# ---- design 1 ----
==> design_1/port_trees.png <==
Scale bar: 20 um.
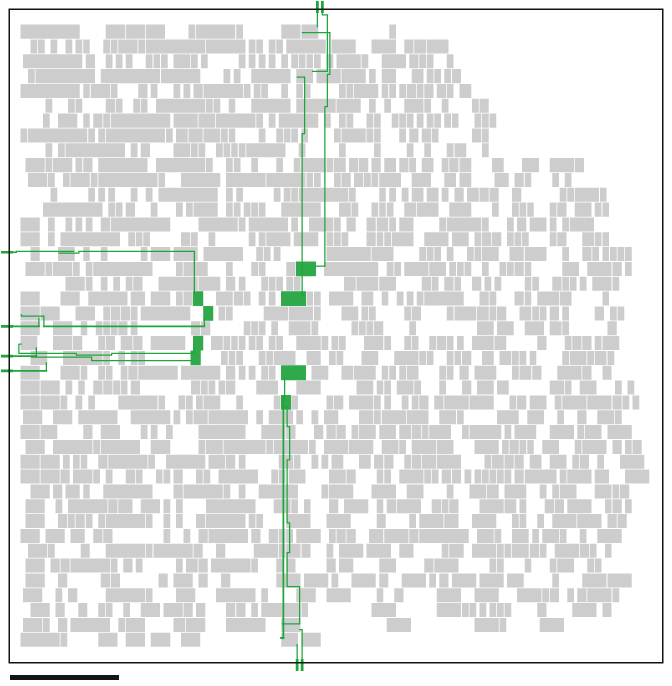

==> config.mk <==
export PLATFORM = sky130hd
export DESIGN_NAME = alu_issue_ctrl_flat
export DESIGN_NICKNAME = d
export VERILOG_FILES = /design/src/rtl/alu_issue_if.sv /design/src/rtl/alu_issue_ctrl.sv /design/src/flat_wrapper.sv
export SDC_FILE = /design/constraint.sdc
export NUM_CORES = 1
export LEC_CHECK = 0
export ABC_AREA = 1
export ABC_CLOCK_PERIOD_IN_PS = 5900
export CAP_MARGIN = 0
export CORE_MARGIN = 1.5
export CORE_UTILIZATION = 50
export DETAILED_ROUTE_END_ITERATION = 12
export GPL_TIMING_DRIVEN = 0
export PLACE_DENSITY = 0.72
export SYNTH_ARGS = -nofsm -noshare
export SYNTH_HDL_FRONTEND = slang
export SYNTH_SLANG_ARGS = --single-unit
==> constraint.sdc <==
create_clock -name clk -period 5.9 [get_ports clk]
set_input_delay 0.59 -clock clk [delete_from_list [all_inputs] [get_ports clk]]
set_output_delay 0.59 -clock clk [all_outputs]
set_load 0.02 [all_outputs]
==> src/rtl/alu_issue_if.sv <==
// alu_issue_if: instruction offer, per-beat ALU issue and write-back signals
// between an instruction source (master) and alu_issue_ctrl (slave).
interface alu_issue_if #(
  parameter int DATA_WIDTH  = 64,
  parameter int MICROOP_BIT = 9,
  parameter int VL_BITS     = 8
);
  localparam int NB = DATA_WIDTH / 8;

  logic                   instr_valid;
  logic                   instr_ready;
  logic [MICROOP_BIT-1:0] instr_op;
  logic [2:0]             instr_sew;
  logic [VL_BITS-1:0]     instr_vl;
  logic                   instr_masked;
  logic                   issue_stall;
  logic [NB-1:0]          mask_slice;
  logic                   flush;

  logic                   alu_valid;
  logic [MICROOP_BIT-1:0] alu_op;
  logic [2:0]             alu_sew;
  logic [NB-1:0]          alu_mask_bits;
  logic                   alu_masked_result;
  logic [VL_BITS-1:0]     beat_idx;
  logic                   wb_valid;
  logic [VL_BITS-1:0]     wb_beat;
  logic                   busy;

  modport master (
    output instr_valid, instr_op, instr_sew, instr_vl, instr_masked,
           issue_stall, mask_slice, flush,
    input  instr_ready, alu_valid, alu_op, alu_sew, alu_mask_bits,
           alu_masked_result, beat_idx, wb_valid, wb_beat, busy
  );

  modport slave (
    input  instr_valid, instr_op, instr_sew, instr_vl, instr_masked,
           issue_stall, mask_slice, flush,
    output instr_ready, alu_valid, alu_op, alu_sew, alu_mask_bits,
           alu_masked_result, beat_idx, wb_valid, wb_beat, busy
  );
endinterface

==> src/rtl/alu_issue_ctrl.sv <==
// alu_issue_ctrl: splits a vector instruction into ALU beats with tail/v0
// masking and routes multiply-class results through a fixed-latency pipe.
module alu_issue_ctrl #(
  parameter int DATA_WIDTH  = 64,
  parameter int MICROOP_BIT = 9,
  parameter int MUL_LATENCY = 2,
  parameter int VL_BITS     = 8
) (
  input  logic       clk,
  input  logic       rst,
  alu_issue_if.slave bus
);
  // state | meaning
  // IDLE  | ready for a new instruction
  // ISSUE | presenting beats to the ALU, one per unstalled cycle
  // DRAIN | waiting for multiply results still in the latency pipe

  localparam int NB  = DATA_WIDTH / 8;
  localparam int LNB = (NB > 1) ? $clog2(NB) : 1;
  localparam int BW  = VL_BITS + LNB + 1;
  localparam int SRD = (MUL_LATENCY > 0) ? MUL_LATENCY : 1;

  typedef enum logic [1:0] {IDLE = 2'd0, ISSUE = 2'd1, DRAIN = 2'd2} state_t;
  state_t state_q, state_d;

  logic [MICROOP_BIT-1:0] op_q;
  logic [2:0]             sew_q;
  logic [VL_BITS-1:0]     vl_q;
  logic [VL_BITS-1:0]     beat_q;
  logic                   masked_q;
  logic                   mul_q;
  logic [LNB:0]           epb_q;
  logic [LNB:0]           epb_in;

  logic [SRD-1:0]         sr_valid_q;
  logic [SRD-1:0]         sr_valid_d;
  logic [VL_BITS-1:0]     sr_beat_q [SRD];

  logic          ready;
  logic          fire;
  logic          accept;
  logic          start_ok;
  logic          is_mul_in;
  logic          last_beat;
  logic          any_tail;
  logic [NB-1:0] mask_bits;
  logic [BW-1:0] base;
  logic          wv;
  logic [VL_BITS-1:0] wbb;

  assign epb_in    = (LNB+1)'(NB >> bus.instr_sew);
  assign is_mul_in = (bus.instr_op[5:3] == 3'b100) ||
                     (bus.instr_op[5:0] == 6'b101101) ||
                     (bus.instr_op[7:0] == 8'b10101001);
  // reserved sew and vl=0 are accepted but never leave IDLE
  assign start_ok  = (bus.instr_vl != '0) && !bus.instr_sew[2] && (epb_in != '0);
  assign accept    = bus.instr_valid && ready;

  always_ff @(posedge clk) begin
    if (rst || bus.flush) state_q <= IDLE;
    else                  state_q <= state_d;
  end

  always_comb begin
    state_d = state_q;
    case (state_q)
      IDLE:    if (accept && start_ok) state_d = ISSUE;
      ISSUE:   if (fire && last_beat) state_d = mul_q ? DRAIN : IDLE;
      DRAIN:   if (sr_valid_d == '0) state_d = IDLE;
      default: state_d = IDLE;
    endcase
  end

  always_comb begin
    ready = !rst && !bus.flush && (state_q == IDLE);
    fire  = !rst && (state_q == ISSUE) && !bus.issue_stall;
    if (mul_q) begin
      wv  = !rst && sr_valid_q[SRD-1];
      wbb = sr_beat_q[SRD-1];
    end else begin
      wv  = fire;
      wbb = beat_q;
    end
    bus.instr_ready       = ready;
    bus.busy              = !rst && (state_q != IDLE);
    bus.alu_valid         = fire;
    bus.alu_op            = rst ? '0 : op_q;
    bus.alu_sew           = rst ? '0 : sew_q;
    bus.alu_mask_bits     = fire ? mask_bits : '0;
    bus.alu_masked_result = fire && (masked_q || any_tail);
    bus.beat_idx          = fire ? beat_q : '0;
    bus.wb_valid          = wv;
    bus.wb_beat           = wv ? wbb : '0;
  end

  // element base+i is live only while it lies below vl
  always_comb begin
    base      = BW'(beat_q) * BW'(epb_q);
    mask_bits = '0;
    any_tail  = 1'b0;
    for (int i = 0; i < NB; i++) begin
      if (BW'(i) < BW'(epb_q)) begin
        if ((base + BW'(i)) < BW'(vl_q)) mask_bits[i] = bus.mask_slice[i] | ~masked_q;
        else                              any_tail     = 1'b1;
      end
    end
    last_beat = (base + BW'(epb_q)) >= BW'(vl_q);
  end

  always_comb begin
    sr_valid_d    = '0;
    sr_valid_d[0] = mul_q && fire;
    for (int k = 1; k < SRD; k++) sr_valid_d[k] = sr_valid_q[k-1];
  end

  always_ff @(posedge clk) begin
    if (rst) begin
      op_q       <= '0;
      sew_q      <= '0;
      vl_q       <= '0;
      masked_q   <= 1'b0;
      mul_q      <= 1'b0;
      epb_q      <= '0;
      beat_q     <= '0;
      sr_valid_q <= '0;
      for (int k = 0; k < SRD; k++) sr_beat_q[k] <= '0;
    end else begin
      if (accept && start_ok) begin
        op_q     <= bus.instr_op;
        sew_q    <= bus.instr_sew;
        vl_q     <= bus.instr_vl;
        masked_q <= bus.instr_masked;
        mul_q    <= is_mul_in && (MUL_LATENCY > 0);
        epb_q    <= epb_in;
        beat_q   <= '0;
      end else if (bus.flush || (fire && last_beat)) begin
        beat_q <= '0;
      end else if (fire) begin
        beat_q <= beat_q + 1'b1;
      end

      // the pipe advances every cycle; only flush empties it
      if (bus.flush) begin
        sr_valid_q <= '0;
        for (int k = 0; k < SRD; k++) sr_beat_q[k] <= '0;
      end else begin
        sr_valid_q   <= sr_valid_d;
        sr_beat_q[0] <= beat_q;
        for (int k = 1; k < SRD; k++) sr_beat_q[k] <= sr_beat_q[k-1];
      end
    end
  end
endmodule

==> src/flat_wrapper.sv <==
// flat-port wrapper written by rule: the top's interface ports become plain ports
module alu_issue_ctrl_flat 
#(
  parameter int DATA_WIDTH  = 64,
  parameter int MICROOP_BIT = 9,
  parameter int MUL_LATENCY = 2,
  parameter int VL_BITS     = 8
)
  (clk, rst, bus_instr_valid, bus_instr_op, bus_instr_sew, bus_instr_vl, bus_instr_masked, bus_issue_stall, bus_mask_slice, bus_flush, bus_instr_ready, bus_alu_valid, bus_alu_op, bus_alu_sew, bus_alu_mask_bits, bus_alu_masked_result, bus_beat_idx, bus_wb_valid, bus_wb_beat, bus_busy);
  alu_issue_if #(.DATA_WIDTH(DATA_WIDTH), .MICROOP_BIT(MICROOP_BIT), .VL_BITS(VL_BITS)) bus_i ();
  input  logic clk;
  input  logic rst;
  input wire logic [$bits(bus_i.instr_valid)-1:0] bus_instr_valid;
  input wire logic [$bits(bus_i.instr_op)-1:0] bus_instr_op;
  input wire logic [$bits(bus_i.instr_sew)-1:0] bus_instr_sew;
  input wire logic [$bits(bus_i.instr_vl)-1:0] bus_instr_vl;
  input wire logic [$bits(bus_i.instr_masked)-1:0] bus_instr_masked;
  input wire logic [$bits(bus_i.issue_stall)-1:0] bus_issue_stall;
  input wire logic [$bits(bus_i.mask_slice)-1:0] bus_mask_slice;
  input wire logic [$bits(bus_i.flush)-1:0] bus_flush;
  output wire logic [$bits(bus_i.instr_ready)-1:0] bus_instr_ready;
  output wire logic [$bits(bus_i.alu_valid)-1:0] bus_alu_valid;
  output wire logic [$bits(bus_i.alu_op)-1:0] bus_alu_op;
  output wire logic [$bits(bus_i.alu_sew)-1:0] bus_alu_sew;
  output wire logic [$bits(bus_i.alu_mask_bits)-1:0] bus_alu_mask_bits;
  output wire logic [$bits(bus_i.alu_masked_result)-1:0] bus_alu_masked_result;
  output wire logic [$bits(bus_i.beat_idx)-1:0] bus_beat_idx;
  output wire logic [$bits(bus_i.wb_valid)-1:0] bus_wb_valid;
  output wire logic [$bits(bus_i.wb_beat)-1:0] bus_wb_beat;
  output wire logic [$bits(bus_i.busy)-1:0] bus_busy;
  assign bus_i.instr_valid = bus_instr_valid;
  assign bus_i.instr_op = bus_instr_op;
  assign bus_i.instr_sew = bus_instr_sew;
  assign bus_i.instr_vl = bus_instr_vl;
  assign bus_i.instr_masked = bus_instr_masked;
  assign bus_i.issue_stall = bus_issue_stall;
  assign bus_i.mask_slice = bus_mask_slice;
  assign bus_i.flush = bus_flush;
  assign bus_instr_ready = bus_i.instr_ready;
  assign bus_alu_valid = bus_i.alu_valid;
  assign bus_alu_op = bus_i.alu_op;
  assign bus_alu_sew = bus_i.alu_sew;
  assign bus_alu_mask_bits = bus_i.alu_mask_bits;
  assign bus_alu_masked_result = bus_i.alu_masked_result;
  assign bus_beat_idx = bus_i.beat_idx;
  assign bus_wb_valid = bus_i.wb_valid;
  assign bus_wb_beat = bus_i.wb_beat;
  assign bus_busy = bus_i.busy;
  alu_issue_ctrl #(.DATA_WIDTH(DATA_WIDTH), .MICROOP_BIT(MICROOP_BIT), .MUL_LATENCY(MUL_LATENCY), .VL_BITS(VL_BITS)) u_core (.clk(clk), .rst(rst), .bus(bus_i));
endmodule
# ---- design 2 ----
==> src/rtl/calc_pkg.sv <==
// Shared types for the pipelined carry-lookahead adder/subtractor:
// lookahead group width, operation mode and the per-stage pipeline record.
package calc_pkg;

    localparam int unsigned BLOCK = 4;
    // Widest supported operand; stage records are sized for it and the
    // top level only uses the low N bits.
    localparam int unsigned MAXN  = 64;

    typedef enum logic {
        ADD = 1'b0,
        SUB = 1'b1
    } addsub_mode_t;

    // One pipeline stage: psum holds the result blocks already produced,
    // pa/pb hold the operand blocks not yet consumed (current block at LSB).
    typedef struct packed {
        logic             valid;
        addsub_mode_t     mode;
        logic             carry;
        logic [MAXN-1:0]  psum;
        logic [MAXN-1:0]  pa;
        logic [MAXN-1:0]  pb;
    } stage_t;

    // Build the record leaving stage k: insert block k of the sum, pass the
    // block carry-out on, and shift the pending operands down one block.
    function automatic stage_t stage_step(input stage_t          src,
                                          input logic [BLOCK-1:0] s,
                                          input logic            c4,
                                          input int unsigned     k);
        stage_t r;
        r                   = src;
        r.psum[BLOCK*k +: BLOCK] = s;
        r.carry             = c4;
        r.pa                = src.pa >> BLOCK;
        r.pb                = src.pb >> BLOCK;
        return r;
    endfunction

endpackage

==> src/rtl/cla4_block.sv <==
// Combinational 4-bit carry-lookahead group: all internal carries are
// computed directly from generate/propagate terms, with no rippling.
module cla4_block (
    input  logic [3:0] a,
    input  logic [3:0] b,
    input  logic       c0,
    output logic [3:0] s,
    output logic       c4,
    output logic       c3
);

    logic [3:0] g;
    logic [3:0] p;
    logic       c1;
    logic       c2;

    // Flat lookahead equations for every carry in the group
    always_comb begin
        g  = a & b;
        p  = a ^ b;
        c1 = g[0] | (p[0] & c0);
        c2 = g[1] | (p[1] & g[0]) | (p[1] & p[0] & c0);
        c3 = g[2] | (p[2] & g[1]) | (p[2] & p[1] & g[0])
           | (p[2] & p[1] & p[0] & c0);
        c4 = g[3] | (p[3] & g[2]) | (p[3] & p[2] & g[1])
           | (p[3] & p[2] & p[1] & g[0])
           | (p[3] & p[2] & p[1] & p[0] & c0);
        s  = p ^ {c3, c2, c1, c0};
    end

endmodule

==> src/rtl/pipelined_cla_addsub.sv <==
// Pipelined adder/subtractor: one 4-bit lookahead group per stage, block
// carries registered between stages, operands skewed through the pipe.
// The last stage register doubles as the output register.
module pipelined_cla_addsub
    import calc_pkg::*;
#(
    parameter int N     = 16,
    parameter int BLOCK = 4
) (
    input  logic         clk,
    input  logic         rst,
    input  logic [N-1:0] A,
    input  logic [N-1:0] B,
    input  logic         cin,
    input  logic         sub,
    input  logic         in_valid,
    output logic         in_ready,
    output logic [N-1:0] Sum,
    output logic         cout,
    output logic         ovf,
    output logic         zero,
    output logic         out_valid,
    input  logic         out_ready
);

    localparam int NB = N / BLOCK;

    stage_t       st  [NB];
    stage_t       src [NB];
    stage_t       nxt [NB];
    stage_t       in_rec;
    logic [NB-1:0] c3v;
    logic         advance;
    logic [N-1:0] sum_d;
    logic         ovf_d;
    logic         zero_d;
    logic         ovf_q;
    logic         zero_q;
    logic         unused_bits;

    assign advance  = !out_valid || out_ready;
    assign in_ready = advance;

    // Stage-0 input record; subtract folds the +1 into the initial carry
    always_comb begin
        in_rec            = '0;
        in_rec.valid      = in_valid;
        in_rec.mode       = sub ? SUB : ADD;
        in_rec.carry      = sub ? 1'b1 : cin;
        in_rec.pa[N-1:0]  = A;
        in_rec.pb[N-1:0]  = B;
    end

    for (genvar k = 0; k < NB; k++) begin : g_stage
        logic [3:0] b_eff;
        logic [3:0] s;
        logic       c4;
        logic       c3;

        if (k == 0) begin : g_first
            assign src[k] = in_rec;
        end else begin : g_rest
            assign src[k] = st[k-1];
        end

        assign b_eff = (src[k].mode == SUB) ? ~src[k].pb[3:0] : src[k].pb[3:0];

        cla4_block u_cla (
            .a  (src[k].pa[3:0]),
            .b  (b_eff),
            .c0 (src[k].carry),
            .s  (s),
            .c4 (c4),
            .c3 (c3)
        );

        assign nxt[k] = stage_step(src[k], s, c4, k);
        assign c3v[k] = c3;
    end

    // Flags come from the completed result entering the output register
    always_comb begin
        sum_d  = nxt[NB-1].psum[N-1:0];
        ovf_d  = nxt[NB-1].valid && (nxt[NB-1].carry ^ c3v[NB-1]);
        zero_d = nxt[NB-1].valid && (sum_d == '0);
    end

    // Whole pipeline advances together or holds together
    always_ff @(posedge clk or posedge rst) begin
        if (rst) begin
            for (int unsigned i = 0; i < NB; i++) begin
                st[i] <= '0;
            end
            ovf_q  <= 1'b0;
            zero_q <= 1'b0;
        end else if (advance) begin
            for (int unsigned i = 0; i < NB; i++) begin
                st[i] <= nxt[i];
            end
            ovf_q  <= ovf_d;
            zero_q <= zero_d;
        end
    end

    assign Sum       = st[NB-1].psum[N-1:0];
    assign cout      = st[NB-1].carry;
    assign out_valid = st[NB-1].valid;
    assign ovf       = ovf_q;
    assign zero      = zero_q;

    // Operand/psum bits beyond what the output needs are intentionally dropped
    assign unused_bits = ^{c3v, st[NB-1], nxt[NB-1]};

endmodule

==> config.mk <==
export PLATFORM = sky130hd
export DESIGN_NAME = pipelined_cla_addsub
export DESIGN_NICKNAME = d
export VERILOG_FILES = /design/src/rtl/calc_pkg.sv /design/src/rtl/cla4_block.sv /design/src/rtl/pipelined_cla_addsub.sv
export SDC_FILE = /design/constraint.sdc
export NUM_CORES = 1
export LEC_CHECK = 0
export CAP_MARGIN = 20
export CORE_MARGIN = 4
export CORE_UTILIZATION = 31
export DETAILED_ROUTE_END_ITERATION = 7
export DONT_BUFFER_PORTS = 1
export PLACE_DENSITY_LB_ADDON = 0.05
export SYNTH_ARGS = -nofsm -noshare
export SYNTH_HDL_FRONTEND = slang
export SYNTH_HIERARCHICAL = 1
export SYNTH_SLANG_ARGS = --single-unit
==> constraint.sdc <==
create_clock -name clk -period 8.2 [get_ports clk]
set_input_delay 1.64 -clock clk [delete_from_list [all_inputs] [get_ports clk]]
set_output_delay 1.64 -clock clk [all_outputs]
set_load 0.01 [all_outputs]
==> design_2/route_heat.png <==
The die is cut into 26 by 26 equal tiles; dark blue is low, red is high, scaled to the fullest tile. Values are wire area over tile area, all layers added.
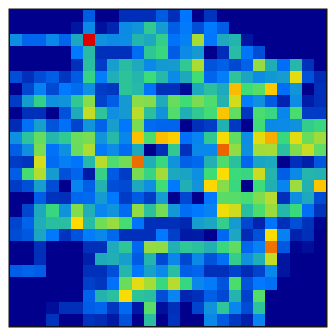
20% of the tiles are nearly empty. The mean over all tiles is 0.073. The fullest tile reaches 0.28. The densest ninth of the die: east. The emptiest ninth of the die: south-west. 15% of the tiles are over half the peak.

==> metrics.json, design 2 <==
{
  "yosysTopAreaCellShare": {"value": 0.526},
  "dp_hpwl": {"value": 5470, "unit": "um"},
  "clock_path_buffers": {"value": 2},
  "viasPerCell": {"value": 4.54},
  "nFillCells": {"value": 1490},
  "cellInternalPower": {"value": 1.52, "unit": "mW"},
  "detailedPlace.worstSlack": {"value": 4.19, "unit": "ns"},
  "floorplan.die_area": {"value": 17500, "unit": "um^2"},
  "netlist.top_cell.by_area": {"value": "sky130_fd_sc_hd__dfrtp_1"},
  "wl_per_cell": {"value": 16.2, "unit": "um"},
  "path_class": {"value": "input pin to primary output"},
  "ant_nets": {"value": 0},
  "syn_area_per_cell": {"value": 15.2, "unit": "um^2"},
  "crit_path_start_kind": {"value": "input pin"},
  "yosys-top-cells-area": {"value": "sky130_fd_sc_hd__dfrtp_1, sky130_fd_sc_hd__mux2_4, sky130_fd_sc_hd__mux2_2"},
  "comb_power": {"value": 0.972, "unit": "mW"},
  "critPathSlowestCell": {"value": "sky130_fd_sc_hd__nand2b_4"},
  "largest_register_ff_count": {"value": 54},
  "reg2reg_depth": {"value": 3},
  "postSynthRegisterBits": {"value": 101},
  "comb_area_share": {"value": 0.403},
  "final_cell_mix": {"value": "sky130_fd_sc_hd__dfrtp_1, sky130_fd_sc_hd__mux2_4, sky130_fd_sc_hd__mux2_2"},
  "design_power_total": {"value": 2.28, "unit": "mW"},
  "grt_remaining_overflow": {"value": 0},
  "power.net_switching": {"value": 0.759, "unit": "mW"},
  "grt_antenna_before_repair": {"value": 0},
  "timing.fmax": {"value": 0.251, "unit": "GHz"},
  "clkTransAtPathRegs": {"value": 0.07, "unit": "ns"},
  "sequential_cell_total": {"value": 101},
  "sequentialPower": {"value": 0.915, "unit": "mW"},
  "die_x": {"value": 132, "unit": "um"},
  "grt_util_all_layers": {"value": 0.0993},
  "status": {"value": "finished, final reports clean"},
  "min_delay_path_depth": {"value": 1},
  "post_synth_fa_ha_maj_area_fraction": {"value": 0.0584},
  "antenna_cells": {"value": 0},
  "mapped_nets": {"value": 373},
  "layout.area.comb": {"value": 2090, "unit": "um^2"},
  "cts-hold-fix-buffers": {"value": 0},
  "cp_cell_sequence": {"value": "nand2b_4"}
}
==> design_1/placed.png <==
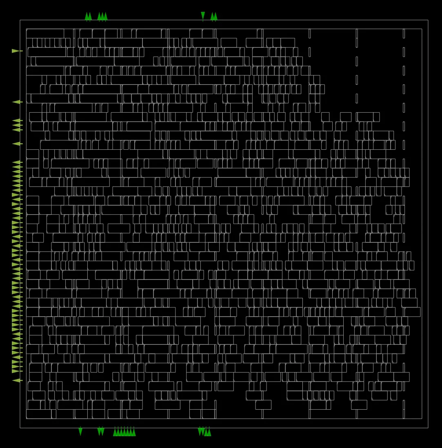
sequential cell count: 54
Core Area: 13200 um^2
n_taps: 176

About design_1/port_trees.png:
bus_alu_mask_bits: shown in green, direction output, end cells 8, wire 384 um.
number of buffers added on ports: 74
number of top-level pins: 75

==> metrics.json, design 1 <==
{
  "path_class": {"value": "flip-flop to primary output"},
  "use_met2": {"value": 0.420},
  "grt_util_all_layers": {"value": 0.256},
  "reg2reg_setup_slack": {"value": 0.79, "unit": "ns"},
  "fin_tns_setup": {"value": 0, "unit": "ns"},
  "wire_length_on_met1": {"value": 8220, "unit": "um"},
  "fraction_of_the_mapped_netlist_area_in_simple_logic_gates": {"value": 0.339},
  "cp_slowest_stage_delay": {"value": 0.56, "unit": "ns"},
  "ys_area": {"value": 6790, "unit": "um^2"},
  "netlist.top_cell.by_instances": {"value": "sky130_fd_sc_hd__nand2_1"},
  "end_kind": {"value": "primary output"},
  "drt_drc_violations_left": {"value": 0},
  "finalCriticalPeriod": {"value": 5.58, "unit": "ns"},
  "clk_share": {"value": 0.0196},
  "final.period_utilization": {"value": 0.946},
  "status": {"value": "finished, final reports clean"},
  "cellInternalPower": {"value": 0.636, "unit": "mW"},
  "comb_area_share": {"value": 0.604}
}

# ---- design 3 ----
==> design_3/port_trees.png <==
Scale bar: 20 um.
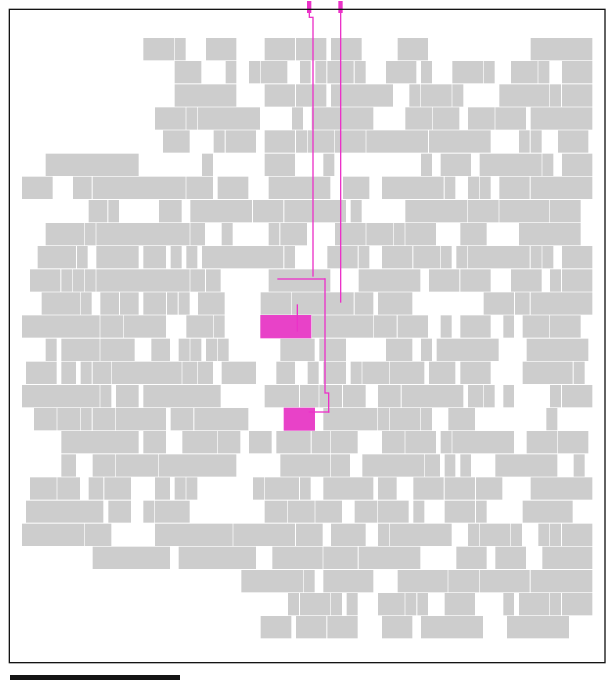

<file path="src/rtl/sa_w_channel_arbiter_if.sv">
// W-channel bundle between the master dispatchers, the slave AW arbiter and one slave W port.
// The slave modport is the arbiter's view; the master modport is the surrounding fabric's view.
interface sa_w_channel_arbiter_if #(
   parameter int unsigned MST_AMT    = 2,
   parameter int unsigned DATA_WIDTH = 32,
   parameter int unsigned MST_ID_W   = $clog2(MST_AMT)
);
   logic [DATA_WIDTH*MST_AMT-1:0] dsp_WDATA_i;
   logic [MST_AMT-1:0]            dsp_WLAST_i;
   logic [MST_AMT-1:0]            dsp_WVALID_i;
   logic [MST_AMT-1:0]            dsp_WDATA_sel_i;
   logic [MST_AMT-1:0]            dsp_WREADY_o;
   logic [MST_ID_W-1:0]           AW_mst_id_i;
   logic                          AW_hsk_i;
   logic                          AW_stall_o;
   logic [DATA_WIDTH-1:0]         s_WDATA_o;
   logic                          s_WLAST_o;
   logic                          s_WVALID_o;
   logic                          s_WREADY_i;

   modport slave (
      input  dsp_WDATA_i, dsp_WLAST_i, dsp_WVALID_i, dsp_WDATA_sel_i,
      input  AW_mst_id_i, AW_hsk_i, s_WREADY_i,
      output dsp_WREADY_o, AW_stall_o, s_WDATA_o, s_WLAST_o, s_WVALID_o
   );

   modport master (
      output dsp_WDATA_i, dsp_WLAST_i, dsp_WVALID_i, dsp_WDATA_sel_i,
      output AW_mst_id_i, AW_hsk_i, s_WREADY_i,
      input  dsp_WREADY_o, AW_stall_o, s_WDATA_o, s_WLAST_o, s_WVALID_o
   );
endinterface

</file>
<file path="src/rtl/sa_w_channel_arbiter.sv">
// Slave-side W arbiter: grants W bursts to masters strictly in AW acceptance order,
// using an in-order FIFO of master IDs and an IDLE/DATA sequencer.
module sa_w_channel_arbiter #(
   parameter int unsigned MST_AMT     = 2,
   parameter int unsigned DATA_WIDTH  = 32,
   parameter int unsigned MST_ID_W    = $clog2(MST_AMT),
   parameter int unsigned ORDER_DEPTH = 4
) (
   input logic                  ACLK_i,
   input logic                  ARESETn_i,
   sa_w_channel_arbiter_if.slave bus
);
   localparam int unsigned PTR_W = $clog2(ORDER_DEPTH);
   localparam int unsigned CNT_W = PTR_W + 1;

   typedef enum logic {IDLE, DATA} state_t;

   state_t                state_q, state_d;
   logic [MST_ID_W-1:0]   cur_mst_q;
   logic [MST_ID_W-1:0]   order_mem [ORDER_DEPTH];
   logic [PTR_W-1:0]      rd_ptr_q, wr_ptr_q;
   logic [CNT_W-1:0]      count_q;
   logic                  fifo_empty, fifo_full;
   logic                  push, pop, last_hsk;
   logic [DATA_WIDTH-1:0] owner_data;
   logic                  owner_valid, owner_sel, owner_last;

   assign fifo_empty     = (count_q == '0);
   assign fifo_full      = (count_q == CNT_W'(ORDER_DEPTH));
   assign bus.AW_stall_o = fifo_full;

   // Owner mux: everything forwarded comes from the master named by cur_mst_q.
   always_comb begin
      owner_data  = '0;
      owner_valid = 1'b0;
      owner_sel   = 1'b0;
      owner_last  = 1'b0;
      for (int unsigned m = 0; m < MST_AMT; m++) begin
         if (cur_mst_q == MST_ID_W'(m)) begin
            owner_data  = bus.dsp_WDATA_i[DATA_WIDTH*m +: DATA_WIDTH];
            owner_valid = bus.dsp_WVALID_i[m];
            owner_sel   = bus.dsp_WDATA_sel_i[m];
            owner_last  = bus.dsp_WLAST_i[m];
         end
      end
   end

   assign last_hsk = (state_q == DATA) & owner_valid & owner_sel & owner_last & bus.s_WREADY_i;
   assign pop      = !fifo_empty && ((state_q == IDLE) || last_hsk);
   // A push while full is only accepted when the head leaves in the same cycle.
   assign push     = bus.AW_hsk_i && (!fifo_full || pop);

   always_ff @(posedge ACLK_i) begin
      if (push) order_mem[wr_ptr_q] <= bus.AW_mst_id_i;
   end

   always_ff @(posedge ACLK_i or negedge ARESETn_i) begin
      if (!ARESETn_i) begin
         rd_ptr_q  <= '0;
         wr_ptr_q  <= '0;
         count_q   <= '0;
         cur_mst_q <= '0;
      end else begin
         if (push) wr_ptr_q <= wr_ptr_q + PTR_W'(1);
         if (pop) begin
            rd_ptr_q  <= rd_ptr_q + PTR_W'(1);
            cur_mst_q <= order_mem[rd_ptr_q];
         end
         if (push && !pop)      count_q <= count_q + CNT_W'(1);
         else if (pop && !push) count_q <= count_q - CNT_W'(1);
      end
   end

   always_ff @(posedge ACLK_i or negedge ARESETn_i) begin
      if (!ARESETn_i) state_q <= IDLE;
      else            state_q <= state_d;
   end

   always_comb begin
      state_d = state_q;
      case (state_q)
         IDLE:    if (!fifo_empty) state_d = DATA;
         DATA:    if (last_hsk && fifo_empty) state_d = IDLE;
         default: state_d = IDLE;
      endcase
   end

   always_comb begin
      bus.s_WVALID_o   = 1'b0;
      bus.s_WDATA_o    = '0;
      bus.s_WLAST_o    = 1'b0;
      bus.dsp_WREADY_o = '0;
      if (state_q == DATA) begin
         bus.s_WVALID_o = owner_valid & owner_sel;
         bus.s_WDATA_o  = owner_data;
         bus.s_WLAST_o  = owner_last;
         for (int unsigned m = 0; m < MST_AMT; m++) begin
            if (cur_mst_q == MST_ID_W'(m)) bus.dsp_WREADY_o[m] = bus.s_WREADY_i & owner_sel;
         end
      end
   end
endmodule
</file>
<file path="src/flat_wrapper.sv">
// flat-port wrapper written by rule: the top's interface ports become plain ports
module sa_w_channel_arbiter_flat 
#(
   parameter int unsigned MST_AMT     = 2,
   parameter int unsigned DATA_WIDTH  = 32,
   parameter int unsigned MST_ID_W    = $clog2(MST_AMT),
   parameter int unsigned ORDER_DEPTH = 4
)
  (ACLK_i, ARESETn_i, bus_dsp_WDATA_i, bus_dsp_WLAST_i, bus_dsp_WVALID_i, bus_dsp_WDATA_sel_i, bus_AW_mst_id_i, bus_AW_hsk_i, bus_s_WREADY_i, bus_dsp_WREADY_o, bus_AW_stall_o, bus_s_WDATA_o, bus_s_WLAST_o, bus_s_WVALID_o);
  sa_w_channel_arbiter_if #(.MST_AMT(MST_AMT), .DATA_WIDTH(DATA_WIDTH), .MST_ID_W(MST_ID_W)) bus_i ();
  input logic ACLK_i;
  input logic ARESETn_i;
  input wire logic [$bits(bus_i.dsp_WDATA_i)-1:0] bus_dsp_WDATA_i;
  input wire logic [$bits(bus_i.dsp_WLAST_i)-1:0] bus_dsp_WLAST_i;
  input wire logic [$bits(bus_i.dsp_WVALID_i)-1:0] bus_dsp_WVALID_i;
  input wire logic [$bits(bus_i.dsp_WDATA_sel_i)-1:0] bus_dsp_WDATA_sel_i;
  input wire logic [$bits(bus_i.AW_mst_id_i)-1:0] bus_AW_mst_id_i;
  input wire logic [$bits(bus_i.AW_hsk_i)-1:0] bus_AW_hsk_i;
  input wire logic [$bits(bus_i.s_WREADY_i)-1:0] bus_s_WREADY_i;
  output wire logic [$bits(bus_i.dsp_WREADY_o)-1:0] bus_dsp_WREADY_o;
  output wire logic [$bits(bus_i.AW_stall_o)-1:0] bus_AW_stall_o;
  output wire logic [$bits(bus_i.s_WDATA_o)-1:0] bus_s_WDATA_o;
  output wire logic [$bits(bus_i.s_WLAST_o)-1:0] bus_s_WLAST_o;
  output wire logic [$bits(bus_i.s_WVALID_o)-1:0] bus_s_WVALID_o;
  assign bus_i.dsp_WDATA_i = bus_dsp_WDATA_i;
  assign bus_i.dsp_WLAST_i = bus_dsp_WLAST_i;
  assign bus_i.dsp_WVALID_i = bus_dsp_WVALID_i;
  assign bus_i.dsp_WDATA_sel_i = bus_dsp_WDATA_sel_i;
  assign bus_i.AW_mst_id_i = bus_AW_mst_id_i;
  assign bus_i.AW_hsk_i = bus_AW_hsk_i;
  assign bus_i.s_WREADY_i = bus_s_WREADY_i;
  assign bus_dsp_WREADY_o = bus_i.dsp_WREADY_o;
  assign bus_AW_stall_o = bus_i.AW_stall_o;
  assign bus_s_WDATA_o = bus_i.s_WDATA_o;
  assign bus_s_WLAST_o = bus_i.s_WLAST_o;
  assign bus_s_WVALID_o = bus_i.s_WVALID_o;
  sa_w_channel_arbiter #(.MST_AMT(MST_AMT), .DATA_WIDTH(DATA_WIDTH), .MST_ID_W(MST_ID_W), .ORDER_DEPTH(ORDER_DEPTH)) u_core (.ACLK_i(ACLK_i), .ARESETn_i(ARESETn_i), .bus(bus_i));
endmodule
</file>
<file path="config.mk">
export PLATFORM = sky130hd
export DESIGN_NAME = sa_w_channel_arbiter_flat
export DESIGN_NICKNAME = d
export VERILOG_FILES = /design/src/rtl/sa_w_channel_arbiter_if.sv /design/src/rtl/sa_w_channel_arbiter.sv /design/src/flat_wrapper.sv
export SDC_FILE = /design/constraint.sdc
export NUM_CORES = 1
export LEC_CHECK = 0
export ABC_AREA = 1
export CORE_ASPECT_RATIO = 1.1
export CORE_UTILIZATION = 25
export CTS_CLUSTER_SIZE = 30
export DETAILED_ROUTE_END_ITERATION = 12
export PLACE_DENSITY = 0.69
export SLEW_MARGIN = 5
export SYNTH_ARGS = -nofsm -noshare
export SYNTH_HDL_FRONTEND = slang
export SYNTH_SLANG_ARGS = --single-unit
export TNS_END_PERCENT = 50
</file>
<file path="constraint.sdc">
create_clock -name ACLK_i -period 2.1 [get_ports ACLK_i]
set_clock_uncertainty 0.05 [all_clocks]
set_input_delay 0.42 -clock ACLK_i [delete_from_list [all_inputs] [get_ports ACLK_i]]
set_output_delay 0.42 -clock ACLK_i [all_outputs]
set_load 0.1 [all_outputs]
</file>
# ---- design 4 ----
$ cat config.mk
export PLATFORM = sky130hd
export DESIGN_NAME = l2_arbiter
export DESIGN_NICKNAME = d
export VERILOG_FILES = /design/src/rtl/lc3b_types.sv /design/src/rtl/l2_arbiter.sv
export SDC_FILE = /design/constraint.sdc
export NUM_CORES = 1
export LEC_CHECK = 0
export CORE_AREA = 4 4 269 271
export CTS_CLUSTER_SIZE = 8
export DETAILED_ROUTE_END_ITERATION = 10
export DIE_AREA = 0 0 273 275
export PLACE_DENSITY = 0.42
export SETUP_SLACK_MARGIN = 0.1
export SYNTH_ARGS = -nofsm -noshare
export SYNTH_HDL_FRONTEND = slang
export SYNTH_SLANG_ARGS = --single-unit
$ cat constraint.sdc
create_clock -name clk -period 2.3 [get_ports clk]
set_clock_uncertainty 0.2 [all_clocks]
set_input_delay 0.46 -clock clk [delete_from_list [all_inputs] [get_ports clk]]
set_output_delay 0.46 -clock clk [all_outputs]
set_load 0.1 [all_outputs]
$ cat src/rtl/lc3b_types.sv
// Shared LC-3b types: word/line widths plus the L2 arbiter's state and requester encodings.
package lc3b_types;

  localparam int unsigned LC3B_ADDR_W = 16;
  localparam int unsigned LC3B_LINE_W = 128;

  typedef logic [LC3B_ADDR_W-1:0] lc3b_word;
  typedef logic [LC3B_LINE_W-1:0] lc3b_cache_line;

  typedef enum logic [1:0] {
    IDLE    = 2'd0,
    SERVE_I = 2'd1,
    SERVE_D = 2'd2,
    DONE    = 2'd3
  } lc3b_arb_state;

  // Identifies a requester; used for last_grant and the transaction owner.
  typedef enum logic {
    ARB_I = 1'b0,
    ARB_D = 1'b1
  } lc3b_arb_src;

endpackage

$ cat src/rtl/l2_arbiter.sv
// l2_arbiter: shares the unified L2 port between the L1 I-cache (read-only) and
// the L1 D-cache. One transaction at a time, round-robin on simultaneous requests.
//
// Ports:
//   clk, rst                        clock, synchronous active-high reset
//   i_mem_address/read              I-cache miss request
//   i_mem_rdata/resp                I-cache line return and completion pulse
//   d_mem_address/read/write/wdata  D-cache miss or writeback request
//   d_mem_rdata/resp                D-cache line return and completion pulse
//   l2_address/wdata/read/write     latched request toward L2
//   l2_rdata/resp                   L2 line return and completion pulse
module l2_arbiter
  import lc3b_types::*;
#(
  parameter int unsigned ADDR_W = LC3B_ADDR_W,
  parameter int unsigned LINE_W = LC3B_LINE_W
) (
  input  logic              clk,
  input  logic              rst,
  input  logic [ADDR_W-1:0] i_mem_address,
  input  logic              i_mem_read,
  output logic [LINE_W-1:0] i_mem_rdata,
  output logic              i_mem_resp,
  input  logic [ADDR_W-1:0] d_mem_address,
  input  logic              d_mem_read,
  input  logic              d_mem_write,
  input  logic [LINE_W-1:0] d_mem_wdata,
  output logic [LINE_W-1:0] d_mem_rdata,
  output logic              d_mem_resp,
  output logic [ADDR_W-1:0] l2_address,
  output logic [LINE_W-1:0] l2_wdata,
  output logic              l2_read,
  output logic              l2_write,
  input  logic [LINE_W-1:0] l2_rdata,
  input  logic              l2_resp
);

  lc3b_arb_state     state_q, state_d;
  lc3b_arb_src       last_grant_q;
  lc3b_arb_src       grant_src;
  logic              grant;
  logic [ADDR_W-1:0] addr_q;
  logic [LINE_W-1:0] wdata_q;
  logic              write_q;
  logic              i_req;
  logic              d_req;

  assign i_req = i_mem_read;
  assign d_req = d_mem_read | d_mem_write;

  // Next-state and grant selection; requests are only looked at in IDLE.
  always_comb begin : next_state
    state_d   = state_q;
    grant     = 1'b0;
    grant_src = last_grant_q;
    case (state_q)
      IDLE: begin
        if (i_req && d_req) begin
          grant     = 1'b1;
          grant_src = (last_grant_q == ARB_I) ? ARB_D : ARB_I;
        end else if (i_req) begin
          grant     = 1'b1;
          grant_src = ARB_I;
        end else if (d_req) begin
          grant     = 1'b1;
          grant_src = ARB_D;
        end
        if (grant) begin
          state_d = (grant_src == ARB_I) ? SERVE_I : SERVE_D;
        end
      end
      SERVE_I, SERVE_D: begin
        if (l2_resp) begin
          state_d = DONE;
        end
      end
      DONE:    state_d = IDLE;
      default: state_d = IDLE;
    endcase
  end

  // State register.
  always_ff @(posedge clk) begin : state_reg
    if (rst) begin
      state_q <= IDLE;
    end else begin
      state_q <= state_d;
    end
  end

  // Request latch; last_grant resets to D so I wins the first tie.
  always_ff @(posedge clk) begin : request_latch
    if (rst) begin
      addr_q       <= '0;
      wdata_q      <= '0;
      write_q      <= 1'b0;
      last_grant_q <= ARB_D;
    end else if (grant) begin
      last_grant_q <= grant_src;
      if (grant_src == ARB_D) begin
        addr_q  <= d_mem_address;
        wdata_q <= d_mem_wdata;
        // A simultaneous read+write from D is treated as the write alone.
        write_q <= d_mem_write;
      end else begin
        addr_q  <= i_mem_address;
        write_q <= 1'b0;
      end
    end
  end

  // Output mux: strobes come from registered state/op; resp is routed to the owner only.
  always_comb begin : output_mux
    l2_read     = 1'b0;
    l2_write    = 1'b0;
    i_mem_resp  = 1'b0;
    d_mem_resp  = 1'b0;
    l2_address  = addr_q;
    l2_wdata    = wdata_q;
    i_mem_rdata = l2_rdata;
    d_mem_rdata = l2_rdata;
    case (state_q)
      SERVE_I: begin
        l2_read    = ~write_q;
        l2_write   = write_q;
        i_mem_resp = l2_resp & ~rst;
      end
      SERVE_D: begin
        l2_read    = ~write_q;
        l2_write   = write_q;
        d_mem_resp = l2_resp & ~rst;
      end
      default: ;
    endcase
  end

endmodule
# ---- design 5 ----
### config.mk
export PLATFORM = sky130hd
export DESIGN_NAME = cla_pipe_adder
export DESIGN_NICKNAME = d
export VERILOG_FILES = /design/src/rtl/cla_pipe_adder.sv
export SDC_FILE = /design/constraint.sdc
export NUM_CORES = 1
export LEC_CHECK = 0
export CAP_MARGIN = 10
export CORE_ASPECT_RATIO = 0.75
export CORE_MARGIN = 1.5
export CORE_UTILIZATION = 55
export CTS_BUF_LIST = sky130_fd_sc_hd__clkbuf_16
export DETAILED_ROUTE_END_ITERATION = 10
export GPL_TIMING_DRIVEN = 0
export MAX_ROUTING_LAYER = met4
export PLACE_DENSITY = 0.79
export SLEW_MARGIN = 20
export SYNTH_ARGS = -nofsm -noshare
export SYNTH_HDL_FRONTEND = slang
export SYNTH_SLANG_ARGS = --single-unit
export TNS_END_PERCENT = 1
### constraint.sdc
create_clock -name clk -period 9.4 [get_ports clk]
set_clock_uncertainty 0.1 [all_clocks]
set_input_delay 1.88 -clock clk [delete_from_list [all_inputs] [get_ports clk]]
set_output_delay 1.88 -clock clk [all_outputs]
set_load 0.01 [all_outputs]
### src/rtl/cla_pipe_adder.sv
// Pipelined carry-lookahead adder/subtractor: one DATA/STAGES-bit slice per stage,
// registered inter-slice carry, valid/ready flow control and status flags.
module cla_pipe_adder #(
   parameter int unsigned DATA   = 32,
   parameter int unsigned STAGES = 4
) (
   input  logic            clk,
   input  logic            rst_n,
   input  logic            in_valid,
   output logic            in_ready,
   input  logic [DATA-1:0] in1,
   input  logic [DATA-1:0] in2,
   input  logic            carry_in,
   input  logic            sub,
   output logic            out_valid,
   input  logic            out_ready,
   output logic [DATA-1:0] sum,
   output logic            carry_out,
   output logic            overflow,
   output logic            zero
);
   localparam int unsigned W    = (STAGES == 0) ? DATA : DATA / STAGES;
   localparam int unsigned LAST = (STAGES == 0) ? 0 : STAGES - 1;
   localparam bit          CFG_BAD = (STAGES == 0) ? 1'b1 : ((DATA % STAGES) != 0);

   if (CFG_BAD) begin : g_cfg_check
      $error("cla_pipe_adder: DATA must be a non-zero multiple of STAGES");
   end

   logic [STAGES-1:0] v_q, v_d;
   logic [STAGES-1:0] c_q, c_d;
   logic [STAGES-1:0] rdy;
   logic [DATA-1:0]   a_q [STAGES];
   logic [DATA-1:0]   a_d [STAGES];
   logic [DATA-1:0]   b_q [STAGES];
   logic [DATA-1:0]   b_d [STAGES];
   logic [DATA-1:0]   s_q [STAGES];
   logic [DATA-1:0]   s_d [STAGES];
   logic              cm_q [STAGES];
   logic              cm_d [STAGES];

   logic [STAGES-1:0] src_v, src_c;
   logic [DATA-1:0]   src_a [STAGES];
   logic [DATA-1:0]   src_b [STAGES];
   logic [DATA-1:0]   src_s [STAGES];

   // A stage is ready if it or any stage downstream of it is empty, or the consumer takes.
   always_comb begin : ready_chain
      logic all_v;
      all_v = 1'b1;
      rdy   = '0;
      for (int unsigned k = 0; k < STAGES; k++) begin
         all_v         = all_v & v_q[LAST - k];
         rdy[LAST - k] = out_ready | ~all_v;
      end
   end

   always_comb begin : stage_sources
      src_v[0] = in_valid;
      src_a[0] = in1;
      src_b[0] = sub ? ~in2 : in2;
      src_c[0] = sub | carry_in;
      src_s[0] = '0;
      for (int unsigned s = 1; s < STAGES; s++) begin
         src_v[s] = v_q[s-1];
         src_a[s] = a_q[s-1];
         src_b[s] = b_q[s-1];
         src_c[s] = c_q[s-1];
         src_s[s] = s_q[s-1];
      end
   end

   always_comb begin : slice_add
      logic [W-1:0]    g, p;
      logic [W:0]      cy;
      logic [DATA-1:0] s_new;
      v_d = v_q;
      c_d = c_q;
      for (int unsigned s = 0; s < STAGES; s++) begin
         a_d[s]  = a_q[s];
         b_d[s]  = b_q[s];
         s_d[s]  = s_q[s];
         cm_d[s] = cm_q[s];
      end
      for (int unsigned s = 0; s < STAGES; s++) begin
         g     = src_a[s][s*W +: W] & src_b[s][s*W +: W];
         p     = src_a[s][s*W +: W] ^ src_b[s][s*W +: W];
         cy[0] = src_c[s];
         for (int unsigned i = 0; i < W; i++) begin
            cy[i+1] = g[i] | (p[i] & cy[i]);
         end
         s_new               = src_s[s];
         s_new[s*W +: W]     = p ^ cy[W-1:0];
         if (rdy[s]) begin
            v_d[s] = src_v[s];
         end
         // Payload only moves with a real transaction, so bubbles leave stale data untouched.
         if (rdy[s] && src_v[s]) begin
            a_d[s]  = src_a[s];
            b_d[s]  = src_b[s];
            s_d[s]  = s_new;
            c_d[s]  = cy[W];
            cm_d[s] = cy[W-1];
         end
      end
   end

   always_ff @(posedge clk or negedge rst_n) begin
      if (!rst_n) begin
         v_q <= '0;
         c_q <= '0;
         for (int unsigned s = 0; s < STAGES; s++) begin
            a_q[s]  <= '0;
            b_q[s]  <= '0;
            s_q[s]  <= '0;
            cm_q[s] <= 1'b0;
         end
      end else begin
         v_q <= v_d;
         c_q <= c_d;
         for (int unsigned s = 0; s < STAGES; s++) begin
            a_q[s]  <= a_d[s];
            b_q[s]  <= b_d[s];
            s_q[s]  <= s_d[s];
            cm_q[s] <= cm_d[s];
         end
      end
   end

   assign in_ready  = rdy[0];
   assign out_valid = v_q[LAST];
   assign sum       = s_q[LAST];
   assign carry_out = c_q[LAST];
   assign overflow  = cm_q[LAST] ^ c_q[LAST];
   // Gated by valid so an empty output stage (including after reset) reports zero=0.
   assign zero      = v_q[LAST] & ~|s_q[LAST];

endmodule
# ---- design 6 ----
<file path="src/rtl/bmp_slave_feeder_if.sv">
// Byte-stream input and packed-word output handshakes of the BMP slave feeder.
// The feeder takes the slave modport; the byte source and arbiter side take master.
interface bmp_slave_feeder_if #(
    parameter int DATA_BUS_SIZE = 32
);
    logic [7:0]               byte_in;
    logic                     byte_vld;
    logic                     byte_rdy;
    logic [DATA_BUS_SIZE-1:0] slv_data;
    logic                     slv_data_valid;
    logic                     slv_ready;

    modport master (
        output byte_in, byte_vld, slv_ready,
        input  byte_rdy, slv_data, slv_data_valid
    );

    modport slave (
        input  byte_in, byte_vld, slv_ready,
        output byte_rdy, slv_data, slv_data_valid
    );
endinterface

</file>
<file path="src/rtl/bmp_slave_feeder.sv">
// Parses and checks a BMP header arriving as a byte stream, skips to the pixel offset and
// packs pixel bytes little-endian into DATA_BUS_SIZE words for one arbiter slave port.
module bmp_slave_feeder #(
    parameter int  DATA_BUS_SIZE = 32,
    parameter int  HDR_LEN       = 54,
    parameter int  CNT_W         = 32,
    localparam int BPW           = DATA_BUS_SIZE / 8,
    localparam int PAD_W         = (BPW > 1) ? $clog2(BPW) : 1
) (
    input  logic                clk,
    input  logic                rst_n,
    input  logic                start,
    input  logic [1:0]          cfg_mode,
    input  logic [7:0]          cfg_data_proc,
    bmp_slave_feeder_if.slave   bus,
    output logic [1:0]          slv_mode,
    output logic [7:0]          slv_data_proc,
    output logic [PAD_W-1:0]    pad_bytes,
    output logic [CNT_W-1:0]    img_width,
    output logic [CNT_W-1:0]    img_height,
    output logic                busy,
    output logic                done,
    output logic                hdr_err
);

    typedef enum logic [2:0] {
        S_IDLE, S_HDR, S_SKIP, S_PIXEL, S_DONE, S_ERR
    } state_t;

    state_t                   state_q, state_d;
    logic [CNT_W-1:0]         byte_cnt_q, byte_cnt_d;
    logic [CNT_W-1:0]         file_size_q, file_size_d;
    logic [CNT_W-1:0]         pix_off_q, pix_off_d;
    logic [CNT_W-1:0]         width_q, width_d;
    logic [CNT_W-1:0]         height_q, height_d;
    logic [15:0]              bpp_q, bpp_d;
    logic                     magic_ok_q, magic_ok_d;
    logic [1:0]               mode_q, mode_d;
    logic [7:0]               proc_q, proc_d;
    logic [DATA_BUS_SIZE-1:0] pack_q, pack_d;
    logic [PAD_W-1:0]         lane_q, lane_d;
    logic                     valid_q, valid_d;
    logic                     last_q, last_d;
    logic [PAD_W-1:0]         pad_q, pad_d;
    logic                     done_q, done_d;
    logic                     hdr_err_q, hdr_err_d;

    logic byte_take;
    logic word_take;
    logic hdr_ok;
    logic is_last_byte;

    assign byte_take    = bus.byte_vld && bus.byte_rdy;
    assign word_take    = valid_q && bus.slv_ready;
    assign is_last_byte = (byte_cnt_q == file_size_q - CNT_W'(1));
    // Header fields are all captured well before the final header byte, so the
    // check can use the registered values on that byte.
    assign hdr_ok = magic_ok_q && (bpp_q == 16'd24) &&
                    (pix_off_q >= CNT_W'(HDR_LEN)) && (file_size_q > pix_off_q);

    always_comb begin
        state_d     = state_q;
        byte_cnt_d  = byte_cnt_q;
        file_size_d = file_size_q;
        pix_off_d   = pix_off_q;
        width_d     = width_q;
        height_d    = height_q;
        bpp_d       = bpp_q;
        magic_ok_d  = magic_ok_q;
        mode_d      = mode_q;
        proc_d      = proc_q;
        pack_d      = pack_q;
        lane_d      = lane_q;
        valid_d     = valid_q;
        last_d      = last_q;
        pad_d       = pad_q;
        done_d      = 1'b0;
        hdr_err_d   = hdr_err_q;

        case (state_q)
            S_IDLE: begin
                if (start) begin
                    state_d    = S_HDR;
                    mode_d     = cfg_mode;
                    proc_d     = cfg_data_proc;
                    hdr_err_d  = 1'b0;
                    byte_cnt_d = '0;
                    pack_d     = '0;
                    lane_d     = '0;
                    valid_d    = 1'b0;
                    last_d     = 1'b0;
                    pad_d      = '0;
                end
            end
            S_HDR: begin
                if (byte_take) begin
                    byte_cnt_d = byte_cnt_q + CNT_W'(1);
                    for (int k = 0; k < 4; k++) begin
                        if (byte_cnt_q == CNT_W'(2 + k))  file_size_d[8*k +: 8] = bus.byte_in;
                        if (byte_cnt_q == CNT_W'(10 + k)) pix_off_d[8*k +: 8]   = bus.byte_in;
                        if (byte_cnt_q == CNT_W'(18 + k)) width_d[8*k +: 8]     = bus.byte_in;
                        if (byte_cnt_q == CNT_W'(22 + k)) height_d[8*k +: 8]    = bus.byte_in;
                    end
                    for (int k = 0; k < 2; k++) begin
                        if (byte_cnt_q == CNT_W'(28 + k)) bpp_d[8*k +: 8] = bus.byte_in;
                    end
                    if (byte_cnt_q == CNT_W'(0)) magic_ok_d = (bus.byte_in == 8'h42);
                    if (byte_cnt_q == CNT_W'(1)) magic_ok_d = magic_ok_q && (bus.byte_in == 8'h4D);
                    if (byte_cnt_q == CNT_W'(HDR_LEN - 1)) begin
                        if (!hdr_ok) begin
                            state_d   = S_ERR;
                            hdr_err_d = 1'b1;
                        end else if (pix_off_q == CNT_W'(HDR_LEN)) begin
                            state_d = S_PIXEL;
                        end else begin
                            state_d = S_SKIP;
                        end
                    end
                end
            end
            S_SKIP: begin
                if (byte_take) begin
                    byte_cnt_d = byte_cnt_q + CNT_W'(1);
                    if (byte_cnt_q == pix_off_q - CNT_W'(1)) state_d = S_PIXEL;
                end
            end
            S_PIXEL: begin
                // byte_rdy is low while a word is pending, so the two handshakes never coincide.
                if (word_take) begin
                    valid_d = 1'b0;
                    pack_d  = '0;
                    if (last_q) begin
                        state_d = S_DONE;
                        done_d  = 1'b1;
                    end
                end else if (byte_take) begin
                    byte_cnt_d = byte_cnt_q + CNT_W'(1);
                    for (int k = 0; k < BPW; k++) begin
                        if (lane_q == PAD_W'(k)) pack_d[8*k +: 8] = bus.byte_in;
                    end
                    if (is_last_byte || (lane_q == PAD_W'(BPW - 1))) begin
                        valid_d = 1'b1;
                        lane_d  = '0;
                        last_d  = is_last_byte;
                        if (is_last_byte) pad_d = PAD_W'(BPW - 1) - lane_q;
                    end else begin
                        lane_d = lane_q + PAD_W'(1);
                    end
                end
            end
            S_DONE:  state_d = S_IDLE;
            S_ERR:   state_d = S_IDLE;
            default: state_d = S_IDLE;
        endcase
    end

    always_ff @(posedge clk or negedge rst_n) begin
        if (!rst_n) begin
            state_q     <= S_IDLE;
            byte_cnt_q  <= '0;
            file_size_q <= '0;
            pix_off_q   <= '0;
            width_q     <= '0;
            height_q    <= '0;
            bpp_q       <= '0;
            magic_ok_q  <= 1'b0;
            mode_q      <= '0;
            proc_q      <= '0;
            pack_q      <= '0;
            lane_q      <= '0;
            valid_q     <= 1'b0;
            last_q      <= 1'b0;
            pad_q       <= '0;
            done_q      <= 1'b0;
            hdr_err_q   <= 1'b0;
        end else begin
            state_q     <= state_d;
            byte_cnt_q  <= byte_cnt_d;
            file_size_q <= file_size_d;
            pix_off_q   <= pix_off_d;
            width_q     <= width_d;
            height_q    <= height_d;
            bpp_q       <= bpp_d;
            magic_ok_q  <= magic_ok_d;
            mode_q      <= mode_d;
            proc_q      <= proc_d;
            pack_q      <= pack_d;
            lane_q      <= lane_d;
            valid_q     <= valid_d;
            last_q      <= last_d;
            pad_q       <= pad_d;
            done_q      <= done_d;
            hdr_err_q   <= hdr_err_d;
        end
    end

    assign bus.byte_rdy       = (state_q == S_HDR) || (state_q == S_SKIP) ||
                                ((state_q == S_PIXEL) && !valid_q);
    assign bus.slv_data       = pack_q;
    assign bus.slv_data_valid = valid_q;
    assign slv_mode           = mode_q;
    assign slv_data_proc      = proc_q;
    assign pad_bytes          = pad_q;
    assign img_width          = width_q;
    assign img_height         = height_q;
    assign busy               = (state_q != S_IDLE);
    assign done               = done_q;
    assign hdr_err            = hdr_err_q;

endmodule
</file>
<file path="src/flat_wrapper.sv">
// flat-port wrapper written by rule: the top's interface ports become plain ports
module bmp_slave_feeder_flat 
#(
    parameter int  DATA_BUS_SIZE = 32,
    parameter int  HDR_LEN       = 54,
    parameter int  CNT_W         = 32,
    localparam int BPW           = DATA_BUS_SIZE / 8,
    localparam int PAD_W         = (BPW > 1) ? $clog2(BPW) : 1
)
  (clk, rst_n, start, cfg_mode, cfg_data_proc, slv_mode, slv_data_proc, pad_bytes, img_width, img_height, busy, done, hdr_err, bus_byte_in, bus_byte_vld, bus_slv_ready, bus_byte_rdy, bus_slv_data, bus_slv_data_valid);
  bmp_slave_feeder_if #(.DATA_BUS_SIZE(DATA_BUS_SIZE)) bus_i ();
  input  logic clk;
  input  logic rst_n;
  input  logic start;
  input  logic [1:0] cfg_mode;
  input  logic [7:0] cfg_data_proc;
  output logic [1:0] slv_mode;
  output logic [7:0] slv_data_proc;
  output logic [PAD_W-1:0] pad_bytes;
  output logic [CNT_W-1:0] img_width;
  output logic [CNT_W-1:0] img_height;
  output logic busy;
  output logic done;
  output logic hdr_err;
  input wire logic [$bits(bus_i.byte_in)-1:0] bus_byte_in;
  input wire logic [$bits(bus_i.byte_vld)-1:0] bus_byte_vld;
  input wire logic [$bits(bus_i.slv_ready)-1:0] bus_slv_ready;
  output wire logic [$bits(bus_i.byte_rdy)-1:0] bus_byte_rdy;
  output wire logic [$bits(bus_i.slv_data)-1:0] bus_slv_data;
  output wire logic [$bits(bus_i.slv_data_valid)-1:0] bus_slv_data_valid;
  assign bus_i.byte_in = bus_byte_in;
  assign bus_i.byte_vld = bus_byte_vld;
  assign bus_i.slv_ready = bus_slv_ready;
  assign bus_byte_rdy = bus_i.byte_rdy;
  assign bus_slv_data = bus_i.slv_data;
  assign bus_slv_data_valid = bus_i.slv_data_valid;
  bmp_slave_feeder #(.DATA_BUS_SIZE(DATA_BUS_SIZE), .HDR_LEN(HDR_LEN), .CNT_W(CNT_W)) u_core (.clk(clk), .rst_n(rst_n), .start(start), .cfg_mode(cfg_mode), .cfg_data_proc(cfg_data_proc), .bus(bus_i), .slv_mode(slv_mode), .slv_data_proc(slv_data_proc), .pad_bytes(pad_bytes), .img_width(img_width), .img_height(img_height), .busy(busy), .done(done), .hdr_err(hdr_err));
endmodule
</file>
<file path="config.mk">
export PLATFORM = sky130hd
export DESIGN_NAME = bmp_slave_feeder_flat
export DESIGN_NICKNAME = d
export VERILOG_FILES = /design/src/rtl/bmp_slave_feeder_if.sv /design/src/rtl/bmp_slave_feeder.sv /design/src/flat_wrapper.sv
export SDC_FILE = /design/constraint.sdc
export NUM_CORES = 1
export LEC_CHECK = 0
export ABC_AREA = 1
export CAP_MARGIN = 20
export CORE_ASPECT_RATIO = 0.6
export CORE_MARGIN = 2
export CORE_UTILIZATION = 63
export CTS_CLUSTER_SIZE = 30
export DETAILED_ROUTE_END_ITERATION = 12
export GPL_ROUTABILITY_DRIVEN = 0
export GPL_TIMING_DRIVEN = 0
export PLACE_DENSITY = 0.91
export SLEW_MARGIN = 20
export SYNTH_ARGS = -nofsm -noshare
export SYNTH_HDL_FRONTEND = slang
export SYNTH_SLANG_ARGS = --single-unit
</file>
<file path="constraint.sdc">
create_clock -name clk -period 5.9 [get_ports clk]
set_input_delay 0.59 -clock clk [delete_from_list [all_inputs] [get_ports clk]]
set_output_delay 0.59 -clock clk [all_outputs]
set_load 0.1 [all_outputs]
</file>
==> design_5/placed.png <==
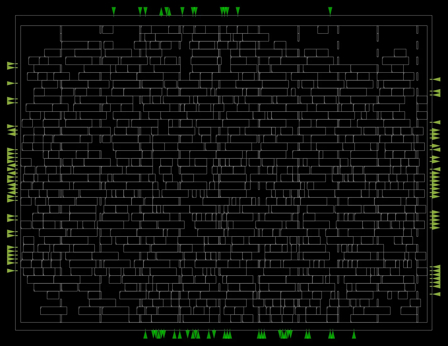
proportion of cell area occupied by registers: 0.456
sequential cell count: 185
number of rows created at floorplan: 38

==> metrics.json, design 5 <==
{
  "synth.mux.area_fraction": {"value": 0.237},
  "wl_per_cell": {"value": 18.5, "unit": "um"},
  "place.gp.congestion": {"value": 0.772},
  "grt_util_met3": {"value": 0.0531},
  "viasPerCell": {"value": 5.19},
  "bufAreaShareNonClock": {"value": 0.144},
  "grt_most_used_layer": {"value": "met2"},
  "grt_antenna_before_repair": {"value": 0},
  "number_of_global_route_vias_before_repair": {"value": 5096},
  "clock_path_buffers": {"value": 2},
  "status": {"value": "finished, final reports clean"},
  "p_per_area": {"value": 283, "unit": "nW/um^2"},
  "yosys_most_used_dff": {"value": "sky130_fd_sc_hd__dfrtp_1"},
  "dp_hpwl": {"value": 11700, "unit": "um"},
  "cts_setup_buffers": {"value": 0},
  "yosysWarningCount": {"value": 0},
  "htreeDepth": {"value": 4},
  "yosys-top-cells-area": {"value": "sky130_fd_sc_hd__dfrtp_1, sky130_fd_sc_hd__mux2_2, sky130_fd_sc_hd__fa_1"},
  "syn_area_per_cell": {"value": 14.8, "unit": "um^2"},
  "worst_hold_path_type": {"value": "flip-flop to flip-flop"},
  "post_synth_fa_ha_maj_area_fraction": {"value": 0.0768},
  "postSynth.asyncResetShare": {"value": 1.00},
  "reg2reg_depth": {"value": 12},
  "comb_area_share": {"value": 0.313},
  "crit_fanout": {"value": 10},
  "final.clkbuf_count": {"value": 17},
  "final.period_utilization": {"value": 0.678},
  "pwr-share-seq": {"value": 0.450},
  "synth_area": {"value": 8340, "unit": "um^2"},
  "floorplan.die_area": {"value": 15900, "unit": "um^2"},
  "floorplan.core_util": {"value": 0.570}
}
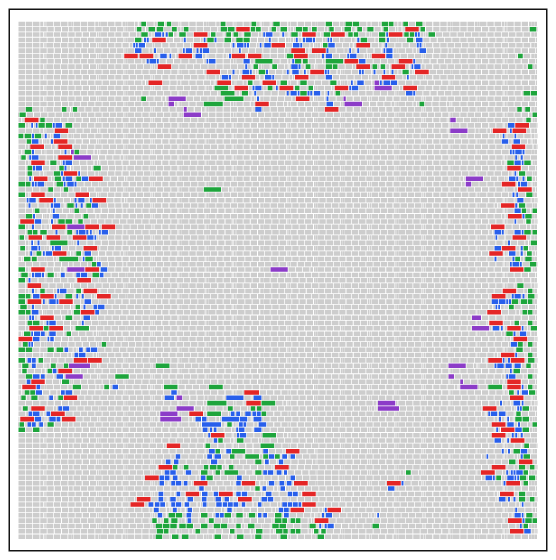
(design_4/class_map.png)
Fill, decap, tap and diode cells in gray.
remaining logic cells: shown in blue, cells 499, share of their area 32%. remaining buffers and delay cells: shown in green, cells 354, share of their area 33%. clock drivers and dummy loads: shown in purple, cells 31, share of their area 5.9%. registers: shown in red, cells 148, share of their area 29%.
number of rows created at floorplan: 97
core occupancy in the finished layout: 0.163
Non-Filler Cell Area, Final: 11400 um^2

==> metrics.json, design 4 <==
{
  "worst_pin_slew": {"value": 0.499, "unit": "ns"},
  "power.share.switching": {"value": 0.554},
  "post_synth_num_cell_types": {"value": 33},
  "yosys-top-cells-area": {"value": "sky130_fd_sc_hd__dfxtp_1, sky130_fd_sc_hd__buf_4, sky130_fd_sc_hd__mux2i_1"},
  "worst_setup_path_startpoint": {"value": "state_q[1]"},
  "critPathArrivalTime": {"value": 1.50, "unit": "ns"},
  "power-top-group": {"value": "combinational logic"},
  "grt_most_used_layer": {"value": "met2"},
  "tapCellCount": {"value": 940},
  "timing.rr.start": {"value": "state_q[0]"},
  "synth_area": {"value": 8370, "unit": "um^2"},
  "fin_ws": {"value": 0.141, "unit": "ns"},
  "top_layer": {"value": "met5"},
  "cts-hold-fix-buffers": {"value": 0},
  "largest_register_ff_count": {"value": 128},
  "cts_buffers": {"value": 17},
  "yosys_most_used_dff": {"value": "sky130_fd_sc_hd__dfxtp_1"},
  "power_frac_clock": {"value": 0.143},
  "largest_class": {"value": "buffers"},
  "postSynth.asyncResetShare": {"value": 0},
  "final.clkbuf_count": {"value": 19},
  "ys_area": {"value": 8370, "unit": "um^2"},
  "postSynthRegisterBits": {"value": 148},
  "final.period_utilization": {"value": 0.939},
  "cp_cell_sequence": {"value": "inv_4 -> ha_4 -> nor2b_4 -> buf_12"},
  "fraction_of_the_mapped_netlist_area_in_simple_logic_gates": {"value": 0.159},
  "cellInternalPower": {"value": 9.28, "unit": "mW"},
  "power_leakage": {"value": 4.58, "unit": "nW"},
  "status": {"value": "finished, final reports clean"},
  "worst_path_dominant_cell_family": {"value": "flip-flops"},
  "hold_path_startpoint": {"value": "rst"},
  "met2RoutedLength": {"value": 13200, "unit": "um"},
  "dr_wl_met3": {"value": 3490, "unit": "um"},
  "finalCriticalPeriod": {"value": 2.16, "unit": "ns"},
  "drt_wl_total": {"value": 28000, "unit": "um"},
  "fp.coreArea": {"value": 69800, "unit": "um^2"}
}
==> design_6/floorplan.png <==
Scale bar: 50 um. Pins as bars on the die edge. Tap cells in gray.
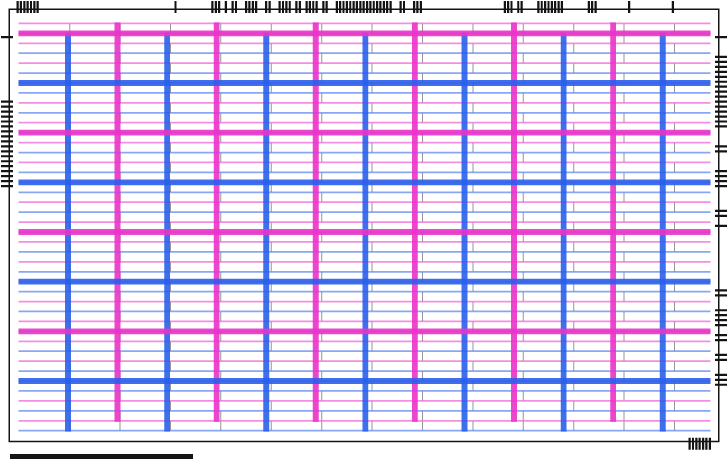
VSS: shown in blue. VDD: shown in magenta.
42 met1 rails follow the rows. 13 straps on met4. 279 tap cells. The core has 41 rows.

==> design_6/route_heat.png <==
The die is cut into 39 by 24 equal tiles; dark blue is low, red is high, scaled to the fullest tile. Values are wire area over tile area, all layers added.
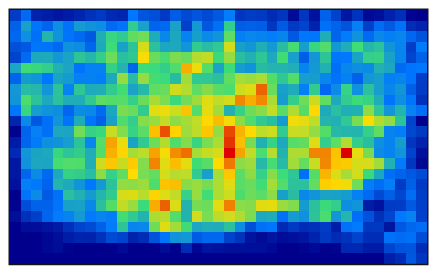
30% of the tiles are over half the peak. 7.4% of the tiles are nearly empty. The fullest tile reaches 0.94. The densest ninth of the die: center. The mean over all tiles is 0.34.
total wirelength of the detailed-routed design: 43900 um
wire length per cell: 19.8 um

==> metrics.json, design 6 <==
{
  "clkTransAtPathRegs": {"value": 0.07, "unit": "ns"},
  "netlist.top_cell.by_instances": {"value": "sky130_fd_sc_hd__nand2_1"},
  "yosysTopAreaCellShare": {"value": 0.422},
  "min_delay_path_depth": {"value": 2},
  "p_clk": {"value": 1.45, "unit": "mW"},
  "worst_setup_path_startpoint": {"value": "u_core.state_q[2]"},
  "grt_util_met3": {"value": 0.134},
  "design_power_total": {"value": 8.27, "unit": "mW"},
  "fin_ws": {"value": 2.69, "unit": "ns"},
  "worstSetupPathDepth": {"value": 6},
  "largest_class": {"value": "logic gates"},
  "power-top-group": {"value": "combinational logic"},
  "met2RoutedLength": {"value": 18000, "unit": "um"},
  "power.net_switching": {"value": 4.30, "unit": "mW"},
  "warning_count": {"value": 35},
  "status": {"value": "finished, final reports clean"},
  "wire_length_on_met1": {"value": 17700, "unit": "um"},
  "power_leakage": {"value": 8.00, "unit": "nW"},
  "viasPerCell": {"value": 6.07},
  "mapped_nets": {"value": 1833},
  "use_met2": {"value": 0.548}
}
==> design_3/placed.png <==
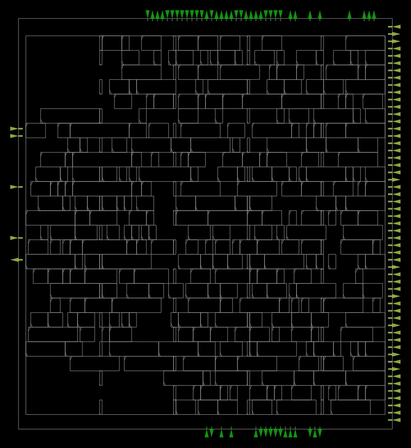
final instance count without filler cells: 381
proportion of cell area occupied by registers: 0.105
sequential cell count: 13

About design_3/port_trees.png:
bus_dsp_WREADY_o: shown in magenta, direction output, end cells 2, wire 92.7 um.

==> metrics.json, design 3 <==
{
  "violations": {"value": "setup timing"},
  "fin_tns_setup": {"value": -0.180, "unit": "ns"},
  "status": {"value": "complete, but fails checks"},
  "viasPerCell": {"value": 4.64},
  "largest_class": {"value": "buffers"},
  "wl_per_cell": {"value": 14.7, "unit": "um"},
  "yosys_most_used_dff": {"value": "sky130_fd_sc_hd__dfrtp_1"},
  "grt_remaining_overflow": {"value": 0},
  "finalSetupViolations": {"value": 2},
  "tapCellCount": {"value": 56},
  "reg2reg_setup_slack": {"value": -0.10, "unit": "ns"},
  "path_class": {"value": "flip-flop to flip-flop"},
  "timing.rr.start": {"value": "u_core.cur_mst_q"},
  "dr.pass1.iters": {"value": 4},
  "clk_share": {"value": 0.0137},
  "timing.fmax": {"value": 0.455, "unit": "GHz"},
  "worst_hold_path_type": {"value": "input pin to asynchronous set/reset pin"},
  "cts_setup_buffers": {"value": 6},
  "die_x": {"value": 69.9, "unit": "um"},
  "synthCells": {"value": 192},
  "use_met2": {"value": 0.408},
  "comb_power_share": {"value": 0.878},
  "final.period_utilization": {"value": 1.05},
  "fin_ws": {"value": -0.100, "unit": "ns"},
  "place.gp.congestion": {"value": 0.743},
  "cp_slowest_stage_delay": {"value": 0.48, "unit": "ns"},
  "power-top-group": {"value": "combinational logic"},
  "worst_slew_margin_rel": {"value": 0.705},
  "power.share.switching": {"value": 0.587},
  "critical_path.reg2reg.endpoint": {"value": "u_core.count_q[1]"},
  "bufAreaShareNonClock": {"value": 0.517},
  "biggest_combinational_cell_group_after_synthesis": {"value": "simple AND/OR/NAND/NOR gates"}
}


==> layout pictures side by side <==
Signal metal coverage by tile.
picture 1
The die is cut into 14 by 15 equal tiles; dark blue is low, red is high, scaled to the fullest tile. Values are wire area over tile area, all layers added.
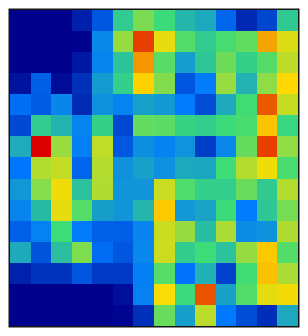
picture 2
The die is cut into 29 by 22 equal tiles; dark blue is low, red is high, scaled to the fullest tile. Values are wire area over tile area, all layers added.
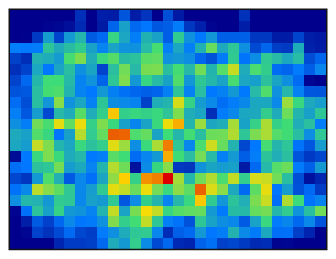
picture 3
The die is cut into 27 by 28 equal tiles; dark blue is low, red is high, scaled to the fullest tile. Values are wire area over tile area, all layers added.
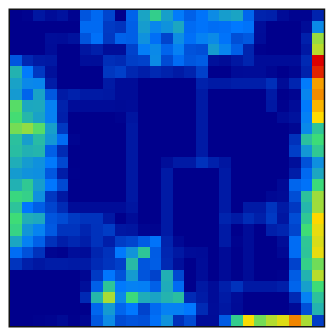
picture 4
The die is cut into 24 by 24 equal tiles; dark blue is low, red is high, scaled to the fullest tile. Values are wire area over tile area, all layers added.
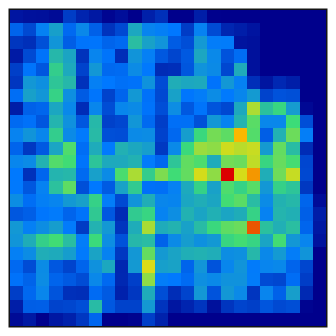
picture 3: design 4
picture 1: design 3
picture 2: design 5
picture 4: design 1


==> layout pictures side by side <==
Cell placement.
panel A
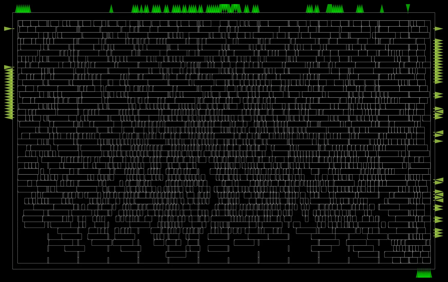
panel B
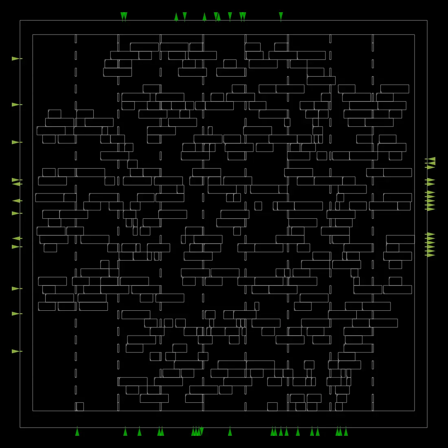
panel C
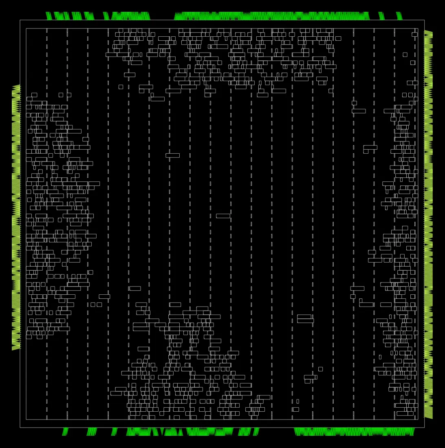
Of these, most sequential cells: panel A
panel A: design 6
panel B: design 2
panel C: design 4

No activity file was given, so power comes from the tool's default toggle rates.
